# ---- block 1 ----
**Block 1: signal wires on met1**

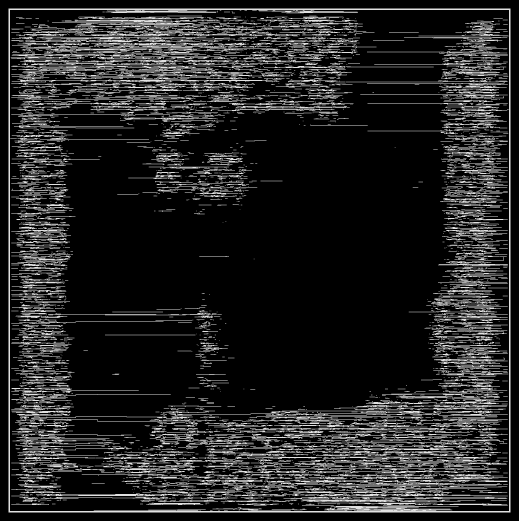
**Block 1: met2 routing**

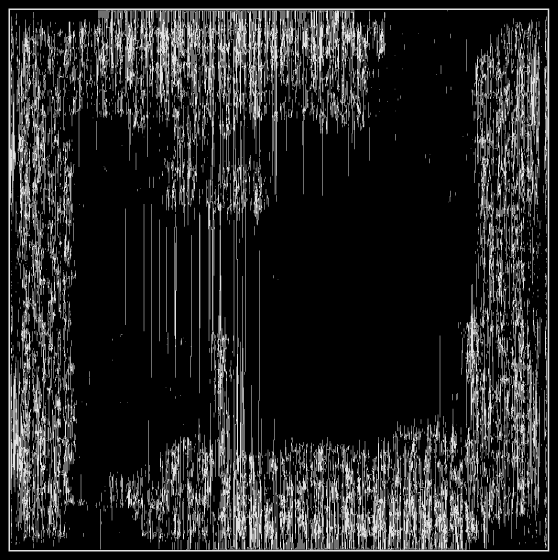
**Block 1: metal 3**

Bar = 100 um.
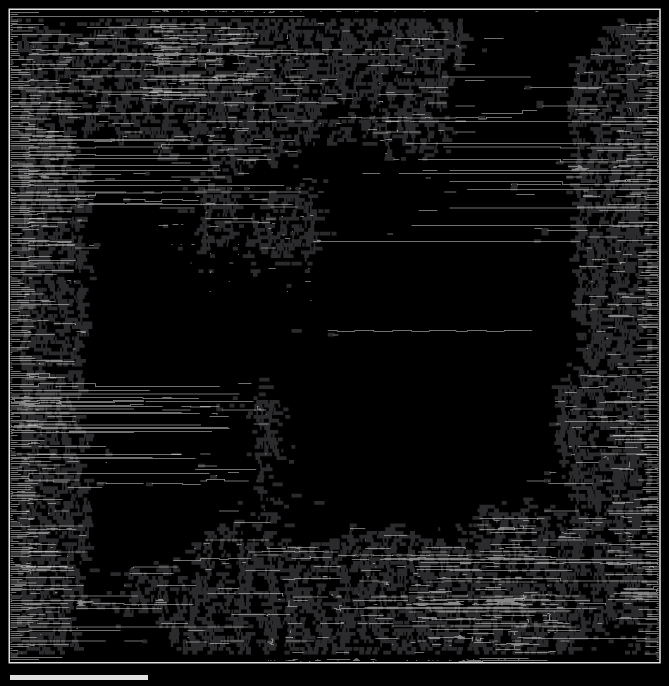
## src/rtl/axis_to_fifo_writer.sv

```systemverilog
// AXI-Stream sink that writes beats (data, last, keep) into a synchronous FIFO write port.
// A two-entry skid buffer keeps tready_out registered; over-long frames are truncated.
module axis_to_fifo_writer #(
    parameter int DATA_SIZE       = 512,
    parameter int MAX_FRAME_BEATS = 64,
    parameter int COUNT_WIDTH     = 16
) (
    input  logic                   clock,
    input  logic                   reset,
    input  logic                   tvalid_in,
    output logic                   tready_out,
    input  logic [DATA_SIZE-1:0]   tdata_in,
    input  logic                   tlast_in,
    input  logic [DATA_SIZE/8-1:0] tkeep_in,
    output logic                   fifo_write_enable,
    output logic [DATA_SIZE-1:0]   fifo_data_in,
    output logic                   fifo_last_in,
    output logic [DATA_SIZE/8-1:0] fifo_keep_in,
    input  logic                   fifo_full,
    output logic                   frame_done,
    output logic [COUNT_WIDTH-1:0] frame_count,
    output logic [COUNT_WIDTH-1:0] truncated_count
);

    localparam int          KEEP_SIZE = DATA_SIZE / 8;
    localparam logic [15:0] MAX_BEATS = 16'(MAX_FRAME_BEATS);

    typedef enum logic [1:0] {
        IDLE,
        IN_FRAME,
        DISCARD
    } state_t;

    state_t state, state_next;
    logic [15:0] beat_cnt, beat_cnt_next;
    logic accept, store, force_last, tready_next;

    // Output register (OR) drives the FIFO port; skid register (SK) absorbs one beat of stall.
    logic                 or_valid, or_valid_next, or_last, or_last_next;
    logic [DATA_SIZE-1:0] or_data, or_data_next;
    logic [KEEP_SIZE-1:0] or_keep, or_keep_next;
    logic                 sk_valid, sk_valid_next, sk_last, sk_last_next;
    logic [DATA_SIZE-1:0] sk_data, sk_data_next;
    logic [KEEP_SIZE-1:0] sk_keep, sk_keep_next;

    assign accept            = tvalid_in & tready_out;
    assign fifo_write_enable = or_valid & ~fifo_full;
    assign fifo_data_in      = or_data;
    assign fifo_last_in      = or_last;
    assign fifo_keep_in      = or_keep;

    // NOTE: every signal assigned in always_comb gets a default first so no latch is inferred.
    always_comb begin
        state_next    = state;
        beat_cnt_next = beat_cnt;
        store         = 1'b0;
        force_last    = 1'b0;
        case (state)
            IDLE: begin
                if (accept) begin
                    store         = 1'b1;
                    beat_cnt_next = 16'd1;
                    if (!tlast_in) state_next = IN_FRAME;
                end
            end
            IN_FRAME: begin
                if (accept) begin
                    store         = 1'b1;
                    beat_cnt_next = beat_cnt + 16'd1;
                    if (tlast_in) begin
                        state_next = IDLE;
                    end else if (beat_cnt_next == MAX_BEATS) begin
                        force_last = 1'b1;
                        state_next = DISCARD;
                    end
                end
            end
            DISCARD: begin
                if (accept && tlast_in) state_next = IDLE;
            end
            default: state_next = IDLE;
        endcase
    end

    always_comb begin
        or_valid_next = or_valid;
        or_last_next  = or_last;
        or_data_next  = or_data;
        or_keep_next  = or_keep;
        sk_valid_next = sk_valid;
        sk_last_next  = sk_last;
        sk_data_next  = sk_data;
        sk_keep_next  = sk_keep;
        if (fifo_write_enable && sk_valid) begin
            or_valid_next = 1'b1;
            or_last_next  = sk_last;
            or_data_next  = sk_data;
            or_keep_next  = sk_keep;
            sk_valid_next = store;
            if (store) begin
                sk_last_next = tlast_in | force_last;
                sk_data_next = tdata_in;
                sk_keep_next = tkeep_in;
            end
        end else if (fifo_write_enable || !or_valid) begin
            or_valid_next = store;
            if (store) begin
                or_last_next = tlast_in | force_last;
                or_data_next = tdata_in;
                or_keep_next = tkeep_in;
            end
        end else if (store) begin
            sk_valid_next = 1'b1;
            sk_last_next  = tlast_in | force_last;
            sk_data_next  = tdata_in;
            sk_keep_next  = tkeep_in;
        end
    end

    // Dropped beats never touch the buffer, so DISCARD can keep accepting unconditionally.
    assign tready_next = (state_next == DISCARD) | ~sk_valid_next;

    // NOTE: sequential state uses non-blocking assignments so every register samples pre-edge values.
    always_ff @(posedge clock) begin
        if (reset) begin
            state           <= IDLE;
            beat_cnt        <= '0;
            tready_out      <= 1'b0;
            or_valid        <= 1'b0;
            or_last         <= 1'b0;
            or_data         <= '0;
            or_keep         <= '0;
            sk_valid        <= 1'b0;
            sk_last         <= 1'b0;
            sk_data         <= '0;
            sk_keep         <= '0;
            frame_done      <= 1'b0;
            frame_count     <= '0;
            truncated_count <= '0;
        end else begin
            state      <= state_next;
            beat_cnt   <= beat_cnt_next;
            tready_out <= tready_next;
            or_valid   <= or_valid_next;
            or_last    <= or_last_next;
            or_data    <= or_data_next;
            or_keep    <= or_keep_next;
            sk_valid   <= sk_valid_next;
            sk_last    <= sk_last_next;
            sk_data    <= sk_data_next;
            sk_keep    <= sk_keep_next;
            frame_done <= fifo_write_enable & or_last;
            if (fifo_write_enable && or_last) frame_count <= frame_count + 1'b1;
            if (store && force_last) truncated_count <= truncated_count + 1'b1;
        end
    end

endmodule
```

## config.mk

```make
export PLATFORM = sky130hd
export DESIGN_NAME = axis_to_fifo_writer
export DESIGN_NICKNAME = d
export VERILOG_FILES = /design/src/rtl/axis_to_fifo_writer.sv
export SDC_FILE = /design/constraint.sdc
export NUM_CORES = 2
export LEC_CHECK = 0
export CAP_MARGIN = 20
export CORE_AREA = 5 5 467 469
export CTS_BUF_LIST = sky130_fd_sc_hd__clkbuf_8
export CTS_CLUSTER_DIAMETER = 30
export DETAILED_ROUTE_END_ITERATION = 8
export DIE_AREA = 0 0 472 474
export RECOVER_POWER = 100
export SLEW_MARGIN = 15
export SYNTH_ARGS = -nofsm -noshare
export SYNTH_HDL_FRONTEND = slang
export SYNTH_SLANG_ARGS = --single-unit
```

## constraint.sdc

```tcl
create_clock -name clock -period 4.5 [get_ports clock]
set_input_delay 0.9 -clock clock [delete_from_list [all_inputs] [get_ports clock]]
set_output_delay 0.9 -clock clock [all_outputs]
set_load 0.02 [all_outputs]
```

==> commit_impl_results.txt <==
Add synthesis and place-and-route results

- Tally of max-capacitance violations: 6
- Number of storage elements in the synthesis netlist: 1208
- Buffers from clock root to sink, at most: 4
- Top cell area share: 0.5151
- I/O Buffers: 1192
- Total met3 wirelength after detailed routing: 27.43 mm
- Result of the run: finished, violations left
- Overall power: 29.60 mW
- Share of the final layout cell area in sequential cells: 0.3530
* Share of final-layout standard cells stronger than drive strength 1: 0.08363
- Checking hold timing, the worst path is listed with class reg -> reg.
- For this run, combinational gates with multiple inputs come to 4334.
* Launch instance of the worst min-delay path: sk_data[391]
- Final-report max-slew violation count: 379
- The checks that failed: max-capacitance violations, max-slew violations.
- First-pass GRT wire length: 301.0 mm
Notes on 'signal wires on met1' of block 1 above:
longest straight run: 123 um
main direction: horizontal
wire length on this layer: 83.1 mm
nets with wire on the layer: 7120
total length of routed wires: 210.1 mm
GR Layer Usage met1: 0.2108

Notes on 'met2 routing' of block 1 above:
wire length on this layer: 88.5 mm
share of all routed wire: 42%
nets with wire on the layer: 6302
via count of the routed design: 48320
met2 demand-to-capacity share in global routing: 0.2611

Notes on 'metal 3' of block 1 above:
longest straight run: 213 um
wire length on this layer: 27.4 mm
share of all routed wire: 13%
main direction: horizontal
met3 track demand over resource: 0.09144

[state kept, by name, summed over array words and instances (netlist names)]
register,cells
sk_last,1
fifo_data_in,512
truncated_count,16
sk_data,512
sk_valid,1
beat_cnt,16
fifo_last_in,1
or_valid,1
sk_keep,64
frame_done,1
frame_count,16
tready_out,1
fifo_keep_in,64
state,2
[report_power, final]
group	switching (mW)	internal (mW)	total [mW]
Sequential	0.271	11.1	11.4
Clock	5.66	9.43	15.1
Combinational	1.78	1.31	3.10
Total	7.72	21.9	29.6
[logic make-up (layout without fill, tap and decap cells)]
family	count (synthesis)	count (layout)	share of synthesized area
AOI/OAI and AO/OA	1207	1207	0.1761
xor gates and xnor gates	14	14	0.002612
adders and majority gates	3	3	0.0007996
buffers and inverters	540	1860	0.04653
DFF	1208	1208	0.5151
muxes	17	17	0.004024
other	0	45	0
and+or+nand+nor	3093	3093	0.2548
[Yosys cell counts (all sizes together) (8+ instances only)]
cell    instances
buf           121
nand3          11
nor2b          20
dfxtp        1208
or3             8
a311oi        580
nand4          17
nor4           20
clkbuf        417
nor3            8
nor2          627
o21ai          16
mux2           15
a21oi         601
nand2        2345

# ---- block 2 ----
**Block 2: signal wires on met1**

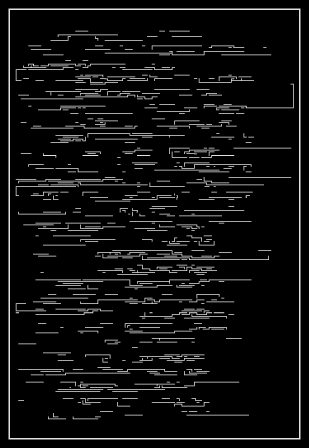
**Block 2: met2 routing**

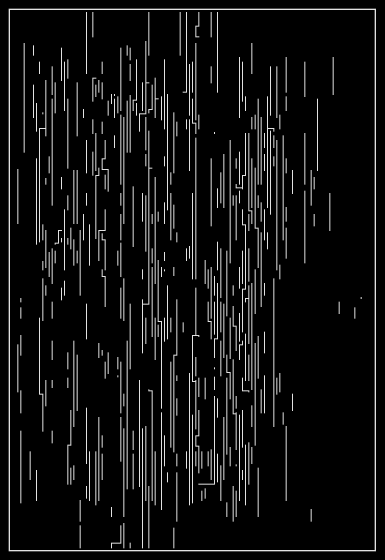
**Block 2: metal 3**

Bar = 20 um.
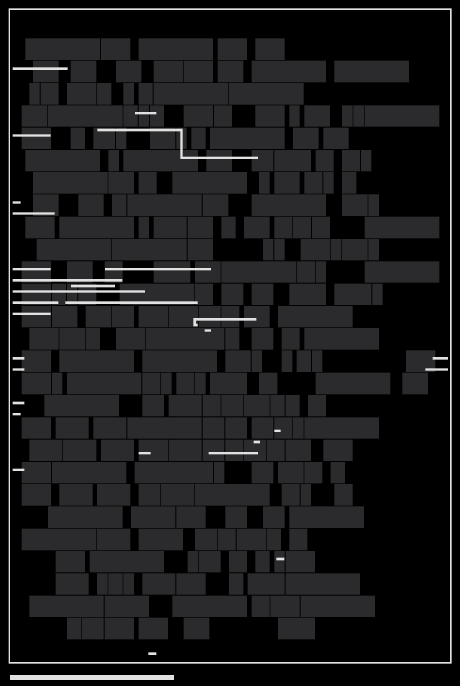
**src/rtl/acq_uart_tx.sv**
```systemverilog
// -----------------------------------------------------------------------------
// acq_uart_tx
//
// Purpose:
//   This block drains bytes from an upstream storage block and sends each one as
//   an asynchronous serial frame on TxD. The frame is LSB first, with one start
//   bit, eight data bits, an optional even-parity bit and one stop bit. A byte is
//   taken from upstream with a single ReadEnable pulse. The block then waits a
//   short settle period so that upstream can present its next DataOut and
//   DataReady before they are sampled again.
//
// Build option:
//   ACQ_UART_TX_PARITY_EN  When defined, a PARITY_BIT state follows DATA_BITS and
//                          drives the even parity of the data byte (8E1). When
//                          undefined, the frame is plain 8N1 and the block
//                          contains no parity logic.
//
// Parameters:
//   CLKS_PER_BIT   clk cycles per UART bit period (>= 4)
//   SETTLE_CYCLES  clk cycles spent in SETTLE after each frame (>= 3)
//
// Ports:
//   clk         in   single clock, shared with the upstream storage read side
//   rst_n       in   asynchronous active-low reset
//   DataOut     in   [7:0] byte offered by upstream
//   DataReady   in   DataOut holds a byte to transmit
//   TxEnable    in   flow control; low only prevents a new frame from starting
//   ReadEnable  out  one-cycle pulse that consumes the offered byte
//   TxD         out  serial line, idle high
//   Busy        out  high whenever the FSM is not in IDLE
//   BytesSent   out  [15:0] count of completed frames, wraps at 16 bits
// -----------------------------------------------------------------------------
module acq_uart_tx #(
    parameter int CLKS_PER_BIT  = 434,
    parameter int SETTLE_CYCLES = 3
) (
    input  logic        clk,
    input  logic        rst_n,
    input  logic [7:0]  DataOut,
    input  logic        DataReady,
    input  logic        TxEnable,
    output logic        ReadEnable,
    output logic        TxD,
    output logic        Busy,
    output logic [15:0] BytesSent
);

    localparam int TMR_W = (CLKS_PER_BIT > 1) ? $clog2(CLKS_PER_BIT) : 1;
    localparam int SET_W = $clog2(SETTLE_CYCLES + 1);

    localparam logic [TMR_W-1:0] TMR_LAST = TMR_W'(CLKS_PER_BIT - 1);
    localparam logic [SET_W-1:0] SET_LAST = SET_W'(SETTLE_CYCLES - 1);

    typedef enum logic [2:0] {
        IDLE       = 3'd0,
        START_BIT  = 3'd1,
        DATA_BITS  = 3'd2,
`ifdef ACQ_UART_TX_PARITY_EN
        PARITY_BIT = 3'd3,
`endif
        STOP_BIT   = 3'd4,
        SETTLE     = 3'd5
    } state_t;

    state_t            state_q, state_d;
    logic [TMR_W-1:0]  tmr_q,   tmr_d;     // position inside the current bit period
    logic [2:0]        bit_q,   bit_d;     // data bit index 0..7
    logic [7:0]        shift_q, shift_d;   // outgoing byte, bit 0 is on the line
    logic              re_q,    re_d;
    logic [15:0]       sent_q,  sent_d;
    logic [SET_W-1:0]  set_q,   set_d;     // cycles already spent in SETTLE
    logic              arm_q,   arm_d;     // set one edge after reset release
`ifdef ACQ_UART_TX_PARITY_EN
    logic              par_q,   par_d;     // even parity of the latched byte
`endif

    logic tmr_done;

    assign tmr_done = (tmr_q == TMR_LAST);

    // -------------------------------------------------------------------------
    // State and datapath registers
    // -------------------------------------------------------------------------
    always_ff @(posedge clk or negedge rst_n) begin
        if (!rst_n) begin
            state_q <= IDLE;
            tmr_q   <= '0;
            bit_q   <= '0;
            shift_q <= '0;
            re_q    <= 1'b0;
            sent_q  <= '0;
            set_q   <= '0;
            arm_q   <= 1'b0;
`ifdef ACQ_UART_TX_PARITY_EN
            par_q   <= 1'b0;
`endif
        end else begin
            state_q <= state_d;
            tmr_q   <= tmr_d;
            bit_q   <= bit_d;
            shift_q <= shift_d;
            re_q    <= re_d;
            sent_q  <= sent_d;
            set_q   <= set_d;
            arm_q   <= arm_d;
`ifdef ACQ_UART_TX_PARITY_EN
            par_q   <= par_d;
`endif
        end
    end

    // -------------------------------------------------------------------------
    // Next-state logic
    // -------------------------------------------------------------------------
    always_comb begin
        state_d = state_q;
        tmr_d   = tmr_q;
        bit_d   = bit_q;
        shift_d = shift_q;
        re_d    = 1'b0;
        sent_d  = sent_q;
        set_d   = set_q;
        // arm_q ignores the first edge after reset release. Without it, a byte
        // could be taken on that same edge.
        arm_d   = 1'b1;
`ifdef ACQ_UART_TX_PARITY_EN
        par_d   = par_q;
`endif

        case (state_q)
            IDLE: begin
                tmr_d = '0;
                bit_d = '0;
                set_d = '0;
                // The byte is captured here, so later changes on DataOut and
                // DataReady cannot disturb the frame. TxEnable is checked only
                // at this point, so a frame already in flight always completes.
                if (arm_q && DataReady && TxEnable) begin
                    shift_d = DataOut;
`ifdef ACQ_UART_TX_PARITY_EN
                    par_d   = ^DataOut;
`endif
                    re_d    = 1'b1;
                    state_d = START_BIT;
                end
            end

            START_BIT: begin
                if (tmr_done) begin
                    tmr_d   = '0;
                    state_d = DATA_BITS;
                end else begin
                    tmr_d = tmr_q + 1'b1;
                end
            end

            DATA_BITS: begin
                if (tmr_done) begin
                    tmr_d   = '0;
                    shift_d = {1'b0, shift_q[7:1]};
                    if (bit_q == 3'd7) begin
                        bit_d   = '0;
`ifdef ACQ_UART_TX_PARITY_EN
                        state_d = PARITY_BIT;
`else
                        state_d = STOP_BIT;
`endif
                    end else begin
                        bit_d = bit_q + 3'd1;
                    end
                end else begin
                    tmr_d = tmr_q + 1'b1;
                end
            end

`ifdef ACQ_UART_TX_PARITY_EN
            PARITY_BIT: begin
                if (tmr_done) begin
                    tmr_d   = '0;
                    state_d = STOP_BIT;
                end else begin
                    tmr_d = tmr_q + 1'b1;
                end
            end
`endif

            STOP_BIT: begin
                if (tmr_done) begin
                    tmr_d   = '0;
                    set_d   = '0;
                    sent_d  = sent_q + 16'd1;
                    state_d = SETTLE;
                end else begin
                    tmr_d = tmr_q + 1'b1;
                end
            end

            SETTLE: begin
                // The ReadEnable pulse always occurs at the start of the frame,
                // well before the stop bit ends. The settle window therefore
                // always starts when STOP_BIT is left.
                if (set_q == SET_LAST) begin
                    set_d   = '0;
                    state_d = IDLE;
                end else begin
                    set_d = set_q + 1'b1;
                end
            end

            default: begin
                state_d = IDLE;
                tmr_d   = '0;
                bit_d   = '0;
                set_d   = '0;
            end
        endcase
    end

    // -------------------------------------------------------------------------
    // Outputs
    // -------------------------------------------------------------------------
    // TxD is decoded from registered state only, so reset forces the line high
    // immediately, without waiting for a clock edge.
    always_comb begin
        TxD = 1'b1;
        case (state_q)
            START_BIT:  TxD = 1'b0;
            DATA_BITS:  TxD = shift_q[0];
`ifdef ACQ_UART_TX_PARITY_EN
            PARITY_BIT: TxD = par_q;
`endif
            default:    TxD = 1'b1;
        endcase
    end

    assign ReadEnable = re_q;
    assign Busy       = (state_q != IDLE);
    assign BytesSent  = sent_q;

endmodule

```
**config.mk**
```make
export PLATFORM = sky130hd
export DESIGN_NAME = acq_uart_tx
export DESIGN_NICKNAME = d
export VERILOG_FILES = /design/src/rtl/acq_uart_tx.sv
export SDC_FILE = /design/constraint.sdc
export NUM_CORES = 1
export LEC_CHECK = 0
export ABC_CLOCK_PERIOD_IN_PS = 2100
export CORE_ASPECT_RATIO = 1.5
export CORE_UTILIZATION = 55
export CTS_BUF_LIST = sky130_fd_sc_hd__clkbuf_4
export DETAILED_ROUTE_END_ITERATION = 8
export GPL_TIMING_DRIVEN = 1
export PLACE_DENSITY = 0.85
export SLEW_MARGIN = 15
export SYNTH_ARGS = -nofsm -noshare
export SYNTH_HDL_FRONTEND = slang
export SYNTH_SLANG_ARGS = --single-unit
```
**constraint.sdc**
```tcl
create_clock -name clk -period 2.1 [get_ports clk]
set_input_delay 0.315 -clock clk [delete_from_list [all_inputs] [get_ports clk]]
set_output_delay 0.315 -clock clk [all_outputs]
set_load 0.02 [all_outputs]
```
==> commit_impl_results.txt <==
Add synthesis and place-and-route results

- The flow ran to the end, and the final reports show no timing, DRC or antenna violations.
- After synthesis, the share of cell area in mux cells is 0.1094.
- The DRC violation total left in the routed layout is recorded as 0.
- Pre-Repair DR Iteration Count: 4
- The script logs the mean routed wire length per placed instance as 14.27 um.
* Count of placed standard cells in the final layout, fillers left out: 282
- With fillers left out, the area of the finished cells amounts to 2621 um^2.
* Number of cell instances after yosys synthesis: 202
* Row cnt: 27
- Of the cells placed in the final design, the portion with a size suffix greater than 1 is 0.1715.
- Setup repair after global routing left no endpoint under its margin.
* Aggregate global routing overflow: 0
* Highest-utilization routing layer at the global route stage: met2
- Crit path max-delay cell type: sky130_fd_sc_hd__dfrtp_2
- Arrival time at the worst endpoint: 1.66 ns
- Sw frac: 0.3503
- The number of warnings reported in the stage logs is 27.
- The clock arrives with 0.01197 ns of skew.
- Post-Place Cell Area: 2559 um^2
- Clock root buffer: sky130_fd_sc_hd__clkbuf_4
* XOR/XNOR share of the synthesized area: 0.09127
* Number of cells after detailed placement: 274
- Combinational share of power: 0.368
- The most critical min-delay path falls under in -> async.
- The synthesis report names the predominant flop master as sky130_fd_sc_hd__dfrtp_1.
- For this run, the script counts the antenna cells in the layout as 0.
- The pre-CTS setup check shows a worst slack of 0.09635 ns.
* Clock tree from TritonCTS: done
- The critical path runs through a total of 2 cells.
* Worst vdd ir: 0.0006780 V
- Skew-Pair Late Insertion Delay: 0.36 ns
Notes on 'signal wires on met1' of block 2 above:
share of all routed wire: 44%
wire length on this layer: 1780 um
main direction: horizontal
nets with wire on the layer: 220
longest straight run: 14.7 um
via count of the routed design: 1618
GR Layer Usage met1: 0.2891

Notes on 'met2 routing' of block 2 above:
wire length on this layer: 1980 um
nets with wire on the layer: 217
share of all routed wire: 49%
main direction: vertical
total length of routed wires: 4.023 mm
met2 demand-to-capacity share in global routing: 0.3481

Notes on 'metal 3' of block 2 above:
longest straight run: 15.9 um
wire length on this layer: 145 um
met3 track demand over resource: 0.06095

[cells in the final DEF, fill, tap and decap left out, types with 7 or more instances in the layout]
| master | Yosys | final |
|---|---|---|
| sky130_fd_sc_hd__buf_4 | 0 | 9 |
| sky130_fd_sc_hd__clkdlybuf4s50_1 | 0 | 27 |
| sky130_fd_sc_hd__dfrtp_1 | 43 | 41 |
| sky130_fd_sc_hd__mux2_2 | 13 | 13 |
| sky130_fd_sc_hd__nand2_1 | 15 | 15 |
| sky130_fd_sc_hd__nand3_1 | 9 | 9 |
| sky130_fd_sc_hd__nand4_1 | 7 | 7 |
| sky130_fd_sc_hd__nor2_1 | 13 | 13 |
| sky130_fd_sc_hd__o21ai_0 | 7 | 7 |
| sky130_fd_sc_hd__o22ai_1 | 7 | 7 |
| sky130_fd_sc_hd__xnor2_1 | 19 | 19 |
[layout make-up]
type | instances | area (um^2)
multi-input cells | 144 | 1052
clock buffers | 6 | 45.04
repair buffers | 39 | 360.3
inverters | 5 | 18.77
fillers | 265 | 1129
clock inverters | 2 | 12.51
well taps | 43 | 53.80
flip-flops and latches | 43 | 1079

# ---- block 3 ----
[config.mk]
export PLATFORM = sky130hd
export DESIGN_NAME = reset_controller
export DESIGN_NICKNAME = d
export VERILOG_FILES = /design/src/rtl/reset_pkg.sv /design/src/rtl/reset_debouncer.sv /design/src/rtl/reset_controller.sv
export SDC_FILE = /design/constraint.sdc
export NUM_CORES = 1
export LEC_CHECK = 0
export ABC_AREA = 1
export CORE_MARGIN = 2
export CORE_UTILIZATION = 30
export CTS_CLUSTER_DIAMETER = 60
export DETAILED_ROUTE_END_ITERATION = 6
export GPL_TIMING_DRIVEN = 0
export PLACE_DENSITY = 0.57
export SKIP_LAST_GASP = 1
export SYNTH_ARGS = -nofsm -noshare
export SYNTH_HDL_FRONTEND = slang
export SYNTH_HIERARCHICAL = 1
export SYNTH_SLANG_ARGS = --single-unit
[constraint.sdc]
create_clock -name clk -period 4.6 [get_ports clk]
set_clock_uncertainty 0.1 [all_clocks]
set_input_delay 0.46 -clock clk [delete_from_list [all_inputs] [get_ports clk]]
set_output_delay 0.46 -clock clk [all_outputs]
set_load 0.005 [all_outputs]
[src/rtl/reset_pkg.sv]
// Shared definitions for the reset sequencer: FSM states, cause bits,
// register addresses and the software reset key.
package reset_pkg;

    typedef enum logic [1:0] {
        RUN      = 2'd0,
        HOLD     = 2'd1,
        WAIT_REL = 2'd2
    } rst_state_e;

    // Bit positions inside the cause register
    localparam int CAUSE_POR = 0;
    localparam int CAUSE_WDT = 1;
    localparam int CAUSE_BTN = 2;
    localparam int CAUSE_SW  = 3;

    // I/O register select values
    localparam logic REG_CAUSE = 1'b0;
    localparam logic REG_CTRL  = 1'b1;

    // Only this exact value written to REG_CTRL requests a reset
    localparam logic [7:0] SW_RESET_KEY = 8'hA5;

endpackage

[src/rtl/reset_debouncer.sv]
// Button conditioning: 2-FF synchronizer on the raw active-low button,
// followed by a counter that only lets a level through once it has been
// stable for DEBOUNCE_CYCLES cycles. Output btn_db is active high (pressed).
module reset_debouncer #(
    parameter int DEBOUNCE_CYCLES = 50000,
    parameter int CNT_W           = 16
) (
    input  logic clk,
    input  logic reset_n,
    input  logic btn_n,
    output logic btn_db
);

    localparam logic [CNT_W-1:0] CNT_LAST = CNT_W'(DEBOUNCE_CYCLES - 1);

    logic             sync1_q, sync2_q;
    logic             btn_db_q, btn_db_d;
    logic [CNT_W-1:0] cnt_q, cnt_d;

    // Count while the synchronized level disagrees with the debounced one;
    // any agreement (a glitch ending) restarts the count from zero.
    always_comb begin
        cnt_d    = '0;
        btn_db_d = btn_db_q;
        if (sync2_q != btn_db_q) begin
            if (cnt_q == CNT_LAST) begin
                btn_db_d = sync2_q;
            end else begin
                cnt_d = cnt_q + 1'b1;
            end
        end
    end

    // Synchronizer stores the inverted button so reset value 0 means released
    always_ff @(posedge clk or negedge reset_n) begin
        if (!reset_n) begin
            sync1_q  <= 1'b0;
            sync2_q  <= 1'b0;
            cnt_q    <= '0;
            btn_db_q <= 1'b0;
        end else begin
            sync1_q  <= ~btn_n;
            sync2_q  <= sync1_q;
            cnt_q    <= cnt_d;
            btn_db_q <= btn_db_d;
        end
    end

    assign btn_db = btn_db_q;

endmodule

[src/rtl/reset_controller.sv]
// System reset sequencer: merges power-on, watchdog, button and software
// reset sources into one stretched active-low sys_reset_n, and exposes the
// reset cause and a saturating reset counter on a small I/O register pair.
module reset_controller
    import reset_pkg::*;
#(
    parameter int HOLD_CYCLES     = 16,
    parameter int DEBOUNCE_CYCLES = 50000,
    parameter int CNT_W           = 16
) (
    input  logic       clk,
    input  logic       reset_n,
    input  logic       btn_n,
    input  logic       wdt_reset,
    input  logic       cs_n,
    input  logic       rd_n,
    input  logic       wr_n,
    input  logic       addr,
    input  logic [7:0] data_in,
    output logic [7:0] data_out,
    output logic       sys_reset_n
);

    localparam logic [CNT_W-1:0] HOLD_LAST = CNT_W'(HOLD_CYCLES - 1);

    logic             btn_db;
    logic             wr_en, rd_en, sw_req, trig;
    logic [3:0]       cause_set, cause_clr;

    rst_state_e       state_q, state_d;
    logic [CNT_W-1:0] hold_cnt_q, hold_cnt_d;
    logic             sys_reset_n_q, sys_reset_n_d;
    logic [3:0]       cause_q, cause_d;
    logic [7:0]       rst_count_q, rst_count_d;

    reset_debouncer #(
        .DEBOUNCE_CYCLES(DEBOUNCE_CYCLES),
        .CNT_W          (CNT_W)
    ) u_debouncer (
        .clk    (clk),
        .reset_n(reset_n),
        .btn_n  (btn_n),
        .btn_db (btn_db)
    );

    // Bus decode; writes only land while the system is running, so firmware
    // cannot clear causes or re-trigger while it is itself held in reset.
    assign wr_en  = !cs_n && rd_n && !wr_n && (state_q == RUN);
    assign rd_en  = !cs_n && !rd_n && wr_n;
    assign sw_req = wr_en && (addr == REG_CTRL) && (data_in == SW_RESET_KEY);
    assign trig   = wdt_reset | btn_db | sw_req;

    // Cause bits raised this cycle and write-1-to-clear mask
    always_comb begin
        cause_set            = '0;
        cause_set[CAUSE_WDT] = wdt_reset;
        cause_set[CAUSE_BTN] = btn_db;
        cause_set[CAUSE_SW]  = sw_req;
        cause_clr            = (wr_en && (addr == REG_CAUSE)) ? data_in[3:0] : 4'h0;
    end

    // Next-state logic; clear is applied first so a same-cycle set wins
    always_comb begin
        state_d       = state_q;
        hold_cnt_d    = hold_cnt_q;
        sys_reset_n_d = sys_reset_n_q;
        rst_count_d   = rst_count_q;
        cause_d       = cause_q & ~cause_clr;
        case (state_q)
            RUN: begin
                if (trig) begin
                    state_d       = HOLD;
                    hold_cnt_d    = '0;
                    sys_reset_n_d = 1'b0;
                    cause_d       = cause_d | cause_set;
                    if (rst_count_q != 8'hFF) begin
                        rst_count_d = rst_count_q + 8'd1;
                    end
                end
            end
            HOLD: begin
                // Late triggers are recorded but do not extend or recount
                cause_d = cause_d | cause_set;
                if (hold_cnt_q == HOLD_LAST) begin
                    state_d = WAIT_REL;
                end else begin
                    hold_cnt_d = hold_cnt_q + 1'b1;
                end
            end
            WAIT_REL: begin
                if (!wdt_reset && !btn_db) begin
                    state_d       = RUN;
                    sys_reset_n_d = 1'b1;
                end
            end
            default: begin
                state_d       = HOLD;
                hold_cnt_d    = '0;
                sys_reset_n_d = 1'b0;
            end
        endcase
    end

    // State register; power-on behaves as a fresh hold with cause POR
    always_ff @(posedge clk or negedge reset_n) begin
        if (!reset_n) begin
            state_q       <= HOLD;
            hold_cnt_q    <= '0;
            sys_reset_n_q <= 1'b0;
            cause_q       <= 4'h1;
            rst_count_q   <= 8'h00;
        end else begin
            state_q       <= state_d;
            hold_cnt_q    <= hold_cnt_d;
            sys_reset_n_q <= sys_reset_n_d;
            cause_q       <= cause_d;
            rst_count_q   <= rst_count_d;
        end
    end

    // Combinational read mux, zero when not addressed for read
    always_comb begin
        data_out = 8'h00;
        if (rd_en) begin
            data_out = (addr == REG_CAUSE) ? {4'h0, cause_q} : rst_count_q;
        end
    end

    assign sys_reset_n = sys_reset_n_q;

endmodule

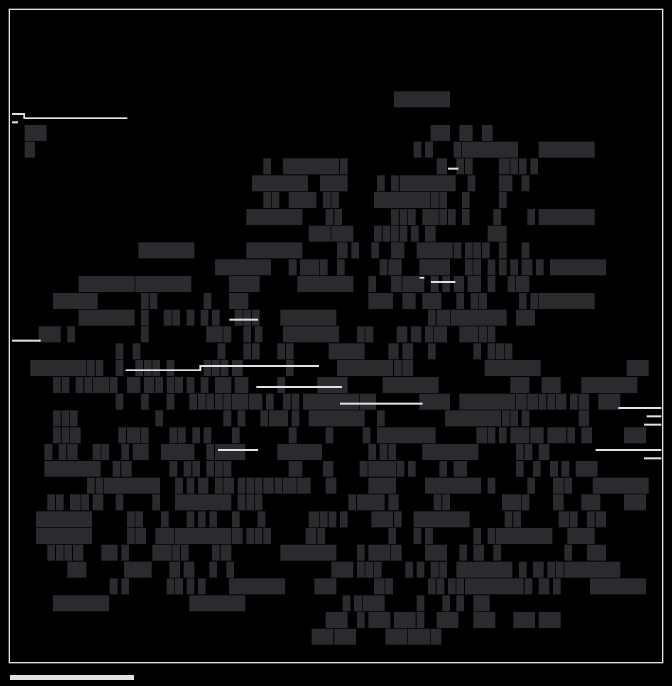
**Above:** block 3 (metal 3).
Bar = 20 um.
longest straight run: 19.1 um
share of all routed wire: 1.8%
main direction: horizontal
nets with wire on the layer: 11
via count of the routed design: 2745
met3 track demand over resource: 0.02288
total length of routed wires: 6.829 mm

==> commit_impl_results.txt <==
Add synthesis and place-and-route results

- Sw frac: 0.3772
- Combinational share of power: 0.313
* Worst setup slack for register-to-register paths: 2.60 ns
* Tally of max-capacitance violations: 0
* Internal power: 0.7436 mW
- Among all flip-flop cells after synthesis, the most frequent one is sky130_fd_sc_hd__dfrtp_1.
- Entering global routing, the biggest net connects 40 pins.
* Met1 layer wirelength in the final routing: 3.393 mm
- The power report attributes to the sequential group a share of 0.456.
- Logic depth along the worst register-to-register path is recorded as 11.
- Top cell area share: 0.3880
* I/O Buffers: 23
- Yosys-reported design area after synthesis: 3095 um^2
- Fraction of the cycle the final worst path needs: 0.5480
- The first global-routing pass estimated 12.26 mm of wire.
- Result of the run: completed
- Checking max transition, the worst relative margin is 0.6847.
* Arrival time at the worst endpoint: 1.96 ns
* CP Cell Sequence: clkdlybuf4s50_1 > nor2_1 > nand2_1 > nor3_1 > clkdlybuf4s50_1
- Post-Syn Area per Cell: 6.988 um^2
* Shortest clock period the worst path allows after layout: 2.521 ns
* Simple share: 0.4208
- Transition at the pin with the smallest max-transition slack: 0.4729 ns
- Min-Delay Endpoint: u_debouncer/sync2_q
* Share of final-layout standard cells stronger than drive strength 1: 0.07143
- Per the OpenROAD timing report, the critical path contains 5 cells.
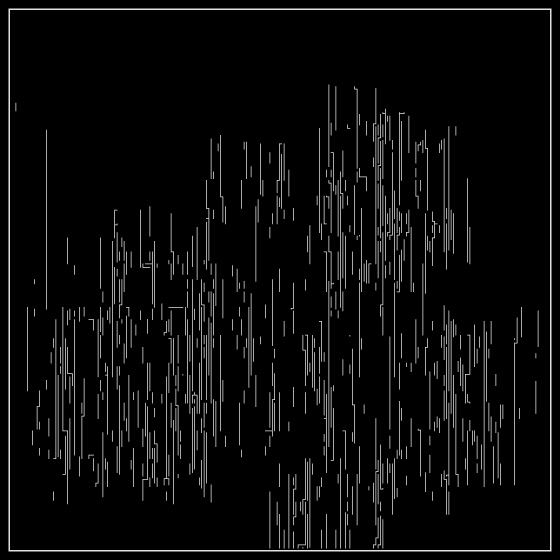
**Above:** block 3 (met2 routing).
wire length on this layer: 3230 um
share of all routed wire: 47%
nets with wire on the layer: 364
longest straight run: 35.0 um
met2 demand-to-capacity share in global routing: 0.2253

[timing repair]
item                      in CTS  in global routing
buffers inserted               0                  0
resized                        0                  0
hold buffers                   1                  0
hold endpoints to repair      11                  0
[cell usage in the layout (no fill, tap or decap), drive strengths merged]
master / count
clkdlybuf4s50: 22
o21bai: 5
nor2: 87
xnor2: 6
nand3b: 2
dfstp: 2
a21o: 1
buf: 5
a21oi: 7
a31oi: 1
a21boi: 1
dfrtp: 48
xor2: 10
nand2: 165
clkinvlp: 1
nand4: 9
clkbuf: 6
nor3: 7
dlygate4sd3: 1
o21ai: 8
nand3: 33
inv: 41
nor3b: 1
ha: 6
clkinv: 1
[area by class of cell]
cell class / instances / area (um^2) / area share
Buffer: 4 / 28.78 / 0.007961
Clock buffer: 5 / 68.82 / 0.01904
Timing Repair Buffer: 25 / 255.2 / 0.07061
Tap cell: 136 / 170.2 / 0.04708
Inverter: 40 / 152.6 / 0.04223
Multi-Input combinational cell: 349 / 1660 / 0.4593
Sequential cell: 50 / 1254 / 0.3468
Clock inverter: 3 / 25.02 / 0.006923

# ---- block 4 ----
File: config.mk
export PLATFORM = sky130hd
export DESIGN_NAME = exec_mem_unit
export DESIGN_NICKNAME = d
export VERILOG_FILES = /design/src/rtl/pdp8_pkg.sv /design/src/rtl/exec_ea_calc.sv /design/src/rtl/exec_mem_unit.sv
export SDC_FILE = /design/constraint.sdc
export NUM_CORES = 1
export LEC_CHECK = 0
export CAP_MARGIN = 25
export CELL_PAD_IN_SITES_DETAIL_PLACEMENT = 1
export CELL_PAD_IN_SITES_GLOBAL_PLACEMENT = 2
export CORE_MARGIN = 10
export CORE_UTILIZATION = 33
export CTS_CLUSTER_SIZE = 16
export DETAILED_ROUTE_END_ITERATION = 7
export MAX_ROUTING_LAYER = met4
export PLACE_DENSITY = 0.89
export RECOVER_POWER = 50
export SLEW_MARGIN = 20
export SYNTH_ARGS = -nofsm -noshare
export SYNTH_HDL_FRONTEND = slang
export SYNTH_SLANG_ARGS = --single-unit
File: constraint.sdc
create_clock -name clk -period 7.7 [get_ports clk]
set_clock_uncertainty 0.15 [all_clocks]
set_input_delay 2.31 -clock clk [delete_from_list [all_inputs] [get_ports clk]]
set_output_delay 2.31 -clock clk [all_outputs]
set_load 0.005 [all_outputs]
File: src/rtl/pdp8_pkg.sv
// Shared PDP-8 types and constants for the execute/memory stage.
package pdp8_pkg;

    localparam int unsigned ADDR_WIDTH = 12;
    localparam int unsigned DATA_WIDTH = 12;
    localparam logic [11:0] START_ADDRESS = 12'o0200;

    localparam logic [2:0] OP_AND = 3'o0;
    localparam logic [2:0] OP_TAD = 3'o1;
    localparam logic [2:0] OP_ISZ = 3'o2;
    localparam logic [2:0] OP_DCA = 3'o3;
    localparam logic [2:0] OP_JMS = 3'o4;
    localparam logic [2:0] OP_JMP = 3'o5;
    localparam logic [2:0] OP_IOT = 3'o6;
    localparam logic [2:0] OP_OPR = 3'o7;

    typedef struct packed {
        logic       op_and;
        logic       op_tad;
        logic       op_isz;
        logic       op_dca;
        logic       op_jms;
        logic       op_jmp;
        logic [8:0] mem_inst_addr;
    } pdp_mem_opcode_s;

    typedef struct packed {
        logic nop, iac, ral, rar, rtl, rtr, cml, cma, cia, cll, cla1;
        logic cla_cll, hlt, osr, skp, snl, szl, sza, sna, sma, spa, cla2;
    } pdp_op7_opcode_s;

    typedef enum logic [2:0] {
        IDLE, CALC_EA, RD_IND, RD_DATA, EXEC, WR, HALT
    } exec_state_e;

endpackage

File: src/rtl/exec_ea_calc.sv
// Effective-address formation: zero page / current page select, or the
// pointer word fetched during an indirect cycle.
module exec_ea_calc #(
    parameter int unsigned ADDR_WIDTH = 12,
    parameter int unsigned DATA_WIDTH = 12
) (
    input  logic [ADDR_WIDTH-1:0] base_addr,
    input  logic [8:0]            mem_inst_addr,
    input  logic                  use_ptr,
    input  logic [DATA_WIDTH-1:0] ptr_data,
    output logic [ADDR_WIDTH-1:0] ea,
    output logic                  indirect
);

    always_comb begin
        if (use_ptr) begin
            ea = ptr_data[ADDR_WIDTH-1:0];
        end else if (mem_inst_addr[7]) begin
            ea = {base_addr[ADDR_WIDTH-1:7], mem_inst_addr[6:0]};
        end else begin
            ea = {{(ADDR_WIDTH-7){1'b0}}, mem_inst_addr[6:0]};
        end
    end

    assign indirect = mem_inst_addr[8];

endmodule

File: src/rtl/exec_mem_unit.sv
// PDP-8 execute stage: runs memory-reference and operate instructions,
// driving a single-port memory with one-cycle read latency.
module exec_mem_unit #(
    parameter int unsigned ADDR_WIDTH = pdp8_pkg::ADDR_WIDTH,
    parameter int unsigned DATA_WIDTH = pdp8_pkg::DATA_WIDTH,
    parameter logic [ADDR_WIDTH-1:0] START_ADDRESS = pdp8_pkg::START_ADDRESS
) (
    input  logic                      clk,
    input  logic                      reset_n,
    input  logic                      dec_valid,
    input  logic [ADDR_WIDTH-1:0]     base_addr,
    input  pdp8_pkg::pdp_mem_opcode_s pdp_mem_opcode,
    input  pdp8_pkg::pdp_op7_opcode_s pdp_op7_opcode,
    output logic                      stall,
    output logic [ADDR_WIDTH-1:0]     PC_value,
    output logic                      exec_rd_req,
    output logic [ADDR_WIDTH-1:0]     exec_rd_addr,
    input  logic [DATA_WIDTH-1:0]     exec_rd_data,
    output logic                      exec_wr_req,
    output logic [ADDR_WIDTH-1:0]     exec_wr_addr,
    output logic [DATA_WIDTH-1:0]     exec_wr_data,
    output logic [DATA_WIDTH-1:0]     ac_out,
    output logic                      link_out
);

    import pdp8_pkg::*;

    localparam logic [ADDR_WIDTH-1:0] ONE_A = ADDR_WIDTH'(1);
    localparam logic [ADDR_WIDTH-1:0] TWO_A = ADDR_WIDTH'(2);
    localparam logic [DATA_WIDTH-1:0] ONE_D = DATA_WIDTH'(1);
    localparam logic [DATA_WIDTH:0]   ONE_L = (DATA_WIDTH+1)'(1);

    exec_state_e           state_q, state_d, after_ea;
    logic                  ind_phase_q, ind_phase_d;
    logic [ADDR_WIDTH-1:0] base_q, base_d, ea_q, ea_d, pc_q, pc_d;
    pdp_mem_opcode_s       mem_q, mem_d;
    pdp_op7_opcode_s       op7_q, op7_d;
    logic [DATA_WIDTH-1:0] ac_q, ac_d, data_q, data_d;
    logic                  link_q, link_d;

    logic [ADDR_WIDTH-1:0] ea, pc_inc;
    logic                  indirect, is_mem, needs_data;
    logic [DATA_WIDTH:0]   tad_sum, iac_sum;

    exec_ea_calc #(
        .ADDR_WIDTH(ADDR_WIDTH),
        .DATA_WIDTH(DATA_WIDTH)
    ) u_ea_calc (
        .base_addr    (base_q),
        .mem_inst_addr(mem_q.mem_inst_addr),
        .use_ptr      (state_q == RD_IND),
        .ptr_data     (exec_rd_data),
        .ea           (ea),
        .indirect     (indirect)
    );

    assign is_mem     = mem_q.op_and | mem_q.op_tad | mem_q.op_isz |
                        mem_q.op_dca | mem_q.op_jms | mem_q.op_jmp;
    assign needs_data = mem_q.op_and | mem_q.op_tad | mem_q.op_isz;
    assign pc_inc     = base_q + ONE_A;
    assign tad_sum    = {1'b0, ac_q} + {1'b0, exec_rd_data};
    assign iac_sum    = {link_q, ac_q} + ONE_L;

    // JMP, operate and empty decodes all finish in EXEC without memory traffic.
    always_comb begin
        if (needs_data) begin
            after_ea = RD_DATA;
        end else if (mem_q.op_dca || mem_q.op_jms) begin
            after_ea = WR;
        end else begin
            after_ea = EXEC;
        end
    end

    always_comb begin
        state_d      = state_q;
        ind_phase_d  = ind_phase_q;
        base_d       = base_q;
        mem_d        = mem_q;
        op7_d        = op7_q;
        ea_d         = ea_q;
        pc_d         = pc_q;
        ac_d         = ac_q;
        link_d       = link_q;
        data_d       = data_q;
        exec_rd_req  = 1'b0;
        exec_rd_addr = '0;
        exec_wr_req  = 1'b0;
        exec_wr_addr = '0;
        exec_wr_data = '0;

        unique case (state_q)
            IDLE: begin
                if (dec_valid) begin
                    base_d  = base_addr;
                    mem_d   = pdp_mem_opcode;
                    op7_d   = pdp_op7_opcode;
                    state_d = CALC_EA;
                end
            end
            CALC_EA: begin
                ea_d = ea;
                if (is_mem && indirect) begin
                    ind_phase_d = 1'b0;
                    state_d     = RD_IND;
                end else begin
                    state_d = after_ea;
                end
            end
            // First cycle requests the pointer, second cycle latches it as the EA.
            RD_IND: begin
                if (!ind_phase_q) begin
                    exec_rd_req  = 1'b1;
                    exec_rd_addr = ea_q;
                    ind_phase_d  = 1'b1;
                end else begin
                    ea_d        = ea;
                    ind_phase_d = 1'b0;
                    state_d     = after_ea;
                end
            end
            RD_DATA: begin
                exec_rd_req  = 1'b1;
                exec_rd_addr = ea_q;
                state_d      = EXEC;
            end
            EXEC: begin
                pc_d    = pc_inc;
                state_d = IDLE;
                if (mem_q.op_and) begin
                    ac_d = ac_q & exec_rd_data;
                end else if (mem_q.op_tad) begin
                    ac_d   = tad_sum[DATA_WIDTH-1:0];
                    link_d = link_q ^ tad_sum[DATA_WIDTH];
                end else if (mem_q.op_isz) begin
                    data_d  = exec_rd_data + ONE_D;
                    state_d = WR;
                end else if (mem_q.op_jmp) begin
                    pc_d = ea_q;
                end else if (!is_mem) begin
                    unique case (1'b1)
                        op7_q.cla1, op7_q.cla2: ac_d = '0;
                        op7_q.cll:              link_d = 1'b0;
                        op7_q.cla_cll: begin
                            ac_d   = '0;
                            link_d = 1'b0;
                        end
                        op7_q.cma:              ac_d = ~ac_q;
                        op7_q.cml:              link_d = ~link_q;
                        op7_q.cia:              ac_d = -ac_q;
                        op7_q.iac:              {link_d, ac_d} = iac_sum;
                        op7_q.hlt:              state_d = HALT;
                        op7_q.nop, op7_q.ral, op7_q.rar, op7_q.rtl, op7_q.rtr,
                        op7_q.osr, op7_q.skp, op7_q.snl, op7_q.szl, op7_q.sza,
                        op7_q.sna, op7_q.sma, op7_q.spa: ;
                        default: ;
                    endcase
                end
            end
            WR: begin
                exec_wr_req  = 1'b1;
                exec_wr_addr = ea_q;
                state_d      = IDLE;
                if (mem_q.op_isz) begin
                    exec_wr_data = data_q;
                    pc_d         = (data_q == '0) ? base_q + TWO_A : pc_inc;
                end else if (mem_q.op_dca) begin
                    exec_wr_data = ac_q;
                    ac_d         = '0;
                    pc_d         = pc_inc;
                end else begin
                    exec_wr_data = DATA_WIDTH'(pc_inc);
                    pc_d         = ea_q + ONE_A;
                end
            end
            HALT: ;
            default: state_d = IDLE;
        endcase
    end

    always_ff @(posedge clk or posedge reset_n) begin
        if (reset_n) begin
            state_q     <= IDLE;
            ind_phase_q <= 1'b0;
            base_q      <= '0;
            mem_q       <= '0;
            op7_q       <= '0;
            ea_q        <= '0;
            pc_q        <= START_ADDRESS;
            ac_q        <= '0;
            link_q      <= 1'b0;
            data_q      <= '0;
        end else begin
            state_q     <= state_d;
            ind_phase_q <= ind_phase_d;
            base_q      <= base_d;
            mem_q       <= mem_d;
            op7_q       <= op7_d;
            ea_q        <= ea_d;
            pc_q        <= pc_d;
            ac_q        <= ac_d;
            link_q      <= link_d;
            data_q      <= data_d;
        end
    end

    assign stall    = (state_q != IDLE);
    assign PC_value = pc_q;
    assign ac_out   = ac_q;
    assign link_out = link_q;

endmodule

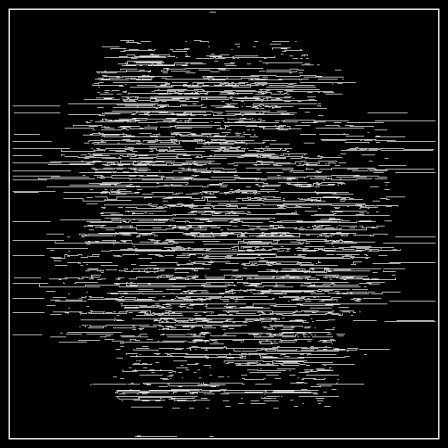
**Above:** block 4 (signal wires on met1).
longest straight run: 45.1 um
nets with wire on the layer: 885
total length of routed wires: 25.57 mm
GR Layer Usage met1: 0.2737
via count of the routed design: 6720

==> commit_impl_results.txt <==
Add synthesis and place-and-route results

- In the synthesized netlist, the cells that appear most often are sky130_fd_sc_hd__nand2_1, sky130_fd_sc_hd__dfrtp_1, sky130_fd_sc_hd__nor2_1, sky130_fd_sc_hd__o21ai_0, sky130_fd_sc_hd__a21oi_1.
- After synthesis, the mean cell area works out to 8.110 um^2.
- Worst setup slack for register-to-register paths: 3.89 ns
* Number of nets at floorplan: 917
- Leading cell type by number of instances after synthesis: sky130_fd_sc_hd__nand2_1
- The cell-mix breakdown from Yosys lists the XOR/XNOR area share as 0.06215.
- Reg-to-reg startpoint: state_q[0]
- Result of the run: finished, violations left
* Leak pwr: 3.303 nW
- Post-Synthesis Cells: 834
- Tool Warnings: 40
* Yosys-reported design area after synthesis: 6764 um^2
- Final-report max-slew violation count: 62
- Crit path max-delay cell type: sky130_fd_sc_hd__dfrtp_1
- Aggregate global routing overflow: 0
* Highest-utilization routing layer at the global route stage: met2
- The clock tree synthesis step divided the H-tree into 3 levels.
- Final Util: 0.4138
* Violations in the final reports: max-capacitance violations, max-slew violations
- Tally of max-capacitance violations: 2
- The critical path is of the reg -> out type.
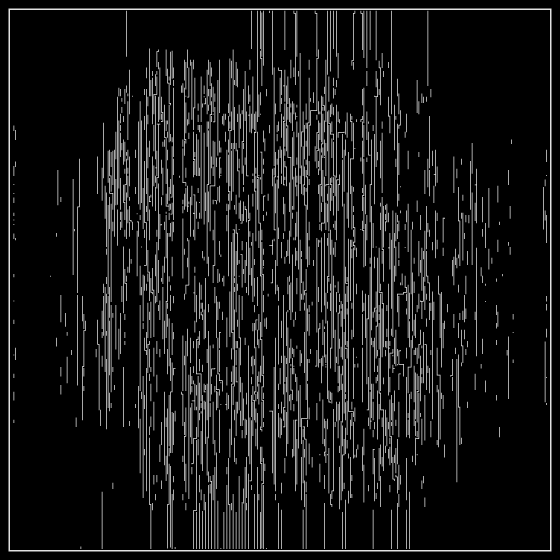
**Above:** block 4 (met2 routing).
nets with wire on the layer: 828
wire length on this layer: 11500 um
met2 demand-to-capacity share in global routing: 0.2912

==> worst min path at each step <==
stage                               to  slack, ns  cells past startpoint
after detailed placement   PC_value[2]       0.33                      2
final                      PC_value[4]       0.33                      2
after global routing       PC_value[9]       0.37                      2
after CTS                  PC_value[2]       0.35                      2
after global placement     PC_value[2]       0.32                      2
after floorplan           PC_value[10]       0.32                      2
==> worst min-delay path, delay by kind of cell, from the launching register on <==
family	cells	cell delay [ns]
flops	1	0.34
simple gates	1	0.05
compound gates	1	0.06
==> flip-flops by register name (all words and copies together) (netlist names) <==
register     flops
base_q          12
op7_q            9
state_q          3
data_q          12
ac_out          12
ind_phase_q      1
mem_q           15
ea_q            12
link_out         1
PC_value        12
==> report_power, final <==
group / total (mW) / internal [mW] / switching [mW]
clock network: 0.464 / 0.252 / 0.212
logic: 1.94 / 0.873 / 1.07
registers: 1.15 / 0.695 / 0.451
total: 3.55 / 1.82 / 1.73
==> cell type report <==
type                            count  area, um^2  area share
Inverter                           24       91.34     0.01094
Multi-Input combinational cell    658        4177      0.5004
Clock buffer                        9       225.2     0.02698
Clock inverter                      6       67.56    0.008095
Tap cell                          270       337.8     0.04047
Timing Repair Buffer              125        1220      0.1462
Sequential cell                    89        2228      0.2670

# ---- block 5 ----
**Block 5: signal wires on met1**

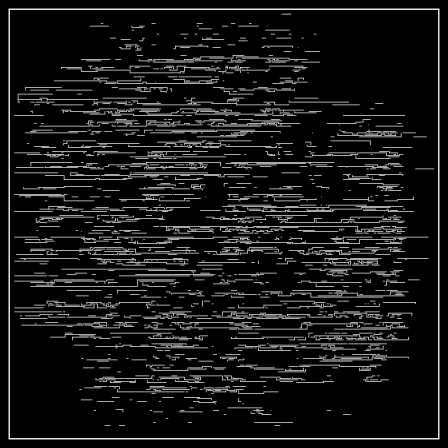
**Block 5: met2 routing**

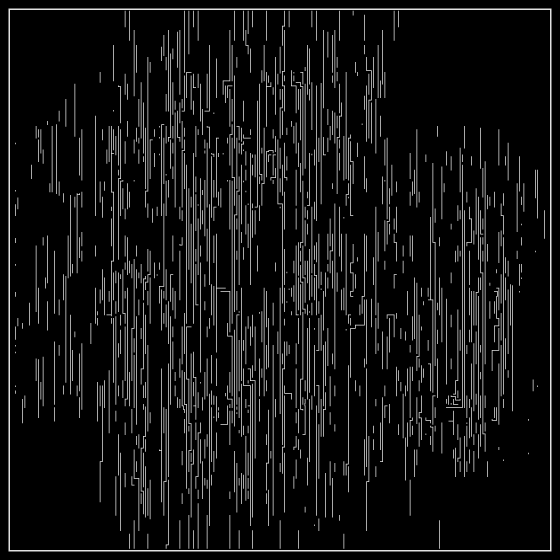
**Block 5: metal 3**

Bar = 20 um.
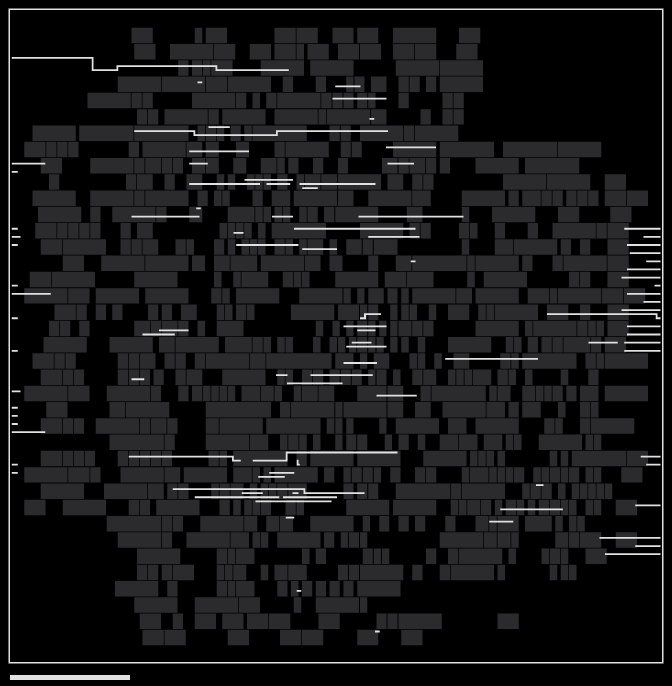
--- config.mk ---
export PLATFORM = sky130hd
export DESIGN_NAME = instr_loader
export DESIGN_NICKNAME = d
export VERILOG_FILES = /design/src/rtl/loader_pkg.sv /design/src/rtl/loader_word_packer.sv /design/src/rtl/instr_loader.sv
export SDC_FILE = /design/constraint.sdc
export NUM_CORES = 1
export LEC_CHECK = 0
export ABC_AREA = 1
export CORE_MARGIN = 2
export CORE_UTILIZATION = 45
export DETAILED_ROUTE_END_ITERATION = 8
export PLACE_DENSITY = 0.71
export SETUP_SLACK_MARGIN = 0.1
export SYNTH_ARGS = -nofsm -noshare
export SYNTH_HDL_FRONTEND = slang
export SYNTH_SLANG_ARGS = --single-unit
export TNS_END_PERCENT = 50
--- constraint.sdc ---
create_clock -name clk_i -period 2.41 [get_ports clk_i]
set_input_delay 0.482 -clock clk_i [delete_from_list [all_inputs] [get_ports clk_i]]
set_output_delay 0.482 -clock clk_i [all_outputs]
set_load 0.01 [all_outputs]
--- src/rtl/loader_pkg.sv ---
// Shared definitions for the instruction loader.
//   state_e          loader FSM state encoding
//   FRAME_HDR_BYTES  length-field bytes ahead of the payload
//   BYTES_PER_WORD   payload bytes packed into one memory word
//   LANE_W           width of the byte-lane index inside a word
package loader_pkg;

    typedef enum logic [2:0] {
        ST_IDLE   = 3'd0,
        ST_LEN_LO = 3'd1,
        ST_LEN_HI = 3'd2,
        ST_DATA   = 3'd3,
        ST_WRITE  = 3'd4,
        ST_CHK    = 3'd5,
        ST_DONE   = 3'd6,
        ST_ERR    = 3'd7
    } state_e;

    localparam int FRAME_HDR_BYTES = 2;
    localparam int BYTES_PER_WORD  = 4;
    localparam int LANE_W          = $clog2(BYTES_PER_WORD);

    // States in which the loader owns the stream and the core stays parked.
    function automatic logic is_busy(input state_e s);
        return (s == ST_LEN_LO) || (s == ST_LEN_HI) || (s == ST_DATA) ||
               (s == ST_WRITE)  || (s == ST_CHK);
    endfunction

    // States that take a byte from the stream.
    function automatic logic takes_byte(input state_e s);
        return (s == ST_LEN_LO) || (s == ST_LEN_HI) || (s == ST_DATA) ||
               (s == ST_CHK);
    endfunction

endpackage

--- src/rtl/loader_word_packer.sv ---
// Packs payload bytes little-endian into a 32-bit word and keeps the
// running XOR checksum of every payload byte.
//   clk_i        system clock
//   rst_ni       synchronous active-low reset
//   clr_i        restart: lane index, word and checksum back to zero
//   shift_i      accept data_i into the current lane
//   data_i       payload byte
//   word_o       assembled word (registered)
//   word_next_o  assembled word including data_i in the current lane
//   acc_o        XOR of all bytes shifted in since the last clear
//   word_full_o  the byte being shifted in completes the word
module loader_word_packer
    import loader_pkg::*;
(
    input  logic        clk_i,
    input  logic        rst_ni,
    input  logic        clr_i,
    input  logic        shift_i,
    input  logic [7:0]  data_i,
    output logic [31:0] word_o,
    output logic [31:0] word_next_o,
    output logic [7:0]  acc_o,
    output logic        word_full_o
);

    localparam logic [LANE_W-1:0] LAST_LANE = LANE_W'(BYTES_PER_WORD - 1);

    logic [LANE_W-1:0] lane_q;
    logic [31:0]       word_q;
    logic [7:0]        acc_q;

    always_comb begin
        word_next_o = word_q;
        word_next_o[{lane_q, 3'b000} +: 8] = data_i;
    end

    always_ff @(posedge clk_i) begin
        if (!rst_ni) begin
            lane_q <= '0;
            word_q <= '0;
            acc_q  <= '0;
        end else if (clr_i) begin
            lane_q <= '0;
            word_q <= '0;
            acc_q  <= '0;
        end else if (shift_i) begin
            word_q <= word_next_o;
            acc_q  <= acc_q ^ data_i;
            // Lane wraps back to 0 after the last byte of a word.
            lane_q <= lane_q + 1'b1;
        end
    end

    assign word_o      = word_q;
    assign acc_o       = acc_q;
    assign word_full_o = shift_i && (lane_q == LAST_LANE);

endmodule

--- src/rtl/instr_loader.sv ---
// Program loader for the instruction memory of the single-cycle core.
// Accepts a LEN_LO, LEN_HI, 4*N payload bytes, CHK frame on a valid/ready
// byte stream, writes each packed word to memory in a one-cycle WRITE
// state and releases the core only after the checksum matches.
//   clk_i         system clock
//   rst_ni        synchronous active-low reset
//   start_i       begin a load (honoured in IDLE, DONE, ERR)
//   byte_valid_i  byte_data_i holds a valid byte
//   byte_data_i   stream byte
//   byte_ready_o  loader accepts a byte this cycle
//   mem_we_o      instruction-memory write strobe, one cycle per word
//   mem_addr_o    word address of the write
//   mem_wdata_o   word to write
//   cpu_hold_o    core held in reset while high
//   busy_o        load in progress
//   done_o        last load completed with a good checksum
//   err_o         last load failed
//   word_count_o  length field of the current or last load
//
// state    | meaning
// ---------+-----------------------------------------------------
// IDLE     | after reset, waiting for start
// LEN_LO   | waiting for low byte of the word count
// LEN_HI   | waiting for high byte; range-check the count
// DATA     | shifting payload bytes into the current word
// WRITE    | one-cycle memory write of the assembled word
// CHK      | waiting for the checksum byte
// DONE     | load good, core released
// ERR      | bad length or checksum, core kept in reset
module instr_loader
    import loader_pkg::*;
#(
    parameter int ADDR_W = 8,
    parameter int WORDS  = 256
) (
    input  logic              clk_i,
    input  logic              rst_ni,
    input  logic              start_i,
    input  logic              byte_valid_i,
    input  logic [7:0]        byte_data_i,
    output logic              byte_ready_o,
    output logic              mem_we_o,
    output logic [ADDR_W-1:0] mem_addr_o,
    output logic [31:0]       mem_wdata_o,
    output logic              cpu_hold_o,
    output logic              busy_o,
    output logic              done_o,
    output logic              err_o,
    output logic [15:0]       word_count_o
);

    localparam logic [16:0] WORDS_L = 17'(WORDS);

    state_e            state_q, state_d;
    logic [ADDR_W-1:0] word_idx_q;
    logic [7:0]        len_lo_q;
    logic [15:0]       word_count_q;
    logic              byte_ready_q;
    logic              mem_we_q;
    logic [ADDR_W-1:0] mem_addr_q;
    logic [31:0]       mem_wdata_q;
    logic              cpu_hold_q;
    logic              busy_q;
    logic              done_q;
    logic              err_q;

    logic              xfer;
    logic              start_ok;
    logic              shift;
    logic              word_full;
    logic [15:0]       n_len;
    logic              len_bad;
    logic              last_word;
    logic [ADDR_W-1:0] last_idx;
    logic [31:0]       word_cur;
    logic [31:0]       word_next;
    logic [7:0]        acc;

    // byte_ready_q is decoded from the registered state, so it is a
    // faithful view of whether the current state consumes bytes.
    assign xfer     = byte_valid_i && byte_ready_q;
    assign start_ok = start_i && ((state_q == ST_IDLE) ||
                                  (state_q == ST_DONE) ||
                                  (state_q == ST_ERR));
    assign shift    = xfer && (state_q == ST_DATA);

    assign n_len     = {byte_data_i, len_lo_q};
    assign len_bad   = (n_len == 16'd0) || ({1'b0, n_len} > WORDS_L);
    // N <= WORDS <= 2^ADDR_W, so N-1 always fits the word index.
    assign last_idx  = ADDR_W'(word_count_q - 16'd1);
    assign last_word = (word_idx_q == last_idx);

    loader_word_packer u_packer (
        .clk_i       (clk_i),
        .rst_ni      (rst_ni),
        .clr_i       (start_ok),
        .shift_i     (shift),
        .data_i      (byte_data_i),
        .word_o      (word_cur),
        .word_next_o (word_next),
        .acc_o       (acc),
        .word_full_o (word_full)
    );

    always_comb begin
        state_d = state_q;
        unique case (state_q)
            ST_IDLE, ST_DONE, ST_ERR: begin
                if (start_i) state_d = ST_LEN_LO;
            end
            ST_LEN_LO: begin
                if (xfer) state_d = ST_LEN_HI;
            end
            ST_LEN_HI: begin
                if (xfer) state_d = len_bad ? ST_ERR : ST_DATA;
            end
            ST_DATA: begin
                if (word_full) state_d = ST_WRITE;
            end
            ST_WRITE: begin
                state_d = last_word ? ST_CHK : ST_DATA;
            end
            ST_CHK: begin
                if (xfer) state_d = (byte_data_i == acc) ? ST_DONE : ST_ERR;
            end
            default: state_d = ST_IDLE;
        endcase
    end

    always_ff @(posedge clk_i) begin
        if (!rst_ni) begin
            state_q      <= ST_IDLE;
            word_idx_q   <= '0;
            len_lo_q     <= '0;
            word_count_q <= '0;
            byte_ready_q <= 1'b0;
            mem_we_q     <= 1'b0;
            mem_addr_q   <= '0;
            mem_wdata_q  <= '0;
            cpu_hold_q   <= 1'b1;
            busy_q       <= 1'b0;
            done_q       <= 1'b0;
            err_q        <= 1'b0;
        end else begin
            state_q      <= state_d;
            // Outputs decoded from the next state so they line up with it.
            byte_ready_q <= takes_byte(state_d);
            busy_q       <= is_busy(state_d);
            cpu_hold_q   <= (state_d != ST_DONE);
            done_q       <= (state_d == ST_DONE);
            err_q        <= (state_d == ST_ERR);
            mem_we_q     <= (state_d == ST_WRITE);

            if (start_ok) begin
                word_idx_q <= '0;
            end else if (state_q == ST_WRITE && state_d == ST_DATA) begin
                word_idx_q <= word_idx_q + 1'b1;
            end

            if (xfer && state_q == ST_LEN_LO) begin
                len_lo_q <= byte_data_i;
            end
            if (xfer && state_q == ST_LEN_HI) begin
                word_count_q <= n_len;
            end

            // The 4th byte is still on the bus, so take the merged word.
            if (word_full) begin
                mem_addr_q  <= word_idx_q;
                mem_wdata_q <= word_next;
            end
        end
    end

    assign byte_ready_o = byte_ready_q;
    assign mem_we_o     = mem_we_q;
    assign mem_addr_o   = mem_addr_q;
    assign mem_wdata_o  = mem_wdata_q;
    assign cpu_hold_o   = cpu_hold_q;
    assign busy_o       = busy_q;
    assign done_o       = done_q;
    assign err_o        = err_q;
    assign word_count_o = word_count_q;

    // The registered word is only observed through word_next.
    logic unused_word;
    assign unused_word = ^word_cur;

endmodule

==> commit_impl_results.txt <==
Add synthesis and place-and-route results

- The root buffer cell chosen for the clock tree is sky130_fd_sc_hd__clkbuf_8.
- Core Footprint: 10790 um^2
* Post-synth ARST share: 0
- Leak pwr: 2.515 nW
- Layout non-clock buf frac: 0.1317
* Post-Syn Area per Cell: 7.595 um^2
* Number of storage elements in the synthesis netlist: 115
- Share of the final layout cell area in sequential cells: 0.3596
- In the hold report, the worst path ends at mem_wdata_o[25].
- After layout, the setup clock skew is reported as 0.005040 ns.
- Per the synthesis report, the adder-cell share of the synthesized area is 0.01766.
- Shortest clock period the worst path allows after layout: 2.112 ns
- Per the detail_route report, routed wire per instance is 14.31 um.
- Global-route total usage across every layer: 0.2259
* Number of top-level pins: 74
* Cell area power density: 803.4 nW/um^2
* Clock tree from TritonCTS: done
* Top cell area share: 0.4642
- Unique masters post-synth: 32
- In the final report, the number of hold violations comes to 0.
- Yosys warnings: 0
- Cell area after layout: 6402 um^2
- Main power-consuming group: the clock network
- Post-route period utilization is reported as 0.8762.
- Including well taps, the total number of placed cells is 848.
- By area, the combinational part of the netlist is dominated by AND-OR/OR-AND gates.
* Detailed placer's ending HPWL: 8.867 mm
- The initial utilization of the core area, before any placement, comes to 0.4595.
- WHS: 0.4642 ns
- I/O Buffers: 73
- Worst-case headroom to the max-slew limit: 0.6048
- The floorplan report lists the tap cell count as 140.
- The flow ran to the end, and the final reports show no timing, DRC or antenna violations.
* Switching power of the nets: 1.415 mW
* Number of fill cells: 951
- Per the OpenROAD floorplan log, the height of the die is 109.0 um.
* Yosys-reported design area after synthesis: 4960 um^2
- First-pass GRT wire length: 20.67 mm
- In the Yosys report the total cell count is 653.
- Clock net power: 2.39 mW
- Post-CTS setup buffer count: 0
- The completed layout was analyzed and its total power is 5.144 mW.
- Synthesis produced a netlist with a net count of 672.
- The layout report lists the clock-cell share of area as 0.08911.
- Per the TritonCTS log, the buffer count is 17.
- Clock buffers: 17
- The initial antenna violation count was 0.
* Average vias per placed instance: 5.282
- Per STA, the library cell used most along the worst path is sky130_fd_sc_hd__nand2_1.
- Internal power comes to 3.729 mW.
* Primary FF master, synth: sky130_fd_sc_hd__dfxtp_1
- The cell area that synthesis handed to floorplanning was 4960 um^2.
- Layout net count: 746
* Cell type contributing the most total cell area after synthesis: sky130_fd_sc_hd__dfxtp_1
- In this run, synthesis inferred 0 flip-flops with an integrated enable.
- Cell count of the worst hold path: 2
* Crit path max-delay cell type: sky130_fd_sc_hd__dfxtp_1
- The longest clock path from root to sink contains 2 buffers.
## Picture notes: 'signal wires on met1' of block 5
nets with wire on the layer: 697
main direction: horizontal
longest straight run: 27.1 um
via count of the routed design: 4648
GR Layer Usage met1: 0.2821

## Picture notes: 'met2 routing' of block 5
main direction: vertical
longest straight run: 49.0 um
met2 demand-to-capacity share in global routing: 0.3642
total length of routed wires: 12.60 mm

## Picture notes: 'metal 3' of block 5
nets with wire on the layer: 76
wire length on this layer: 624 um
longest straight run: 21.8 um
share of all routed wire: 5.0%
main direction: horizontal
met3 track demand over resource: 0.07173

-- layer usage --
layer	vias to the layer above	global-route usage	part of all wire
met5	-	0	0
met4	0	0.08425	0.023
met3	25	0.07173	0.049
met2	143	0.3642	0.48
met1	2127	0.2821	0.45
li1	2353	-	-
-- placed cells by master (no fill, tap or decap), types with 4 or more instances in the layout --
master	instances
sky130_fd_sc_hd__dfxtp_1	115
sky130_fd_sc_hd__a21oi_1	103
sky130_fd_sc_hd__nand2_1	90
sky130_fd_sc_hd__o21ai_0	80
sky130_fd_sc_hd__clkdlybuf4s50_1	73
sky130_fd_sc_hd__inv_1	64
sky130_fd_sc_hd__nor2_1	43
sky130_fd_sc_hd__nand3_1	26
sky130_fd_sc_hd__a22oi_1	23
sky130_fd_sc_hd__clkbuf_16	16
sky130_fd_sc_hd__buf_4	15
sky130_fd_sc_hd__nor3_1	11
sky130_fd_sc_hd__xnor2_1	9
sky130_fd_sc_hd__or2_2	8
sky130_fd_sc_hd__nand4_1	8
sky130_fd_sc_hd__o21ai_1	7
sky130_fd_sc_hd__ha_1	7
sky130_fd_sc_hd__nor2_2	6
sky130_fd_sc_hd__clkinv_2	5
sky130_fd_sc_hd__clkinv_4	4

# ---- block 6 ----
## src/rtl/psram_arbiter_if.sv

```systemverilog
// Request/response bundle between the CPU port, the video fetch port and the psram controller.
// The arbiter uses the slave modport; requesters and the psram model drive through master.
interface psram_arbiter_if;
  logic        i_cpu_req;
  logic        i_cpu_we;
  logic [23:0] i_cpu_addr;
  logic [15:0] i_cpu_wdata;
  logic        o_cpu_gnt;
  logic        o_cpu_done;
  logic        o_cpu_err;
  logic [15:0] o_cpu_rdata;

  logic        i_vid_req;
  logic        i_vid_we;
  logic [23:0] i_vid_addr;
  logic [15:0] i_vid_wdata;
  logic        o_vid_gnt;
  logic        o_vid_done;
  logic        o_vid_err;
  logic [15:0] o_vid_rdata;

  logic        o_psram_stb;
  logic        o_psram_we;
  logic [23:0] o_psram_addr;
  logic [15:0] o_psram_din;
  logic        i_psram_busy;
  logic        i_psram_done;
  logic [15:0] i_psram_dout;
  logic        o_owner;

  modport slave (
    input  i_cpu_req, i_cpu_we, i_cpu_addr, i_cpu_wdata,
    output o_cpu_gnt, o_cpu_done, o_cpu_err, o_cpu_rdata,
    input  i_vid_req, i_vid_we, i_vid_addr, i_vid_wdata,
    output o_vid_gnt, o_vid_done, o_vid_err, o_vid_rdata,
    output o_psram_stb, o_psram_we, o_psram_addr, o_psram_din,
    input  i_psram_busy, i_psram_done, i_psram_dout,
    output o_owner
  );

  modport master (
    output i_cpu_req, i_cpu_we, i_cpu_addr, i_cpu_wdata,
    input  o_cpu_gnt, o_cpu_done, o_cpu_err, o_cpu_rdata,
    output i_vid_req, i_vid_we, i_vid_addr, i_vid_wdata,
    input  o_vid_gnt, o_vid_done, o_vid_err, o_vid_rdata,
    input  o_psram_stb, o_psram_we, o_psram_addr, o_psram_din,
    output i_psram_busy, i_psram_done, i_psram_dout,
    input  o_owner
  );
endinterface

```

## src/rtl/psram_arbiter.sv

```systemverilog
// Two-port (CPU / video) arbiter in front of the psram controller, one stb/done transaction at a time.
// Default: video priority with a bounded run; define PSRAM_ARB_RR_EN for round-robin ties.
module psram_arbiter #(
  parameter int VID_MAX_RUN = 4,
  parameter int TIMEOUT     = 255
) (
  input logic            i_clk,
  input logic            i_rstn,
  psram_arbiter_if.slave bus
);

  typedef enum logic [1:0] {IDLE, ISSUE, WAIT, DONE} state_t;

  state_t      state_q;
  logic [7:0]  tmo_q;
  logic        owner_q;
  logic        stb_q;
  logic        we_q;
  logic [23:0] addr_q;
  logic [15:0] din_q;
  logic        cpu_gnt_q, vid_gnt_q;
  logic        cpu_done_q, vid_done_q;
  logic        cpu_err_q, vid_err_q;
  logic [15:0] cpu_rdata_q, vid_rdata_q;

  logic        arb_d;
  logic        vid_win_d;

  assign arb_d = (state_q == IDLE) && (bus.i_cpu_req || bus.i_vid_req) && !bus.i_psram_busy;

`ifdef PSRAM_ARB_RR_EN
  // owner_q resets to CPU, so the first tie after reset goes to video.
  always_comb begin
    vid_win_d = bus.i_vid_req;
    if (bus.i_cpu_req && bus.i_vid_req) vid_win_d = ~owner_q;
  end
`else
  localparam int RUN_W = (VID_MAX_RUN < 1) ? 1 : $clog2(VID_MAX_RUN + 1);
  localparam logic [RUN_W-1:0] RUN_MAX = RUN_W'(VID_MAX_RUN);

  logic [RUN_W-1:0] run_q, run_d;

  function automatic logic [RUN_W-1:0] sat_inc(input logic [RUN_W-1:0] v);
    if (v >= RUN_MAX) return v;
    return v + RUN_W'(1);
  endfunction

  // Video wins unless it has already taken VID_MAX_RUN grants past a waiting CPU.
  always_comb begin
    vid_win_d = bus.i_vid_req && !(bus.i_cpu_req && (run_q == RUN_MAX));
    run_d     = '0;
    if (bus.i_cpu_req && vid_win_d) run_d = sat_inc(run_q);
  end

  always_ff @(posedge i_clk or negedge i_rstn) begin
    if (!i_rstn) begin
      run_q <= '0;
    end else if (arb_d) begin
      run_q <= run_d;
    end
  end
`endif

  always_ff @(posedge i_clk or negedge i_rstn) begin
    if (!i_rstn) begin
      state_q     <= IDLE;
      tmo_q       <= '0;
      owner_q     <= 1'b0;
      stb_q       <= 1'b0;
      we_q        <= 1'b0;
      addr_q      <= '0;
      din_q       <= '0;
      cpu_gnt_q   <= 1'b0;
      vid_gnt_q   <= 1'b0;
      cpu_done_q  <= 1'b0;
      vid_done_q  <= 1'b0;
      cpu_err_q   <= 1'b0;
      vid_err_q   <= 1'b0;
      cpu_rdata_q <= '0;
      vid_rdata_q <= '0;
    end else begin
      case (state_q)
        IDLE: begin
          if (arb_d) begin
            owner_q   <= vid_win_d;
            we_q      <= vid_win_d ? bus.i_vid_we    : bus.i_cpu_we;
            addr_q    <= vid_win_d ? bus.i_vid_addr  : bus.i_cpu_addr;
            din_q     <= vid_win_d ? bus.i_vid_wdata : bus.i_cpu_wdata;
            stb_q     <= 1'b1;
            cpu_gnt_q <= ~vid_win_d;
            vid_gnt_q <= vid_win_d;
            state_q   <= ISSUE;
          end
        end
        ISSUE: begin
          stb_q     <= 1'b0;
          cpu_gnt_q <= 1'b0;
          vid_gnt_q <= 1'b0;
          tmo_q     <= '0;
          state_q   <= WAIT;
        end
        WAIT: begin
          if (bus.i_psram_done) begin
            if (!we_q) begin
              if (owner_q) vid_rdata_q <= bus.i_psram_dout;
              else         cpu_rdata_q <= bus.i_psram_dout;
            end
            cpu_done_q <= ~owner_q;
            vid_done_q <= owner_q;
            state_q    <= DONE;
          end else if (tmo_q == 8'(TIMEOUT - 1)) begin
            // Abort: report completion with err so the requester never hangs.
            cpu_done_q <= ~owner_q;
            vid_done_q <= owner_q;
            cpu_err_q  <= ~owner_q;
            vid_err_q  <= owner_q;
            state_q    <= DONE;
          end else begin
            tmo_q <= tmo_q + 8'd1;
          end
        end
        DONE: begin
          cpu_done_q <= 1'b0;
          vid_done_q <= 1'b0;
          cpu_err_q  <= 1'b0;
          vid_err_q  <= 1'b0;
          state_q    <= IDLE;
        end
        default: state_q <= IDLE;
      endcase
    end
  end

  assign bus.o_cpu_gnt    = cpu_gnt_q;
  assign bus.o_cpu_done   = cpu_done_q;
  assign bus.o_cpu_err    = cpu_err_q;
  assign bus.o_cpu_rdata  = cpu_rdata_q;
  assign bus.o_vid_gnt    = vid_gnt_q;
  assign bus.o_vid_done   = vid_done_q;
  assign bus.o_vid_err    = vid_err_q;
  assign bus.o_vid_rdata  = vid_rdata_q;
  assign bus.o_psram_stb  = stb_q;
  assign bus.o_psram_we   = we_q;
  assign bus.o_psram_addr = addr_q;
  assign bus.o_psram_din  = din_q;
  assign bus.o_owner      = owner_q;

endmodule

```

## src/flat_wrapper.sv

```systemverilog
// flat-port wrapper written by rule: the top's interface ports become plain ports
module psram_arbiter_flat 
#(
  parameter int VID_MAX_RUN = 4,
  parameter int TIMEOUT     = 255
)
  (i_clk, i_rstn, bus_i_cpu_req, bus_i_cpu_we, bus_i_cpu_addr, bus_i_cpu_wdata, bus_o_cpu_gnt, bus_o_cpu_done, bus_o_cpu_err, bus_o_cpu_rdata, bus_i_vid_req, bus_i_vid_we, bus_i_vid_addr, bus_i_vid_wdata, bus_o_vid_gnt, bus_o_vid_done, bus_o_vid_err, bus_o_vid_rdata, bus_o_psram_stb, bus_o_psram_we, bus_o_psram_addr, bus_o_psram_din, bus_i_psram_busy, bus_i_psram_done, bus_i_psram_dout, bus_o_owner);
  psram_arbiter_if bus_i ();
  input logic i_clk;
  input logic i_rstn;
  input wire logic [$bits(bus_i.i_cpu_req)-1:0] bus_i_cpu_req;
  input wire logic [$bits(bus_i.i_cpu_we)-1:0] bus_i_cpu_we;
  input wire logic [$bits(bus_i.i_cpu_addr)-1:0] bus_i_cpu_addr;
  input wire logic [$bits(bus_i.i_cpu_wdata)-1:0] bus_i_cpu_wdata;
  output wire logic [$bits(bus_i.o_cpu_gnt)-1:0] bus_o_cpu_gnt;
  output wire logic [$bits(bus_i.o_cpu_done)-1:0] bus_o_cpu_done;
  output wire logic [$bits(bus_i.o_cpu_err)-1:0] bus_o_cpu_err;
  output wire logic [$bits(bus_i.o_cpu_rdata)-1:0] bus_o_cpu_rdata;
  input wire logic [$bits(bus_i.i_vid_req)-1:0] bus_i_vid_req;
  input wire logic [$bits(bus_i.i_vid_we)-1:0] bus_i_vid_we;
  input wire logic [$bits(bus_i.i_vid_addr)-1:0] bus_i_vid_addr;
  input wire logic [$bits(bus_i.i_vid_wdata)-1:0] bus_i_vid_wdata;
  output wire logic [$bits(bus_i.o_vid_gnt)-1:0] bus_o_vid_gnt;
  output wire logic [$bits(bus_i.o_vid_done)-1:0] bus_o_vid_done;
  output wire logic [$bits(bus_i.o_vid_err)-1:0] bus_o_vid_err;
  output wire logic [$bits(bus_i.o_vid_rdata)-1:0] bus_o_vid_rdata;
  output wire logic [$bits(bus_i.o_psram_stb)-1:0] bus_o_psram_stb;
  output wire logic [$bits(bus_i.o_psram_we)-1:0] bus_o_psram_we;
  output wire logic [$bits(bus_i.o_psram_addr)-1:0] bus_o_psram_addr;
  output wire logic [$bits(bus_i.o_psram_din)-1:0] bus_o_psram_din;
  input wire logic [$bits(bus_i.i_psram_busy)-1:0] bus_i_psram_busy;
  input wire logic [$bits(bus_i.i_psram_done)-1:0] bus_i_psram_done;
  input wire logic [$bits(bus_i.i_psram_dout)-1:0] bus_i_psram_dout;
  output wire logic [$bits(bus_i.o_owner)-1:0] bus_o_owner;
  assign bus_i.i_cpu_req = bus_i_cpu_req;
  assign bus_i.i_cpu_we = bus_i_cpu_we;
  assign bus_i.i_cpu_addr = bus_i_cpu_addr;
  assign bus_i.i_cpu_wdata = bus_i_cpu_wdata;
  assign bus_o_cpu_gnt = bus_i.o_cpu_gnt;
  assign bus_o_cpu_done = bus_i.o_cpu_done;
  assign bus_o_cpu_err = bus_i.o_cpu_err;
  assign bus_o_cpu_rdata = bus_i.o_cpu_rdata;
  assign bus_i.i_vid_req = bus_i_vid_req;
  assign bus_i.i_vid_we = bus_i_vid_we;
  assign bus_i.i_vid_addr = bus_i_vid_addr;
  assign bus_i.i_vid_wdata = bus_i_vid_wdata;
  assign bus_o_vid_gnt = bus_i.o_vid_gnt;
  assign bus_o_vid_done = bus_i.o_vid_done;
  assign bus_o_vid_err = bus_i.o_vid_err;
  assign bus_o_vid_rdata = bus_i.o_vid_rdata;
  assign bus_o_psram_stb = bus_i.o_psram_stb;
  assign bus_o_psram_we = bus_i.o_psram_we;
  assign bus_o_psram_addr = bus_i.o_psram_addr;
  assign bus_o_psram_din = bus_i.o_psram_din;
  assign bus_i.i_psram_busy = bus_i_psram_busy;
  assign bus_i.i_psram_done = bus_i_psram_done;
  assign bus_i.i_psram_dout = bus_i_psram_dout;
  assign bus_o_owner = bus_i.o_owner;
  psram_arbiter #(.VID_MAX_RUN(VID_MAX_RUN), .TIMEOUT(TIMEOUT)) u_core (.i_clk(i_clk), .i_rstn(i_rstn), .bus(bus_i));
endmodule
```

## config.mk

```make
export PLATFORM = sky130hd
export DESIGN_NAME = psram_arbiter_flat
export DESIGN_NICKNAME = d
export VERILOG_FILES = /design/src/rtl/psram_arbiter_if.sv /design/src/rtl/psram_arbiter.sv /design/src/flat_wrapper.sv
export SDC_FILE = /design/constraint.sdc
export NUM_CORES = 1
export LEC_CHECK = 0
export ABC_AREA = 1
export CAP_MARGIN = 10
export CORE_UTILIZATION = 46
export CTS_BUF_LIST = sky130_fd_sc_hd__clkbuf_4 sky130_fd_sc_hd__clkbuf_8 sky130_fd_sc_hd__clkbuf_16
export DETAILED_ROUTE_END_ITERATION = 10
export PLACE_DENSITY_LB_ADDON = 0.08
export REMOVE_ABC_BUFFERS = 1
export SYNTH_ARGS = -nofsm -noshare
export SYNTH_HDL_FRONTEND = slang
export SYNTH_SLANG_ARGS = --single-unit
```

## constraint.sdc

```tcl
create_clock -name i_clk -period 2.4 [get_ports i_clk]
set_input_delay 0.6 -clock i_clk [delete_from_list [all_inputs] [get_ports i_clk]]
set_output_delay 0.6 -clock i_clk [all_outputs]
set_load 0.1 [all_outputs]
```

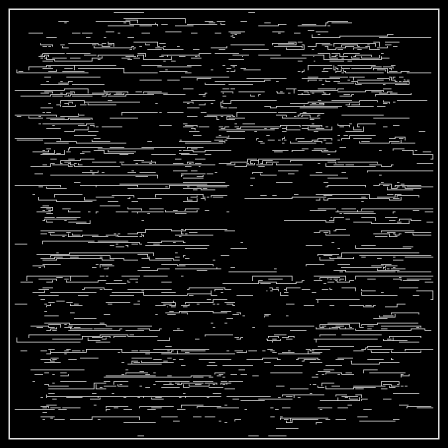
**Above:** block 6 (signal wires on met1).
main direction: horizontal
wire length on this layer: 4640 um
nets with wire on the layer: 659
total length of routed wires: 11.32 mm
GR Layer Usage met1: 0.2832
via count of the routed design: 3991

==> commit_impl_results.txt <==
Add synthesis and place-and-route results

- The run finished with clean final reports.
- In this run the core area contains 35 standard-cell rows.
- After synthesis, the mean cell area works out to 8.817 um^2.
- In this run, the synthesized area fraction spent on xor and xnor cells is recorded as 0.004014.
- Well-Tap Cells: 111
* Number of top-level pins: 185
- Total Negative Setup Slacks: 0 ns
* Vias in the first global route: 3991
- The largest single stage delay on the critical path is 0.58 ns.
* Buffers from clock root to sink, at most: 2
- Number of cell instances after yosys synthesis: 495
* Crit path max-delay cell type: sky130_fd_sc_hd__clkdlybuf4s50_1
- The initial antenna violation count was 0.
* Arrival time at the worst endpoint: 2.10 ns
- Crit path required time: 2.68 ns
- Counting both buffers and inverters, the worst setup path holds a total of 2.
- Top cell area share: 0.5390
- In the final report, the number of endpoints failing setup comes to 0.
* Global-route total usage across every layer: 0.2390
* Most frequent cells after synthesis: sky130_fd_sc_hd__nand2_1, sky130_fd_sc_hd__dfrtp_1, sky130_fd_sc_hd__nor2_1, sky130_fd_sc_hd__a21oi_1, sky130_fd_sc_hd__o21ai_0
- After detailed routing, the average wire length per cell comes to 14.28 um.
- WHS: 0.2197 ns
* Layout non-clock buf frac: 0.2793
- Number of DRC markers after the initial detailed-route iteration: 87
- Core Footprint: 9196 um^2
- At the floorplan stage, the core utilization is reported as 0.4746.
- Checking hold timing, the worst path is listed with class in -> async.
* Achievable frequency: 0.5480 GHz
- The tree is rooted in a sky130_fd_sc_hd__clkbuf_8.
- Leading cell type by number of instances after synthesis: sky130_fd_sc_hd__nand2_1
- Primary FF master, synth: sky130_fd_sc_hd__dfrtp_1
- Once synthesis finished, the tally of register bits stood at 94.
- Type of destination of the critical path: flip-flop
- Number of buffers inserted during clock tree synthesis: 9
- Depth of the most critical reg-to-reg path: 7
* First-pass GRT wire length: 18.55 mm
* Adder share: 0.02294
- From synthesis to final layout, the design area changed by 45.36%.
- The DRC violation total left in the routed layout is recorded as 0.
- Post-synth ARST share: 1.000
- Top library cells by usage in the layout, fill and taps aside: sky130_fd_sc_hd__nand2_1, sky130_fd_sc_hd__clkdlybuf4s50_1, sky130_fd_sc_hd__dfrtp_1, sky130_fd_sc_hd__buf_4, sky130_fd_sc_hd__nor2_1
- Count of library flops with an enable pin: 0
- Detailed placer's ending HPWL: 8.458 mm
[flip-flops by register name, summed over array words and instances (netlist names), 2 cells and up]
register,count
u_core.bus.o_cpu_rdata,16
u_core.bus.o_psram_addr,24
u_core.bus.o_psram_din,16
u_core.bus.o_vid_rdata,16
u_core.run_q,3
u_core.state_q,2
u_core.tmo_q,8
[metrics by stage]
stage | cell area (um^2) | utilization
global route | 6344 | 0.6898
floorplan | 4215 | -
detailed placement | 6133 | 0.6669
CTS | 6344 | 0.6898
finish | 6344 | 0.6898
global placement | 6133 | 0.6669
[final timing paths]
check	startpoint	slack [ns]	to
setup / recovery	bus_i_vid_req	0.58	u_core.bus.o_psram_addr[23]
hold / removal	i_rstn	0.22	u_core.bus.o_vid_rdata[0]
setup reg to reg	u_core.state_q[0]	0.59	u_core.bus.o_psram_addr[23]
hold reg to reg	u_core.bus.o_vid_rdata[4]	0.49	u_core.bus.o_vid_rdata[4]
max in group asynchronous	i_rstn	1.56	u_core.state_q[0]
min in group i_clk	u_core.bus.o_vid_rdata[4]	0.49	u_core.bus.o_vid_rdata[4]
[routing by layer]
metal  vias to the layer above  wire [um]
met1                      1857       4639
met3                        18        844
met5                         -          0
met2                       149       5574
li1                       1967          -
met4                         0        263

# ---- block 7 ----
$ cat config.mk
export PLATFORM = sky130hd
export DESIGN_NAME = fifo16
export DESIGN_NICKNAME = d
export VERILOG_FILES = /design/src/rtl/fifo16.sv
export SDC_FILE = /design/constraint.sdc
export NUM_CORES = 1
export LEC_CHECK = 0
export CORE_AREA = 4 4 102 104
export DETAILED_ROUTE_END_ITERATION = 12
export DIE_AREA = 0 0 106 108
export GPL_ROUTABILITY_DRIVEN = 0
export HOLD_SLACK_MARGIN = 0.03
export PLACE_DENSITY_LB_ADDON = 0.15
export SETUP_SLACK_MARGIN = 0.1
export SYNTH_ARGS = -nofsm -noshare
export SYNTH_HDL_FRONTEND = slang
export SYNTH_SLANG_ARGS = --single-unit
$ cat constraint.sdc
create_clock -name clk -period 3.44 [get_ports clk]
set_clock_uncertainty 0.2 [all_clocks]
set_input_delay 0.688 -clock clk [delete_from_list [all_inputs] [get_ports clk]]
set_output_delay 0.688 -clock clk [all_outputs]
set_load 0.02 [all_outputs]
$ cat src/rtl/fifo16.sv
// fifo16: single-clock synchronous FIFO with registered read data,
// occupancy counter and programmable almost-full / almost-empty flags.
// Depth is 2^BUF_WIDTH entries; the counter is one bit wider than the
// pointers so that "full" (count == DEPTH) is distinct from "empty".
module fifo16 #(
  parameter int BUF_WIDTH  = 4,
  parameter int DATA_WIDTH = 4
) (
  input  logic                  clk,
  input  logic                  rst,
  input  logic [DATA_WIDTH-1:0] buf_in,
  input  logic                  wr_en,
  input  logic                  rd_en,
  input  logic [BUF_WIDTH:0]    uH,
  input  logic [BUF_WIDTH:0]    uL,
  output logic [DATA_WIDTH-1:0] buf_out,
  output logic                  buf_empty,
  output logic                  buf_full,
  output logic                  almost_full,
  output logic                  almost_empty,
  output logic [BUF_WIDTH:0]    fifo_counter
);

  localparam int                 DEPTH   = 1 << BUF_WIDTH;
  localparam logic [BUF_WIDTH:0] DEPTH_C = (BUF_WIDTH + 1)'(DEPTH);

  logic [DATA_WIDTH-1:0] mem [DEPTH];
  logic [BUF_WIDTH-1:0]  wr_ptr;
  logic [BUF_WIDTH-1:0]  rd_ptr;
  logic                  wr_acc;
  logic                  rd_acc;

  // Almost-full threshold DEPTH - margin, clamped at zero so an oversized
  // margin keeps the flag permanently asserted instead of wrapping.
  function automatic logic [BUF_WIDTH:0] af_threshold(input logic [BUF_WIDTH:0] margin);
    if (margin > DEPTH_C)
      return '0;
    else
      return DEPTH_C - margin;
  endfunction

  // Status flags decode only the registered counter.
  always_comb begin
    buf_empty    = (fifo_counter == '0);
    buf_full     = (fifo_counter == DEPTH_C);
    almost_full  = (fifo_counter >= af_threshold(uH));
    almost_empty = (fifo_counter <= uL);
  end

  // Accept a request only when the FIFO can honour it; at full a paired
  // write is dropped, at empty a paired read is dropped.
  always_comb begin
    wr_acc = wr_en && !buf_full;
    rd_acc = rd_en && !buf_empty;
  end

  // Storage array: no reset, writes are suppressed while reset is held.
  always_ff @(posedge clk) begin
    if (rst && wr_acc)
      mem[wr_ptr] <= buf_in;
  end

  // Pointers, occupancy counter and registered read data.
  always_ff @(posedge clk or negedge rst) begin
    if (!rst) begin
      wr_ptr       <= '0;
      rd_ptr       <= '0;
      fifo_counter <= '0;
      buf_out      <= '0;
    end else begin
      if (wr_acc)
        wr_ptr <= wr_ptr + 1'b1;
      if (rd_acc) begin
        rd_ptr  <= rd_ptr + 1'b1;
        buf_out <= mem[rd_ptr];
      end
      case ({wr_acc, rd_acc})
        2'b10:   fifo_counter <= fifo_counter + 1'b1;
        2'b01:   fifo_counter <= fifo_counter - 1'b1;
        default: fifo_counter <= fifo_counter;
      endcase
    end
  end

endmodule

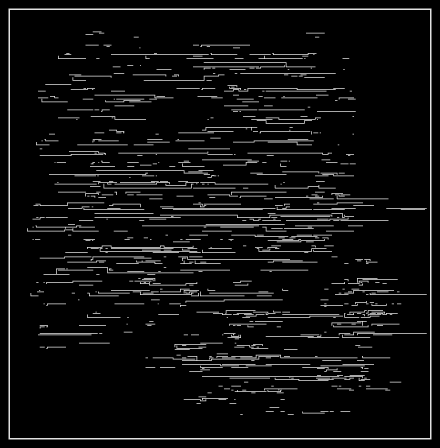
**Above:** block 7 (signal wires on met1).
longest straight run: 34.5 um
nets with wire on the layer: 300
share of all routed wire: 46%
wire length on this layer: 3260 um
total length of routed wires: 7.015 mm
GR Layer Usage met1: 0.1793
via count of the routed design: 2070

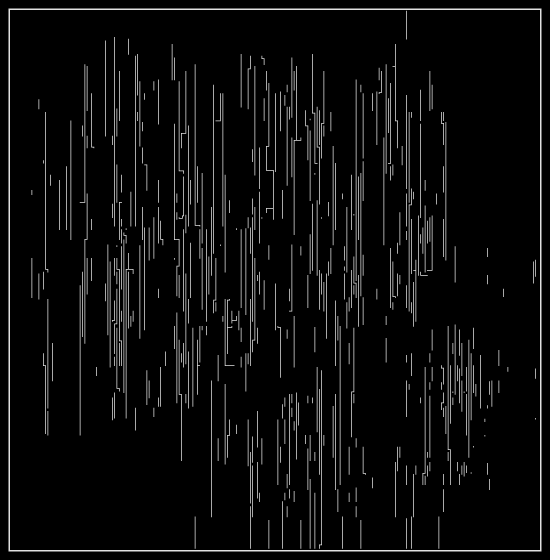
**Above:** block 7 (met2 routing).
wire length on this layer: 3390 um
main direction: vertical
longest straight run: 40.1 um
nets with wire on the layer: 275
share of all routed wire: 48%
met2 demand-to-capacity share in global routing: 0.2131

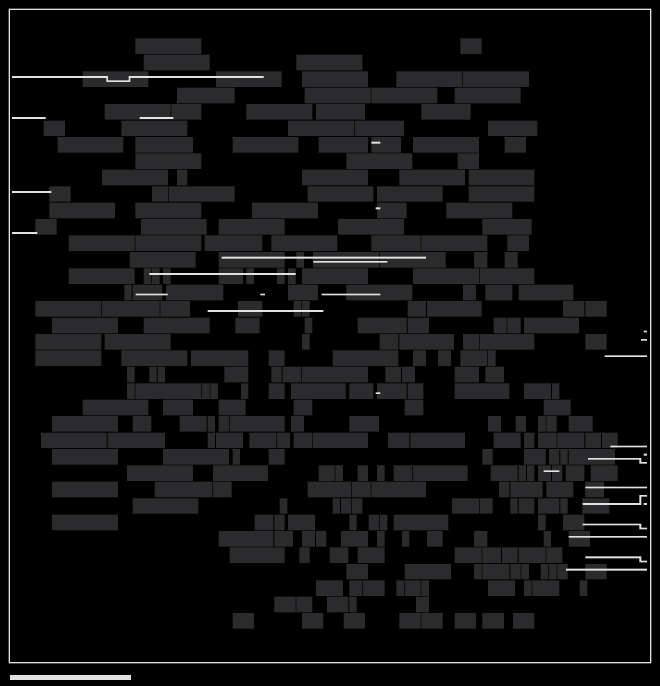
**Above:** block 7 (metal 3).
Bar = 20 um.
wire length on this layer: 263 um
main direction: horizontal
nets with wire on the layer: 22
share of all routed wire: 3.8%
met3 track demand over resource: 0.02567

==> commit_impl_results.txt <==
Add synthesis and place-and-route results

- The flow ran to the end, and the final reports show no timing, DRC or antenna violations.
* Unique masters post-synth: 43
- Main power-consuming group: registers
- At the later pin of the worst-skew pair, clock insertion delay measures 0.35 ns.
- Yosys instantiated no cell more often than sky130_fd_sc_hd__edfxtp_1.
* Type of destination of the critical path: primary output
- Sw frac: 0.3399
- Pre-Repair DR Iteration Count: 6
- STA classifies the critical path startpoint as an input port.
- Overall routing resource usage recorded by global route was 0.1330.
* I/O Buffers: 30
* Number of buffers inserted during clock tree synthesis: 9
* Category of cells accounting for the largest share of critical-path delay: buffers and inverters
- Power attributed to combinational cells: 1.17 mW
* Number of antenna violations at the first check in global routing: 0
- The largest single stage delay on the critical path is 0.54 ns.
- In the final design database the tool counted 325 nets.
- Per the OpenROAD floorplan log, the height of the die is 108 um.
- Average vias per placed instance: 4.882
* Cell type with the highest occurrence count on the critical path: sky130_fd_sc_hd__a21oi_1
* Aggregate global routing overflow: 0
* Number of cells after detailed placement: 408
- For reference, the critical path is launched at uH[4].
- The region available for standard cell placement spans 9549 um^2.
- For the pin with the worst max-slew slack, the measured transition is 0.7779 ns.
* Number of fill cells: 863
* Worst path bufs/invs: 3
- Clock tree from TritonCTS: done
- The first global-routing pass estimated 11.49 mm of wire.
- WHS: 0.3505 ns
- Init Core Util: 0.3927
- Setup repair after global routing left no endpoint under its margin.
- In this run the deepest clock path goes through 2 buffers.
* Part of the power in registers: 0.427
* Worst Setup Path Type: in -> out
- Area overhead of the layout relative to synthesis: 19.95%
- Shortest clock period the worst path allows after layout: 3.217 ns
- The worst register-to-register path has a setup slack of 0.38 ns.
- Yosys-reported design area after synthesis: 3750 um^2
- For reference, the top cells by area after synthesis are sky130_fd_sc_hd__edfxtp_1, sky130_fd_sc_hd__dfrtp_1, sky130_fd_sc_hd__ha_1.
- Of the total power, the clock network draws 0.228.
- Number of buffers added to fix hold violations after cts: 0
* Leak pwr: 1.662 nW
- Final Util: 0.4710
* Clock net power: 0.776 mW
- Largest fanout on the critical path: 4
- The share of synthesized area in the top cell type comes to 0.5125.
- In the final layout, the share of cells above drive strength 1 is 0.1649.
- Vias in the first global route: 2087
* Worst vdd ir: 0.0002671 V
- Max-cap violations in this run came to 0.
* Primary FF master, synth: sky130_fd_sc_hd__edfxtp_1
- Of all cell types, the one taking the most synthesized area is sky130_fd_sc_hd__edfxtp_1.
- Number of sinks handled by clock tree synthesis: 81
- Die width: 106 um
- Post-synth ARST share: 0.2099
* Crit path required time: 2.55 ns
* Reg-to-reg startpoint: fifo_counter[1]
- Tool Warnings: 30
- Sequential power for this build is 1.45 mW.
* Most frequent cells after synthesis: sky130_fd_sc_hd__edfxtp_1, sky130_fd_sc_hd__nor2_1, sky130_fd_sc_hd__ha_1, sky130_fd_sc_hd__dfrtp_1, sky130_fd_sc_hd__inv_1
* Post-Syn Area per Cell: 15.31 um^2
* Fraction of the cycle the final worst path needs: 0.9353
- Grouping non-sequential cells by family puts the most area in multiplexers.
* Reg area: 2347 um^2
## metrics by stage
step | instance area [um^2] | worst slack, ns
after floorplan | 3750 | 0.3794
after global placement | 4230 | -0.3701
after detailed placement | 4230 | -0.3974
after CTS | 4457 | 0.09723
after global routing | 4498 | 0.09311
final | 4498 | 0.2225
## layout make-up
type                    instances  area share
clock buffers                   9     0.02754
clock inverters                 7     0.02253
inverters                      16     0.01335
multi-input cells             140      0.2971
flip-flops and latches         81      0.5218
well taps                     133     0.03700
repair buffers                 38     0.08067
## per-layer routing
layer	wire length, um	GRT usage
met5	0	0
met4	106	0.05550
met3	262	0.02567
met2	3387	0.2131
met1	3258	0.1793
## path summary, 6_finish.rpt
path	depth (start not counted)	end
setup / recovery	10	almost_full
min in group asynchronous	1	wr_ptr[0]
hold / removal	1	wr_ptr[3]
max in group asynchronous	2	rd_ptr[3]
setup reg to reg	12	fifo_counter[4]
hold reg to reg	1	wr_ptr[3]
## state kept, by name, summed over array words and instances, names as in the netlist
signal / count
mem: 64
fifo_counter: 5
buf_out: 4
rd_ptr: 4
wr_ptr: 4

# ---- block 8 ----
**Block 8: signal wires on met1**

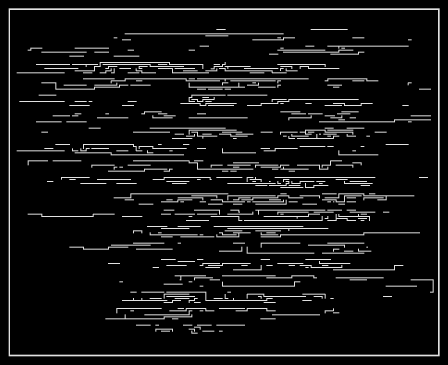
--- config.mk ---
export PLATFORM = sky130hd
export DESIGN_NAME = uart_rx
export DESIGN_NICKNAME = d
export VERILOG_FILES = /design/src/rtl/uart_pkg.sv /design/src/rtl/uart_sync.sv /design/src/rtl/uart_rx.sv
export SDC_FILE = /design/constraint.sdc
export NUM_CORES = 1
export LEC_CHECK = 0
export CAP_MARGIN = 15
export CORE_ASPECT_RATIO = 0.8
export CORE_MARGIN = 1
export CORE_UTILIZATION = 50
export CTS_BUF_LIST = sky130_fd_sc_hd__clkbuf_8
export CTS_CLUSTER_DIAMETER = 150
export DETAILED_ROUTE_END_ITERATION = 7
export HOLD_SLACK_MARGIN = 0.03
export PLACE_DENSITY = 0.77
export SYNTH_ARGS = -nofsm -noshare
export SYNTH_HDL_FRONTEND = slang
export SYNTH_HIERARCHICAL = 1
export SYNTH_SLANG_ARGS = --single-unit
--- constraint.sdc ---
create_clock -name wclk -period 1.9 [get_ports wclk]
set_input_delay 0.19 -clock wclk [delete_from_list [all_inputs] [get_ports wclk]]
set_output_delay 0.19 -clock wclk [all_outputs]
set_load 0.02 [all_outputs]
--- src/rtl/uart_pkg.sv ---
// Shared UART types: receiver state encoding, parity modes and the parity helper.
package uart_pkg;

  typedef enum logic [2:0] {
    IDLE,
    START,
    DATA,
    PARITY,
    STOP,
    BREAK
  } rx_state_t;

  localparam int PARITY_NONE = 0;
  localparam int PARITY_ODD  = 1;
  localparam int PARITY_EVEN = 2;

  // Callers zero-extend narrower data; extra zeros leave the XOR unchanged.
  function automatic logic parity_bit(input logic [31:0] data, input int mode);
    case (mode)
      PARITY_ODD:  return ~^data;
      PARITY_EVEN: return ^data;
      default:     return 1'b0;
    endcase
  endfunction

endpackage

--- src/rtl/uart_sync.sv ---
// Two-flop synchronizer for a single asynchronous level, with a selectable reset value.
module uart_sync #(
  parameter logic RESET_VAL = 1'b1
) (
  input  logic clk,
  input  logic rst_n,
  input  logic d,
  output logic q
);

  logic meta;

  // NOTE: reset to the line's idle level so leaving reset never looks like an edge.
  always_ff @(posedge clk or negedge rst_n) begin
    if (!rst_n) begin
      meta <= RESET_VAL;
      q    <= RESET_VAL;
    end else begin
      meta <= d;
      q    <= meta;
    end
  end

endmodule

--- src/rtl/uart_rx.sv ---
// UART receiver: deframes start/data/parity/stop bits and writes good bytes into the RX FIFO.
module uart_rx
  import uart_pkg::*;
#(
  parameter int DSIZE        = 8,
  parameter int CLKS_PER_BIT = 868,
  parameter int PARITY       = 0
) (
  input  logic             wclk,
  input  logic             wrst_n,
  input  logic             rx,
  input  logic             wfull,
  output logic             winc,
  output logic [DSIZE-1:0] wdata,
  output logic             busy,
  output logic             frame_err,
  output logic             parity_err,
  output logic             overrun
);

  localparam int CW = $clog2(CLKS_PER_BIT);
  localparam int BW = $clog2(DSIZE + 1);
  localparam logic [CW-1:0] MID_CNT  = CW'(CLKS_PER_BIT / 2 - 1);
  localparam logic [CW-1:0] BIT_CNT  = CW'(CLKS_PER_BIT - 1);
  localparam logic [BW-1:0] LAST_BIT = BW'(DSIZE - 1);

  logic             rx_sync;
  logic             rx_prev;
  logic             rx_fall;
  logic             bit_tick;
  rx_state_t        state;
  logic [CW-1:0]    cnt;
  logic [BW-1:0]    bit_idx;
  logic [DSIZE-1:0] shift;
  logic             par_mismatch;

  uart_sync #(.RESET_VAL(1'b1)) u_sync (
    .clk   (wclk),
    .rst_n (wrst_n),
    .d     (rx),
    .q     (rx_sync)
  );

  always_ff @(posedge wclk or negedge wrst_n) begin
    if (!wrst_n) rx_prev <= 1'b1;
    else         rx_prev <= rx_sync;
  end

  assign rx_fall  = rx_prev & ~rx_sync;
  // After the mid-start sample the counter is cleared, so a full period later is mid-bit again.
  assign bit_tick = (cnt == BIT_CNT);

  always_ff @(posedge wclk or negedge wrst_n) begin
    if (!wrst_n) begin
      state        <= IDLE;
      cnt          <= '0;
      bit_idx      <= '0;
      shift        <= '0;
      par_mismatch <= 1'b0;
      busy         <= 1'b0;
      winc         <= 1'b0;
      wdata        <= '0;
      frame_err    <= 1'b0;
      parity_err   <= 1'b0;
      overrun      <= 1'b0;
    end else begin
      // NOTE: non-blocking defaults make every strobe exactly one cycle wide.
      winc       <= 1'b0;
      frame_err  <= 1'b0;
      parity_err <= 1'b0;
      overrun    <= 1'b0;
      cnt        <= cnt + CW'(1);

      case (state)
        IDLE: begin
          cnt <= '0;
          if (rx_fall) begin
            state <= START;
            busy  <= 1'b1;
          end
        end

        START: begin
          if (cnt == MID_CNT) begin
            cnt <= '0;
            if (!rx_sync) begin
              state        <= DATA;
              bit_idx      <= '0;
              par_mismatch <= 1'b0;
            end else begin
              state <= IDLE;
              busy  <= 1'b0;
            end
          end
        end

        DATA: begin
          if (bit_tick) begin
            cnt     <= '0;
            shift   <= {rx_sync, shift[DSIZE-1:1]};
            bit_idx <= bit_idx + BW'(1);
            if (bit_idx == LAST_BIT) begin
              if (PARITY != PARITY_NONE) state <= uart_pkg::PARITY;
              else                       state <= STOP;
            end
          end
        end

        // The module parameter shadows the enum literal, hence the package-qualified name.
        uart_pkg::PARITY: begin
          if (bit_tick) begin
            cnt          <= '0;
            par_mismatch <= (rx_sync != parity_bit(32'(shift), PARITY));
            state        <= STOP;
          end
        end

        STOP: begin
          if (bit_tick) begin
            cnt <= '0;
            if (!rx_sync) begin
              frame_err <= 1'b1;
              state     <= BREAK;
            end else begin
              state <= IDLE;
              busy  <= 1'b0;
              if (par_mismatch) begin
                parity_err <= 1'b1;
              end else if (wfull) begin
                overrun <= 1'b1;
              end else begin
                wdata <= shift;
                winc  <= 1'b1;
              end
            end
          end
        end

        BREAK: begin
          if (rx_sync) begin
            state <= IDLE;
            busy  <= 1'b0;
          end
        end

        default: begin
          state <= IDLE;
          busy  <= 1'b0;
        end
      endcase
    end
  end

endmodule
==> commit_impl_results.txt <==
Add synthesis and place-and-route results

- Per the final layout report, the fraction of cells sized above drive strength 1 comes to 0.2275.
- Fraction of the cycle the final worst path needs: 0.9948
- Number of nets at floorplan: 183
* Largest regs: cnt x10, shift x8, wdata x8
- Violations in the final reports: design-rule violations
* Global-route total usage across every layer: 0.1978
- Leading post-synthesis cells by cell area: sky130_fd_sc_hd__dfrtp_1, sky130_fd_sc_hd__mux2_2, sky130_fd_sc_hd__nand2_1
- For the final database, setup skew stands at 0.002978 ns.
- Endpoints failing hold in the final report were tallied at 0.
- The cell-mix breakdown from Yosys lists the simple-gate area share as 0.2251.
- Leak pwr: 1.072 nW
- Detailed placement finished with a half-perimeter wire length of 2.558 mm.
- RD Place Congestion: 0.8624
- Die width: 70.93 um
- Average vias per placed instance: 5.601
- Comb area leader: simple AND/OR/NAND/NOR gates
- Top library cells by usage in the layout, fill and taps aside: sky130_fd_sc_hd__dfrtp_1, sky130_fd_sc_hd__nand2_1, sky130_fd_sc_hd__nor2_1, sky130_fd_sc_hd__clkdlybuf4s50_1, sky130_fd_sc_hd__buf_4
- The number of different library cells used by synthesis comes to 38.
- Crit path required time: 2.07 ns
- Pre-CTS setup slack: -0.06021 ns
* Count of placed standard cells in the final layout, fillers left out: 253
- The run finished, with violations left.
* Fraction of the mapped netlist area in compound gates: 0.07044
- Summing all non-filler instances in the final layout gives an area of 2371 um^2.
- Area overhead of the layout relative to synthesis: 24.75%
- The most common cell in the synthesized netlist is sky130_fd_sc_hd__dfrtp_1.
* Setup-violating endpoint count in the final report: 0
* Setup repair after global routing missed its margin: yes
* Post-Place Cell Area: 2195 um^2
- Number of storage elements in the synthesis netlist: 42
- STA lists the maximum fanout along the critical path as 3.
- Transition at the pin with the smallest max-transition slack: 0.5066 ns
- Final-report max-slew violation count: 0
* Post-synth ARST share: 1.000
* I/O Buffers: 16
- PostCTS Resize Cnt: 3
- Crit path max-delay cell type: sky130_fd_sc_hd__dfrtp_1
- The later pin in the worst-skew pair is clocked with a latency of 0.29 ns.
- Yosys-reported design area after synthesis: 1901 um^2
- The worst-case reg-to-reg setup slack stands at 0.01 ns.
- For the worst min-delay path, the startpoint reported by OpenROAD is rx.
- The report puts the cell count of the worst reg-to-reg path at 7.
* Number of buffers added to fix hold violations after cts: 1
* Tool Warnings: 28
- CP Cell Sequence: inv_1 > ha_1 > nand4b_1 > o31a_1 > a31oi_2 > and4_4 > mux2_2
- Diode count: 0
- Top cell area share: 0.5135
* Vias in the first global route: 1410
- Most common library cell in the layout ignoring fill and taps: sky130_fd_sc_hd__dfrtp_1
- The launch point of the worst register-to-register path is recorded as cnt[1].
- Primary FF master, synth: sky130_fd_sc_hd__dfrtp_1
* Post-CTS setup buffer count: 0
- The finished layout reports a core utilization of 0.6694.
* Stages on worst setup path: 7
- Adder share: 0.01975
- Flip-flop count of the largest register, all copies and words added: 10
- Per the detail_route report, DRC violations left total 4.
* Top reg by flops: cnt
- The tightest min-delay check is of the in -> reg type.
* Die y size: 57.15 um
- Wire length per cell after detailed routing: 14.83 um
* Number of top-level pins: 17
- Layout net count: 218
Notes on 'signal wires on met1' of block 8 above:
longest straight run: 26.2 um
share of all routed wire: 45%
total length of routed wires: 3.752 mm
via count of the routed design: 1417
GR Layer Usage met1: 0.2567

## cell type report
type	count	area, um^2	area share
Multi-Input combinational cell	123	835.8	0.3525
Tap cell	42	52.55	0.02216
Clock inverter	1	30.03	0.01266
Inverter	6	22.52	0.009499
Timing Repair Buffer	33	292.8	0.1235
Clock buffer	6	82.58	0.03483
Sequential cell	42	1055	0.4449
## power by group
group / switching [mW] / internal, mW / leakage, nW / total [mW]
logic: 0.464 / 0.427 / 0.447 / 0.891
clock network: 0.279 / 0.420 / 0.0573 / 0.699
registers: 0.0826 / 0.972 / 0.568 / 1.05
total: 0.826 / 1.82 / 1.07 / 2.65
## per-layer routing
metal | share of wire | global-route usage
met4 | 0.0096 | 0.06000
met5 | 0 | 0
met1 | 0.45 | 0.2567
met2 | 0.50 | 0.3269
met3 | 0.040 | 0.05654
## stage by stage
step | setup TNS, ns | hold slack [ns]
3_3_place_gp | 0 | 0.2691
6_report | 0 | 0.3008
3_5_place_dp | -0.1198 | 0.2827
5_1_grt | -0.3754 | 0.2902
2_1_floorplan | 0 | -0.1056
4_1_cts | 0 | 0.2979

# ---- block 9 ----
**Block 9: signal wires on met1**

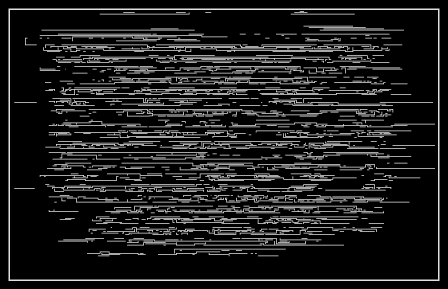
**src/rtl/dummy_ro_load_seq_pkg.sv**
```systemverilog
// Shared types and constants for the dummy ring-oscillator load sequencer.
package dummy_ro_load_seq_pkg;

    localparam int NUM_GROUPS_DEF = 32;
    localparam int LVL_W          = 6;

    typedef enum logic [2:0] {
        ST_IDLE,
        ST_RAMP,
        ST_HOLD,
        ST_DRAIN,
        ST_DONE
    } state_t;

    typedef enum logic [1:0] {
        MODE_RAMP = 2'd0,
        MODE_STEP = 2'd1,
        MODE_TRI  = 2'd2,
        MODE_RSVD = 2'd3
    } mode_t;

    // Clamp a requested group count to the number of groups actually present.
    function automatic logic [LVL_W-1:0] sat_target(input logic [LVL_W-1:0] t,
                                                    input int unsigned      max_g);
        if (32'(t) > max_g) begin
            return LVL_W'(max_g);
        end
        return t;
    endfunction

endpackage

```
**src/rtl/dummy_ro_therm_dec.sv**
```systemverilog
// Level to thermometer select: group g is on whenever level exceeds g.
module dummy_ro_therm_dec
    import dummy_ro_load_seq_pkg::*;
#(
    parameter int NUM_GROUPS = NUM_GROUPS_DEF
) (
    input  logic [LVL_W-1:0]      level_i,
    output logic [NUM_GROUPS-1:0] sel_o
);

    for (genvar g = 0; g < NUM_GROUPS; g++) begin : g_sel
        assign sel_o[g] = (level_i > LVL_W'(g));
    end

endmodule

```
**src/rtl/dummy_ro_load_seq.sv**
```systemverilog
// Dummy RO load sequencer: ramps, holds and drains the number of active
// dummy oscillator groups with a programmable dwell per level step.
//
// state    | meaning
// ---------+-----------------------------------------------------------
// ST_IDLE  | outputs off, waiting for start; latches mode/target/dwell
// ST_RAMP  | level climbing (RAMP/TRIANGLE) or jumping (STEP) to target
// ST_HOLD  | level held at target until stop
// ST_DRAIN | level falling by one every dwell cycles down to zero
// ST_DONE  | single-cycle completion pulse, then back to idle
module dummy_ro_load_seq
    import dummy_ro_load_seq_pkg::*;
#(
    parameter int NUM_GROUPS = NUM_GROUPS_DEF,
    parameter int DWELL_W    = 16
) (
    input  logic                  i_Clk,
    input  logic                  i_Rst,
    input  logic                  i_Start,
    input  logic                  i_Stop,
    input  logic [1:0]            i_Mode,
    input  logic [LVL_W-1:0]      i_Target,
    input  logic [DWELL_W-1:0]    i_Dwell,
    output logic                  o_Enable,
    output logic [NUM_GROUPS-1:0] o_Sel,
    output logic [LVL_W-1:0]      o_Level,
    output logic                  o_Busy,
    output logic                  o_Done
);

    state_t             state_q, state_d;
    mode_t              mode_q, mode_d;
    logic [LVL_W-1:0]   target_q, target_d;
    logic [LVL_W-1:0]   level_q, level_d;
    logic [DWELL_W-1:0] dwell_q, dwell_d;
    logic [DWELL_W-1:0] cnt_q, cnt_d;
    logic [LVL_W-1:0]   level_inc;
    logic               step;
    logic               ramp_like;

    // dwell_q is never 0 once a sequence is running, so dwell-1 cannot wrap there
    assign step      = (cnt_q == dwell_q - DWELL_W'(1));
    assign level_inc = level_q + LVL_W'(1);
    assign ramp_like = (mode_q == MODE_RAMP) || (mode_q == MODE_TRI);

    // State, latched configuration, dwell counter and level register
    always_ff @(posedge i_Clk) begin
        if (i_Rst) begin
            state_q  <= ST_IDLE;
            mode_q   <= MODE_RAMP;
            target_q <= '0;
            dwell_q  <= '0;
            cnt_q    <= '0;
            level_q  <= '0;
        end else begin
            state_q  <= state_d;
            mode_q   <= mode_d;
            target_q <= target_d;
            dwell_q  <= dwell_d;
            cnt_q    <= cnt_d;
            level_q  <= level_d;
        end
    end

    // Next-state, counter and level update; stop wins over a pending step in RAMP
    always_comb begin
        state_d  = state_q;
        mode_d   = mode_q;
        target_d = target_q;
        dwell_d  = dwell_q;
        cnt_d    = cnt_q;
        level_d  = level_q;
        case (state_q)
            ST_IDLE: begin
                if (i_Start) begin
                    mode_d   = mode_t'(i_Mode);
                    target_d = sat_target(i_Target, NUM_GROUPS);
                    dwell_d  = (i_Dwell == '0) ? DWELL_W'(1) : i_Dwell;
                    cnt_d    = '0;
                    level_d  = '0;
                    state_d  = ST_RAMP;
                end
            end
            ST_RAMP: begin
                if (i_Stop || (target_q == '0)) begin
                    cnt_d   = '0;
                    state_d = ST_DRAIN;
                end else if (ramp_like) begin
                    if (step) begin
                        cnt_d   = '0;
                        level_d = level_inc;
                        if (level_inc == target_q) begin
                            state_d = (mode_q == MODE_TRI) ? ST_DRAIN : ST_HOLD;
                        end
                    end else begin
                        cnt_d = cnt_q + DWELL_W'(1);
                    end
                end else begin
                    cnt_d   = '0;
                    level_d = target_q;
                    state_d = ST_HOLD;
                end
            end
            ST_HOLD: begin
                if (i_Stop) begin
                    cnt_d   = '0;
                    state_d = ST_DRAIN;
                end
            end
            ST_DRAIN: begin
                if (level_q == '0) begin
                    cnt_d   = '0;
                    state_d = ST_DONE;
                end else if (step) begin
                    cnt_d   = '0;
                    level_d = level_q - LVL_W'(1);
                end else begin
                    cnt_d = cnt_q + DWELL_W'(1);
                end
            end
            ST_DONE: begin
                state_d = ST_IDLE;
            end
            default: begin
                state_d = ST_IDLE;
            end
        endcase
    end

    assign o_Enable = (state_q == ST_RAMP) || (state_q == ST_HOLD) || (state_q == ST_DRAIN);
    assign o_Busy   = (state_q != ST_IDLE);
    assign o_Done   = (state_q == ST_DONE);
    assign o_Level  = level_q;

    dummy_ro_therm_dec #(
        .NUM_GROUPS(NUM_GROUPS)
    ) u_therm (
        .level_i(level_q),
        .sel_o  (o_Sel)
    );

endmodule

```
**config.mk**
```make
export PLATFORM = sky130hd
export DESIGN_NAME = dummy_ro_load_seq
export DESIGN_NICKNAME = d
export VERILOG_FILES = /design/src/rtl/dummy_ro_load_seq_pkg.sv /design/src/rtl/dummy_ro_therm_dec.sv /design/src/rtl/dummy_ro_load_seq.sv
export SDC_FILE = /design/constraint.sdc
export NUM_CORES = 1
export LEC_CHECK = 0
export CAP_MARGIN = 15
export CORE_ASPECT_RATIO = 0.6
export CORE_MARGIN = 4
export CORE_UTILIZATION = 56
export CTS_CLUSTER_DIAMETER = 150
export DETAILED_ROUTE_END_ITERATION = 16
export PLACE_DENSITY = 0.86
export RECOVER_POWER = 100
export SLEW_MARGIN = 20
export SYNTH_ARGS = -nofsm -noshare
export SYNTH_HDL_FRONTEND = slang
export SYNTH_SLANG_ARGS = --single-unit
```
**constraint.sdc**
```tcl
create_clock -name i_Clk -period 5.9 [get_ports i_Clk]
set_clock_uncertainty 0.2 [all_clocks]
set_input_delay 0.885 -clock i_Clk [delete_from_list [all_inputs] [get_ports i_Clk]]
set_output_delay 0.885 -clock i_Clk [all_outputs]
set_load 0.01 [all_outputs]
```
==> commit_impl_results.txt <==
Add synthesis and place-and-route results

- Met2 demand-to-capacity share in global routing: 0.3916
* Init Core Util: 0.5925
* Fraction of area in multi-input gates: 0.5324
* Die Size: 7380 um^2
* Number of buffers inserted during clock tree synthesis: 5
- At the pin with the least slew margin, the transition time is 1.921 ns.
- Registers take 980.9 um^2.
* Buffers from clock root to sink, at most: 2
- The main area contributors are sky130_fd_sc_hd__dfxtp_1, sky130_fd_sc_hd__nand2_1, sky130_fd_sc_hd__a21oi_1.
- The power report attributes to the combinational group a share of 0.406.
* Core Footprint: 5702 um^2
- In the final design, more cell area goes to logic gates than to any other class.
* Number of fill cells: 479
- From synthesis to final layout, the design area changed by 21.11%.
* Post-Synthesis Cell Area: 3378 um^2
* Launch instance of the worst min-delay path: dwell_q[15]
* Sw frac: 0.3981
- Diode count: 0
* Most frequent cells after synthesis: sky130_fd_sc_hd__nand2_1, sky130_fd_sc_hd__dfxtp_1, sky130_fd_sc_hd__a21oi_1, sky130_fd_sc_hd__nor2_1, sky130_fd_sc_hd__clkbuf_1
- Detailed placer's ending HPWL: 8.189 mm
- Depth of the most critical reg-to-reg path: 10
- Primary FF master, synth: sky130_fd_sc_hd__dfxtp_1
* Tally of max-capacitance violations: 1
- Yosys mapped the design onto 58 distinct sky130hd cell types.
- Clock tree synthesis selected as its root buffer the cell sky130_fd_sc_hd__clkbuf_8.
- Entering global routing, the biggest net connects 30 pins.
- Final Hold Fails: 0
- Leading cell type by number of instances after synthesis: sky130_fd_sc_hd__nand2_1
* Nonclk inv count: 16
- Die width: 108.3 um
- Combinational gate area: 2178 um^2
- Achievable frequency: 0.2295 GHz
- The synth_stat.txt file lists the number of cells as 462.
- Clock tree from TritonCTS: done
- The count of nets left with antenna violations once routing finished came out at 0.
* Number of levels in the clock H-tree: 2
- The design has 49 sequential cells.
- Pins over their slew limit in the final report were tallied at 19.
- Result of the run: finished, violations left
- Worst Setup Path Type: reg -> reg
* Post-Place Cell Area: 4046 um^2
* First-pass GRT wire length: 16.56 mm
* Yosys-reported design area after synthesis: 3378 um^2
* Number of top-level pins: 69
- Violations in the final reports: max-capacitance violations, max-slew violations
About 'signal wires on met1' of block 9:
nets with wire on the layer: 502
main direction: horizontal
share of all routed wire: 47%
GR Layer Usage met1: 0.4597
via count of the routed design: 3693
total length of routed wires: 10.67 mm

critical path, stage by stage (launching register included):
cell and delay, ns:
sky130_fd_sc_hd__dfxtp_1 0.36, sky130_fd_sc_hd__inv_1 0.09, sky130_fd_sc_hd__ha_1 0.24, sky130_fd_sc_hd__nor4b_1 0.64
sky130_fd_sc_hd__a21o_1 0.19, sky130_fd_sc_hd__a211oi_1 0.07, sky130_fd_sc_hd__a211oi_1 0.36, sky130_fd_sc_hd__nor4b_1 0.14
sky130_fd_sc_hd__a211oi_1 1.54, sky130_fd_sc_hd__o21ai_0 0.32, sky130_fd_sc_hd__nand2_1 0.13
logic make-up (layout without fill, tap and decap cells):
logic type / after synthesis / in the layout / synth area share
AND-OR/OR-AND: 105 / 105 / 0.2011
buffers and inverters: 44 / 93 / 0.05333
flip-flops: 49 / 49 / 0.2904
multiplexers: 9 / 9 / 0.02667
AND/OR/NAND/NOR: 217 / 217 / 0.3233
XOR/XNOR: 32 / 32 / 0.08296
adder cells (fa/ha/maj): 6 / 6 / 0.02222
state kept, by name (all words and copies together) (netlist names):
signal and flops:
state_q 3, target_q 6, mode_q 2, o_Level 6, dwell_q 16, cnt_q 16


==> layout pictures side by side <==
Met2 routing.
picture 1
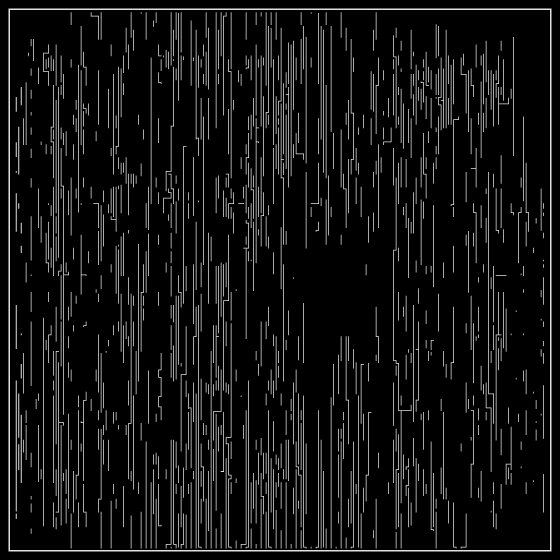
picture 2
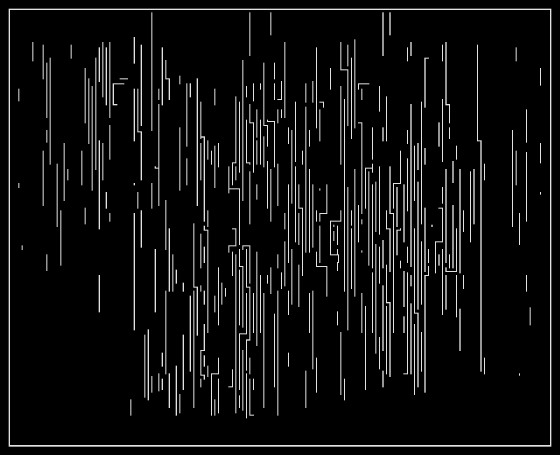
picture 3
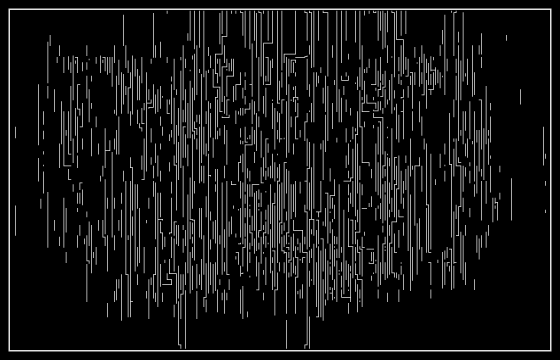
Picture 1 comes from block 6.
Picture 3 comes from block 9.
Picture 2 comes from block 8.

Key to picture 3:
share of all routed wire: 39%
wire length on this layer: 4140 um


==> gallery <==
Sequential cells grouped by signal name.
Bar = 20 um.
Plate I
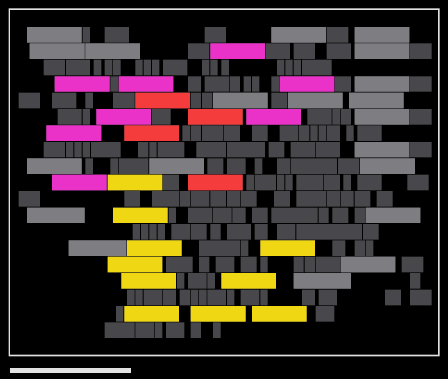
Plate II
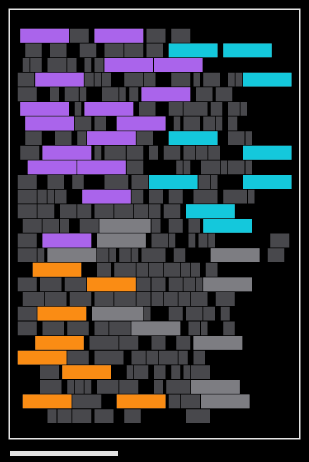
Plate III
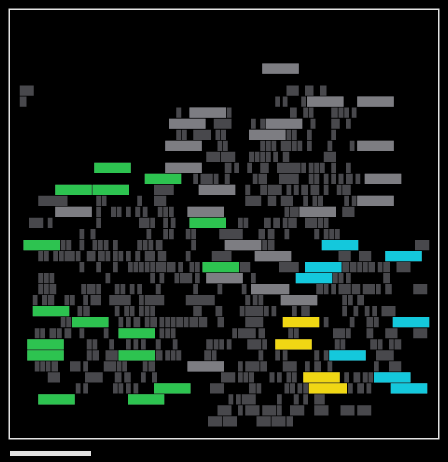
Plate IV
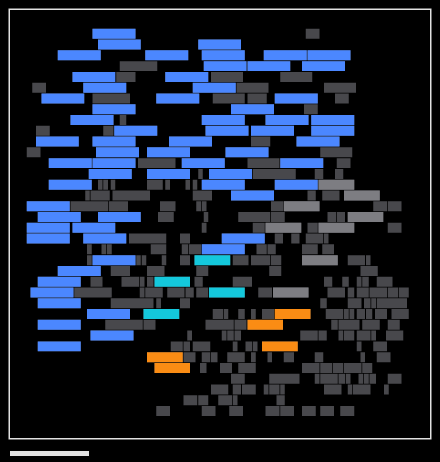
- block 8 = Plate I
- block 7 = Plate IV
- block 2 = Plate II
- block 3 = Plate III
Of these, most sequential cells: Plate IV
Of these, most cells: Plate III

Key to Plate II:
| signal | color | sequential cells |
|---|---|---|
| `BytesSent` | purple | 16 |
| `tmr_q` | cyan | 9 |
| `shift_q` | orange | 8 |

No activity file was given, so power comes from the tool's default toggle rates.
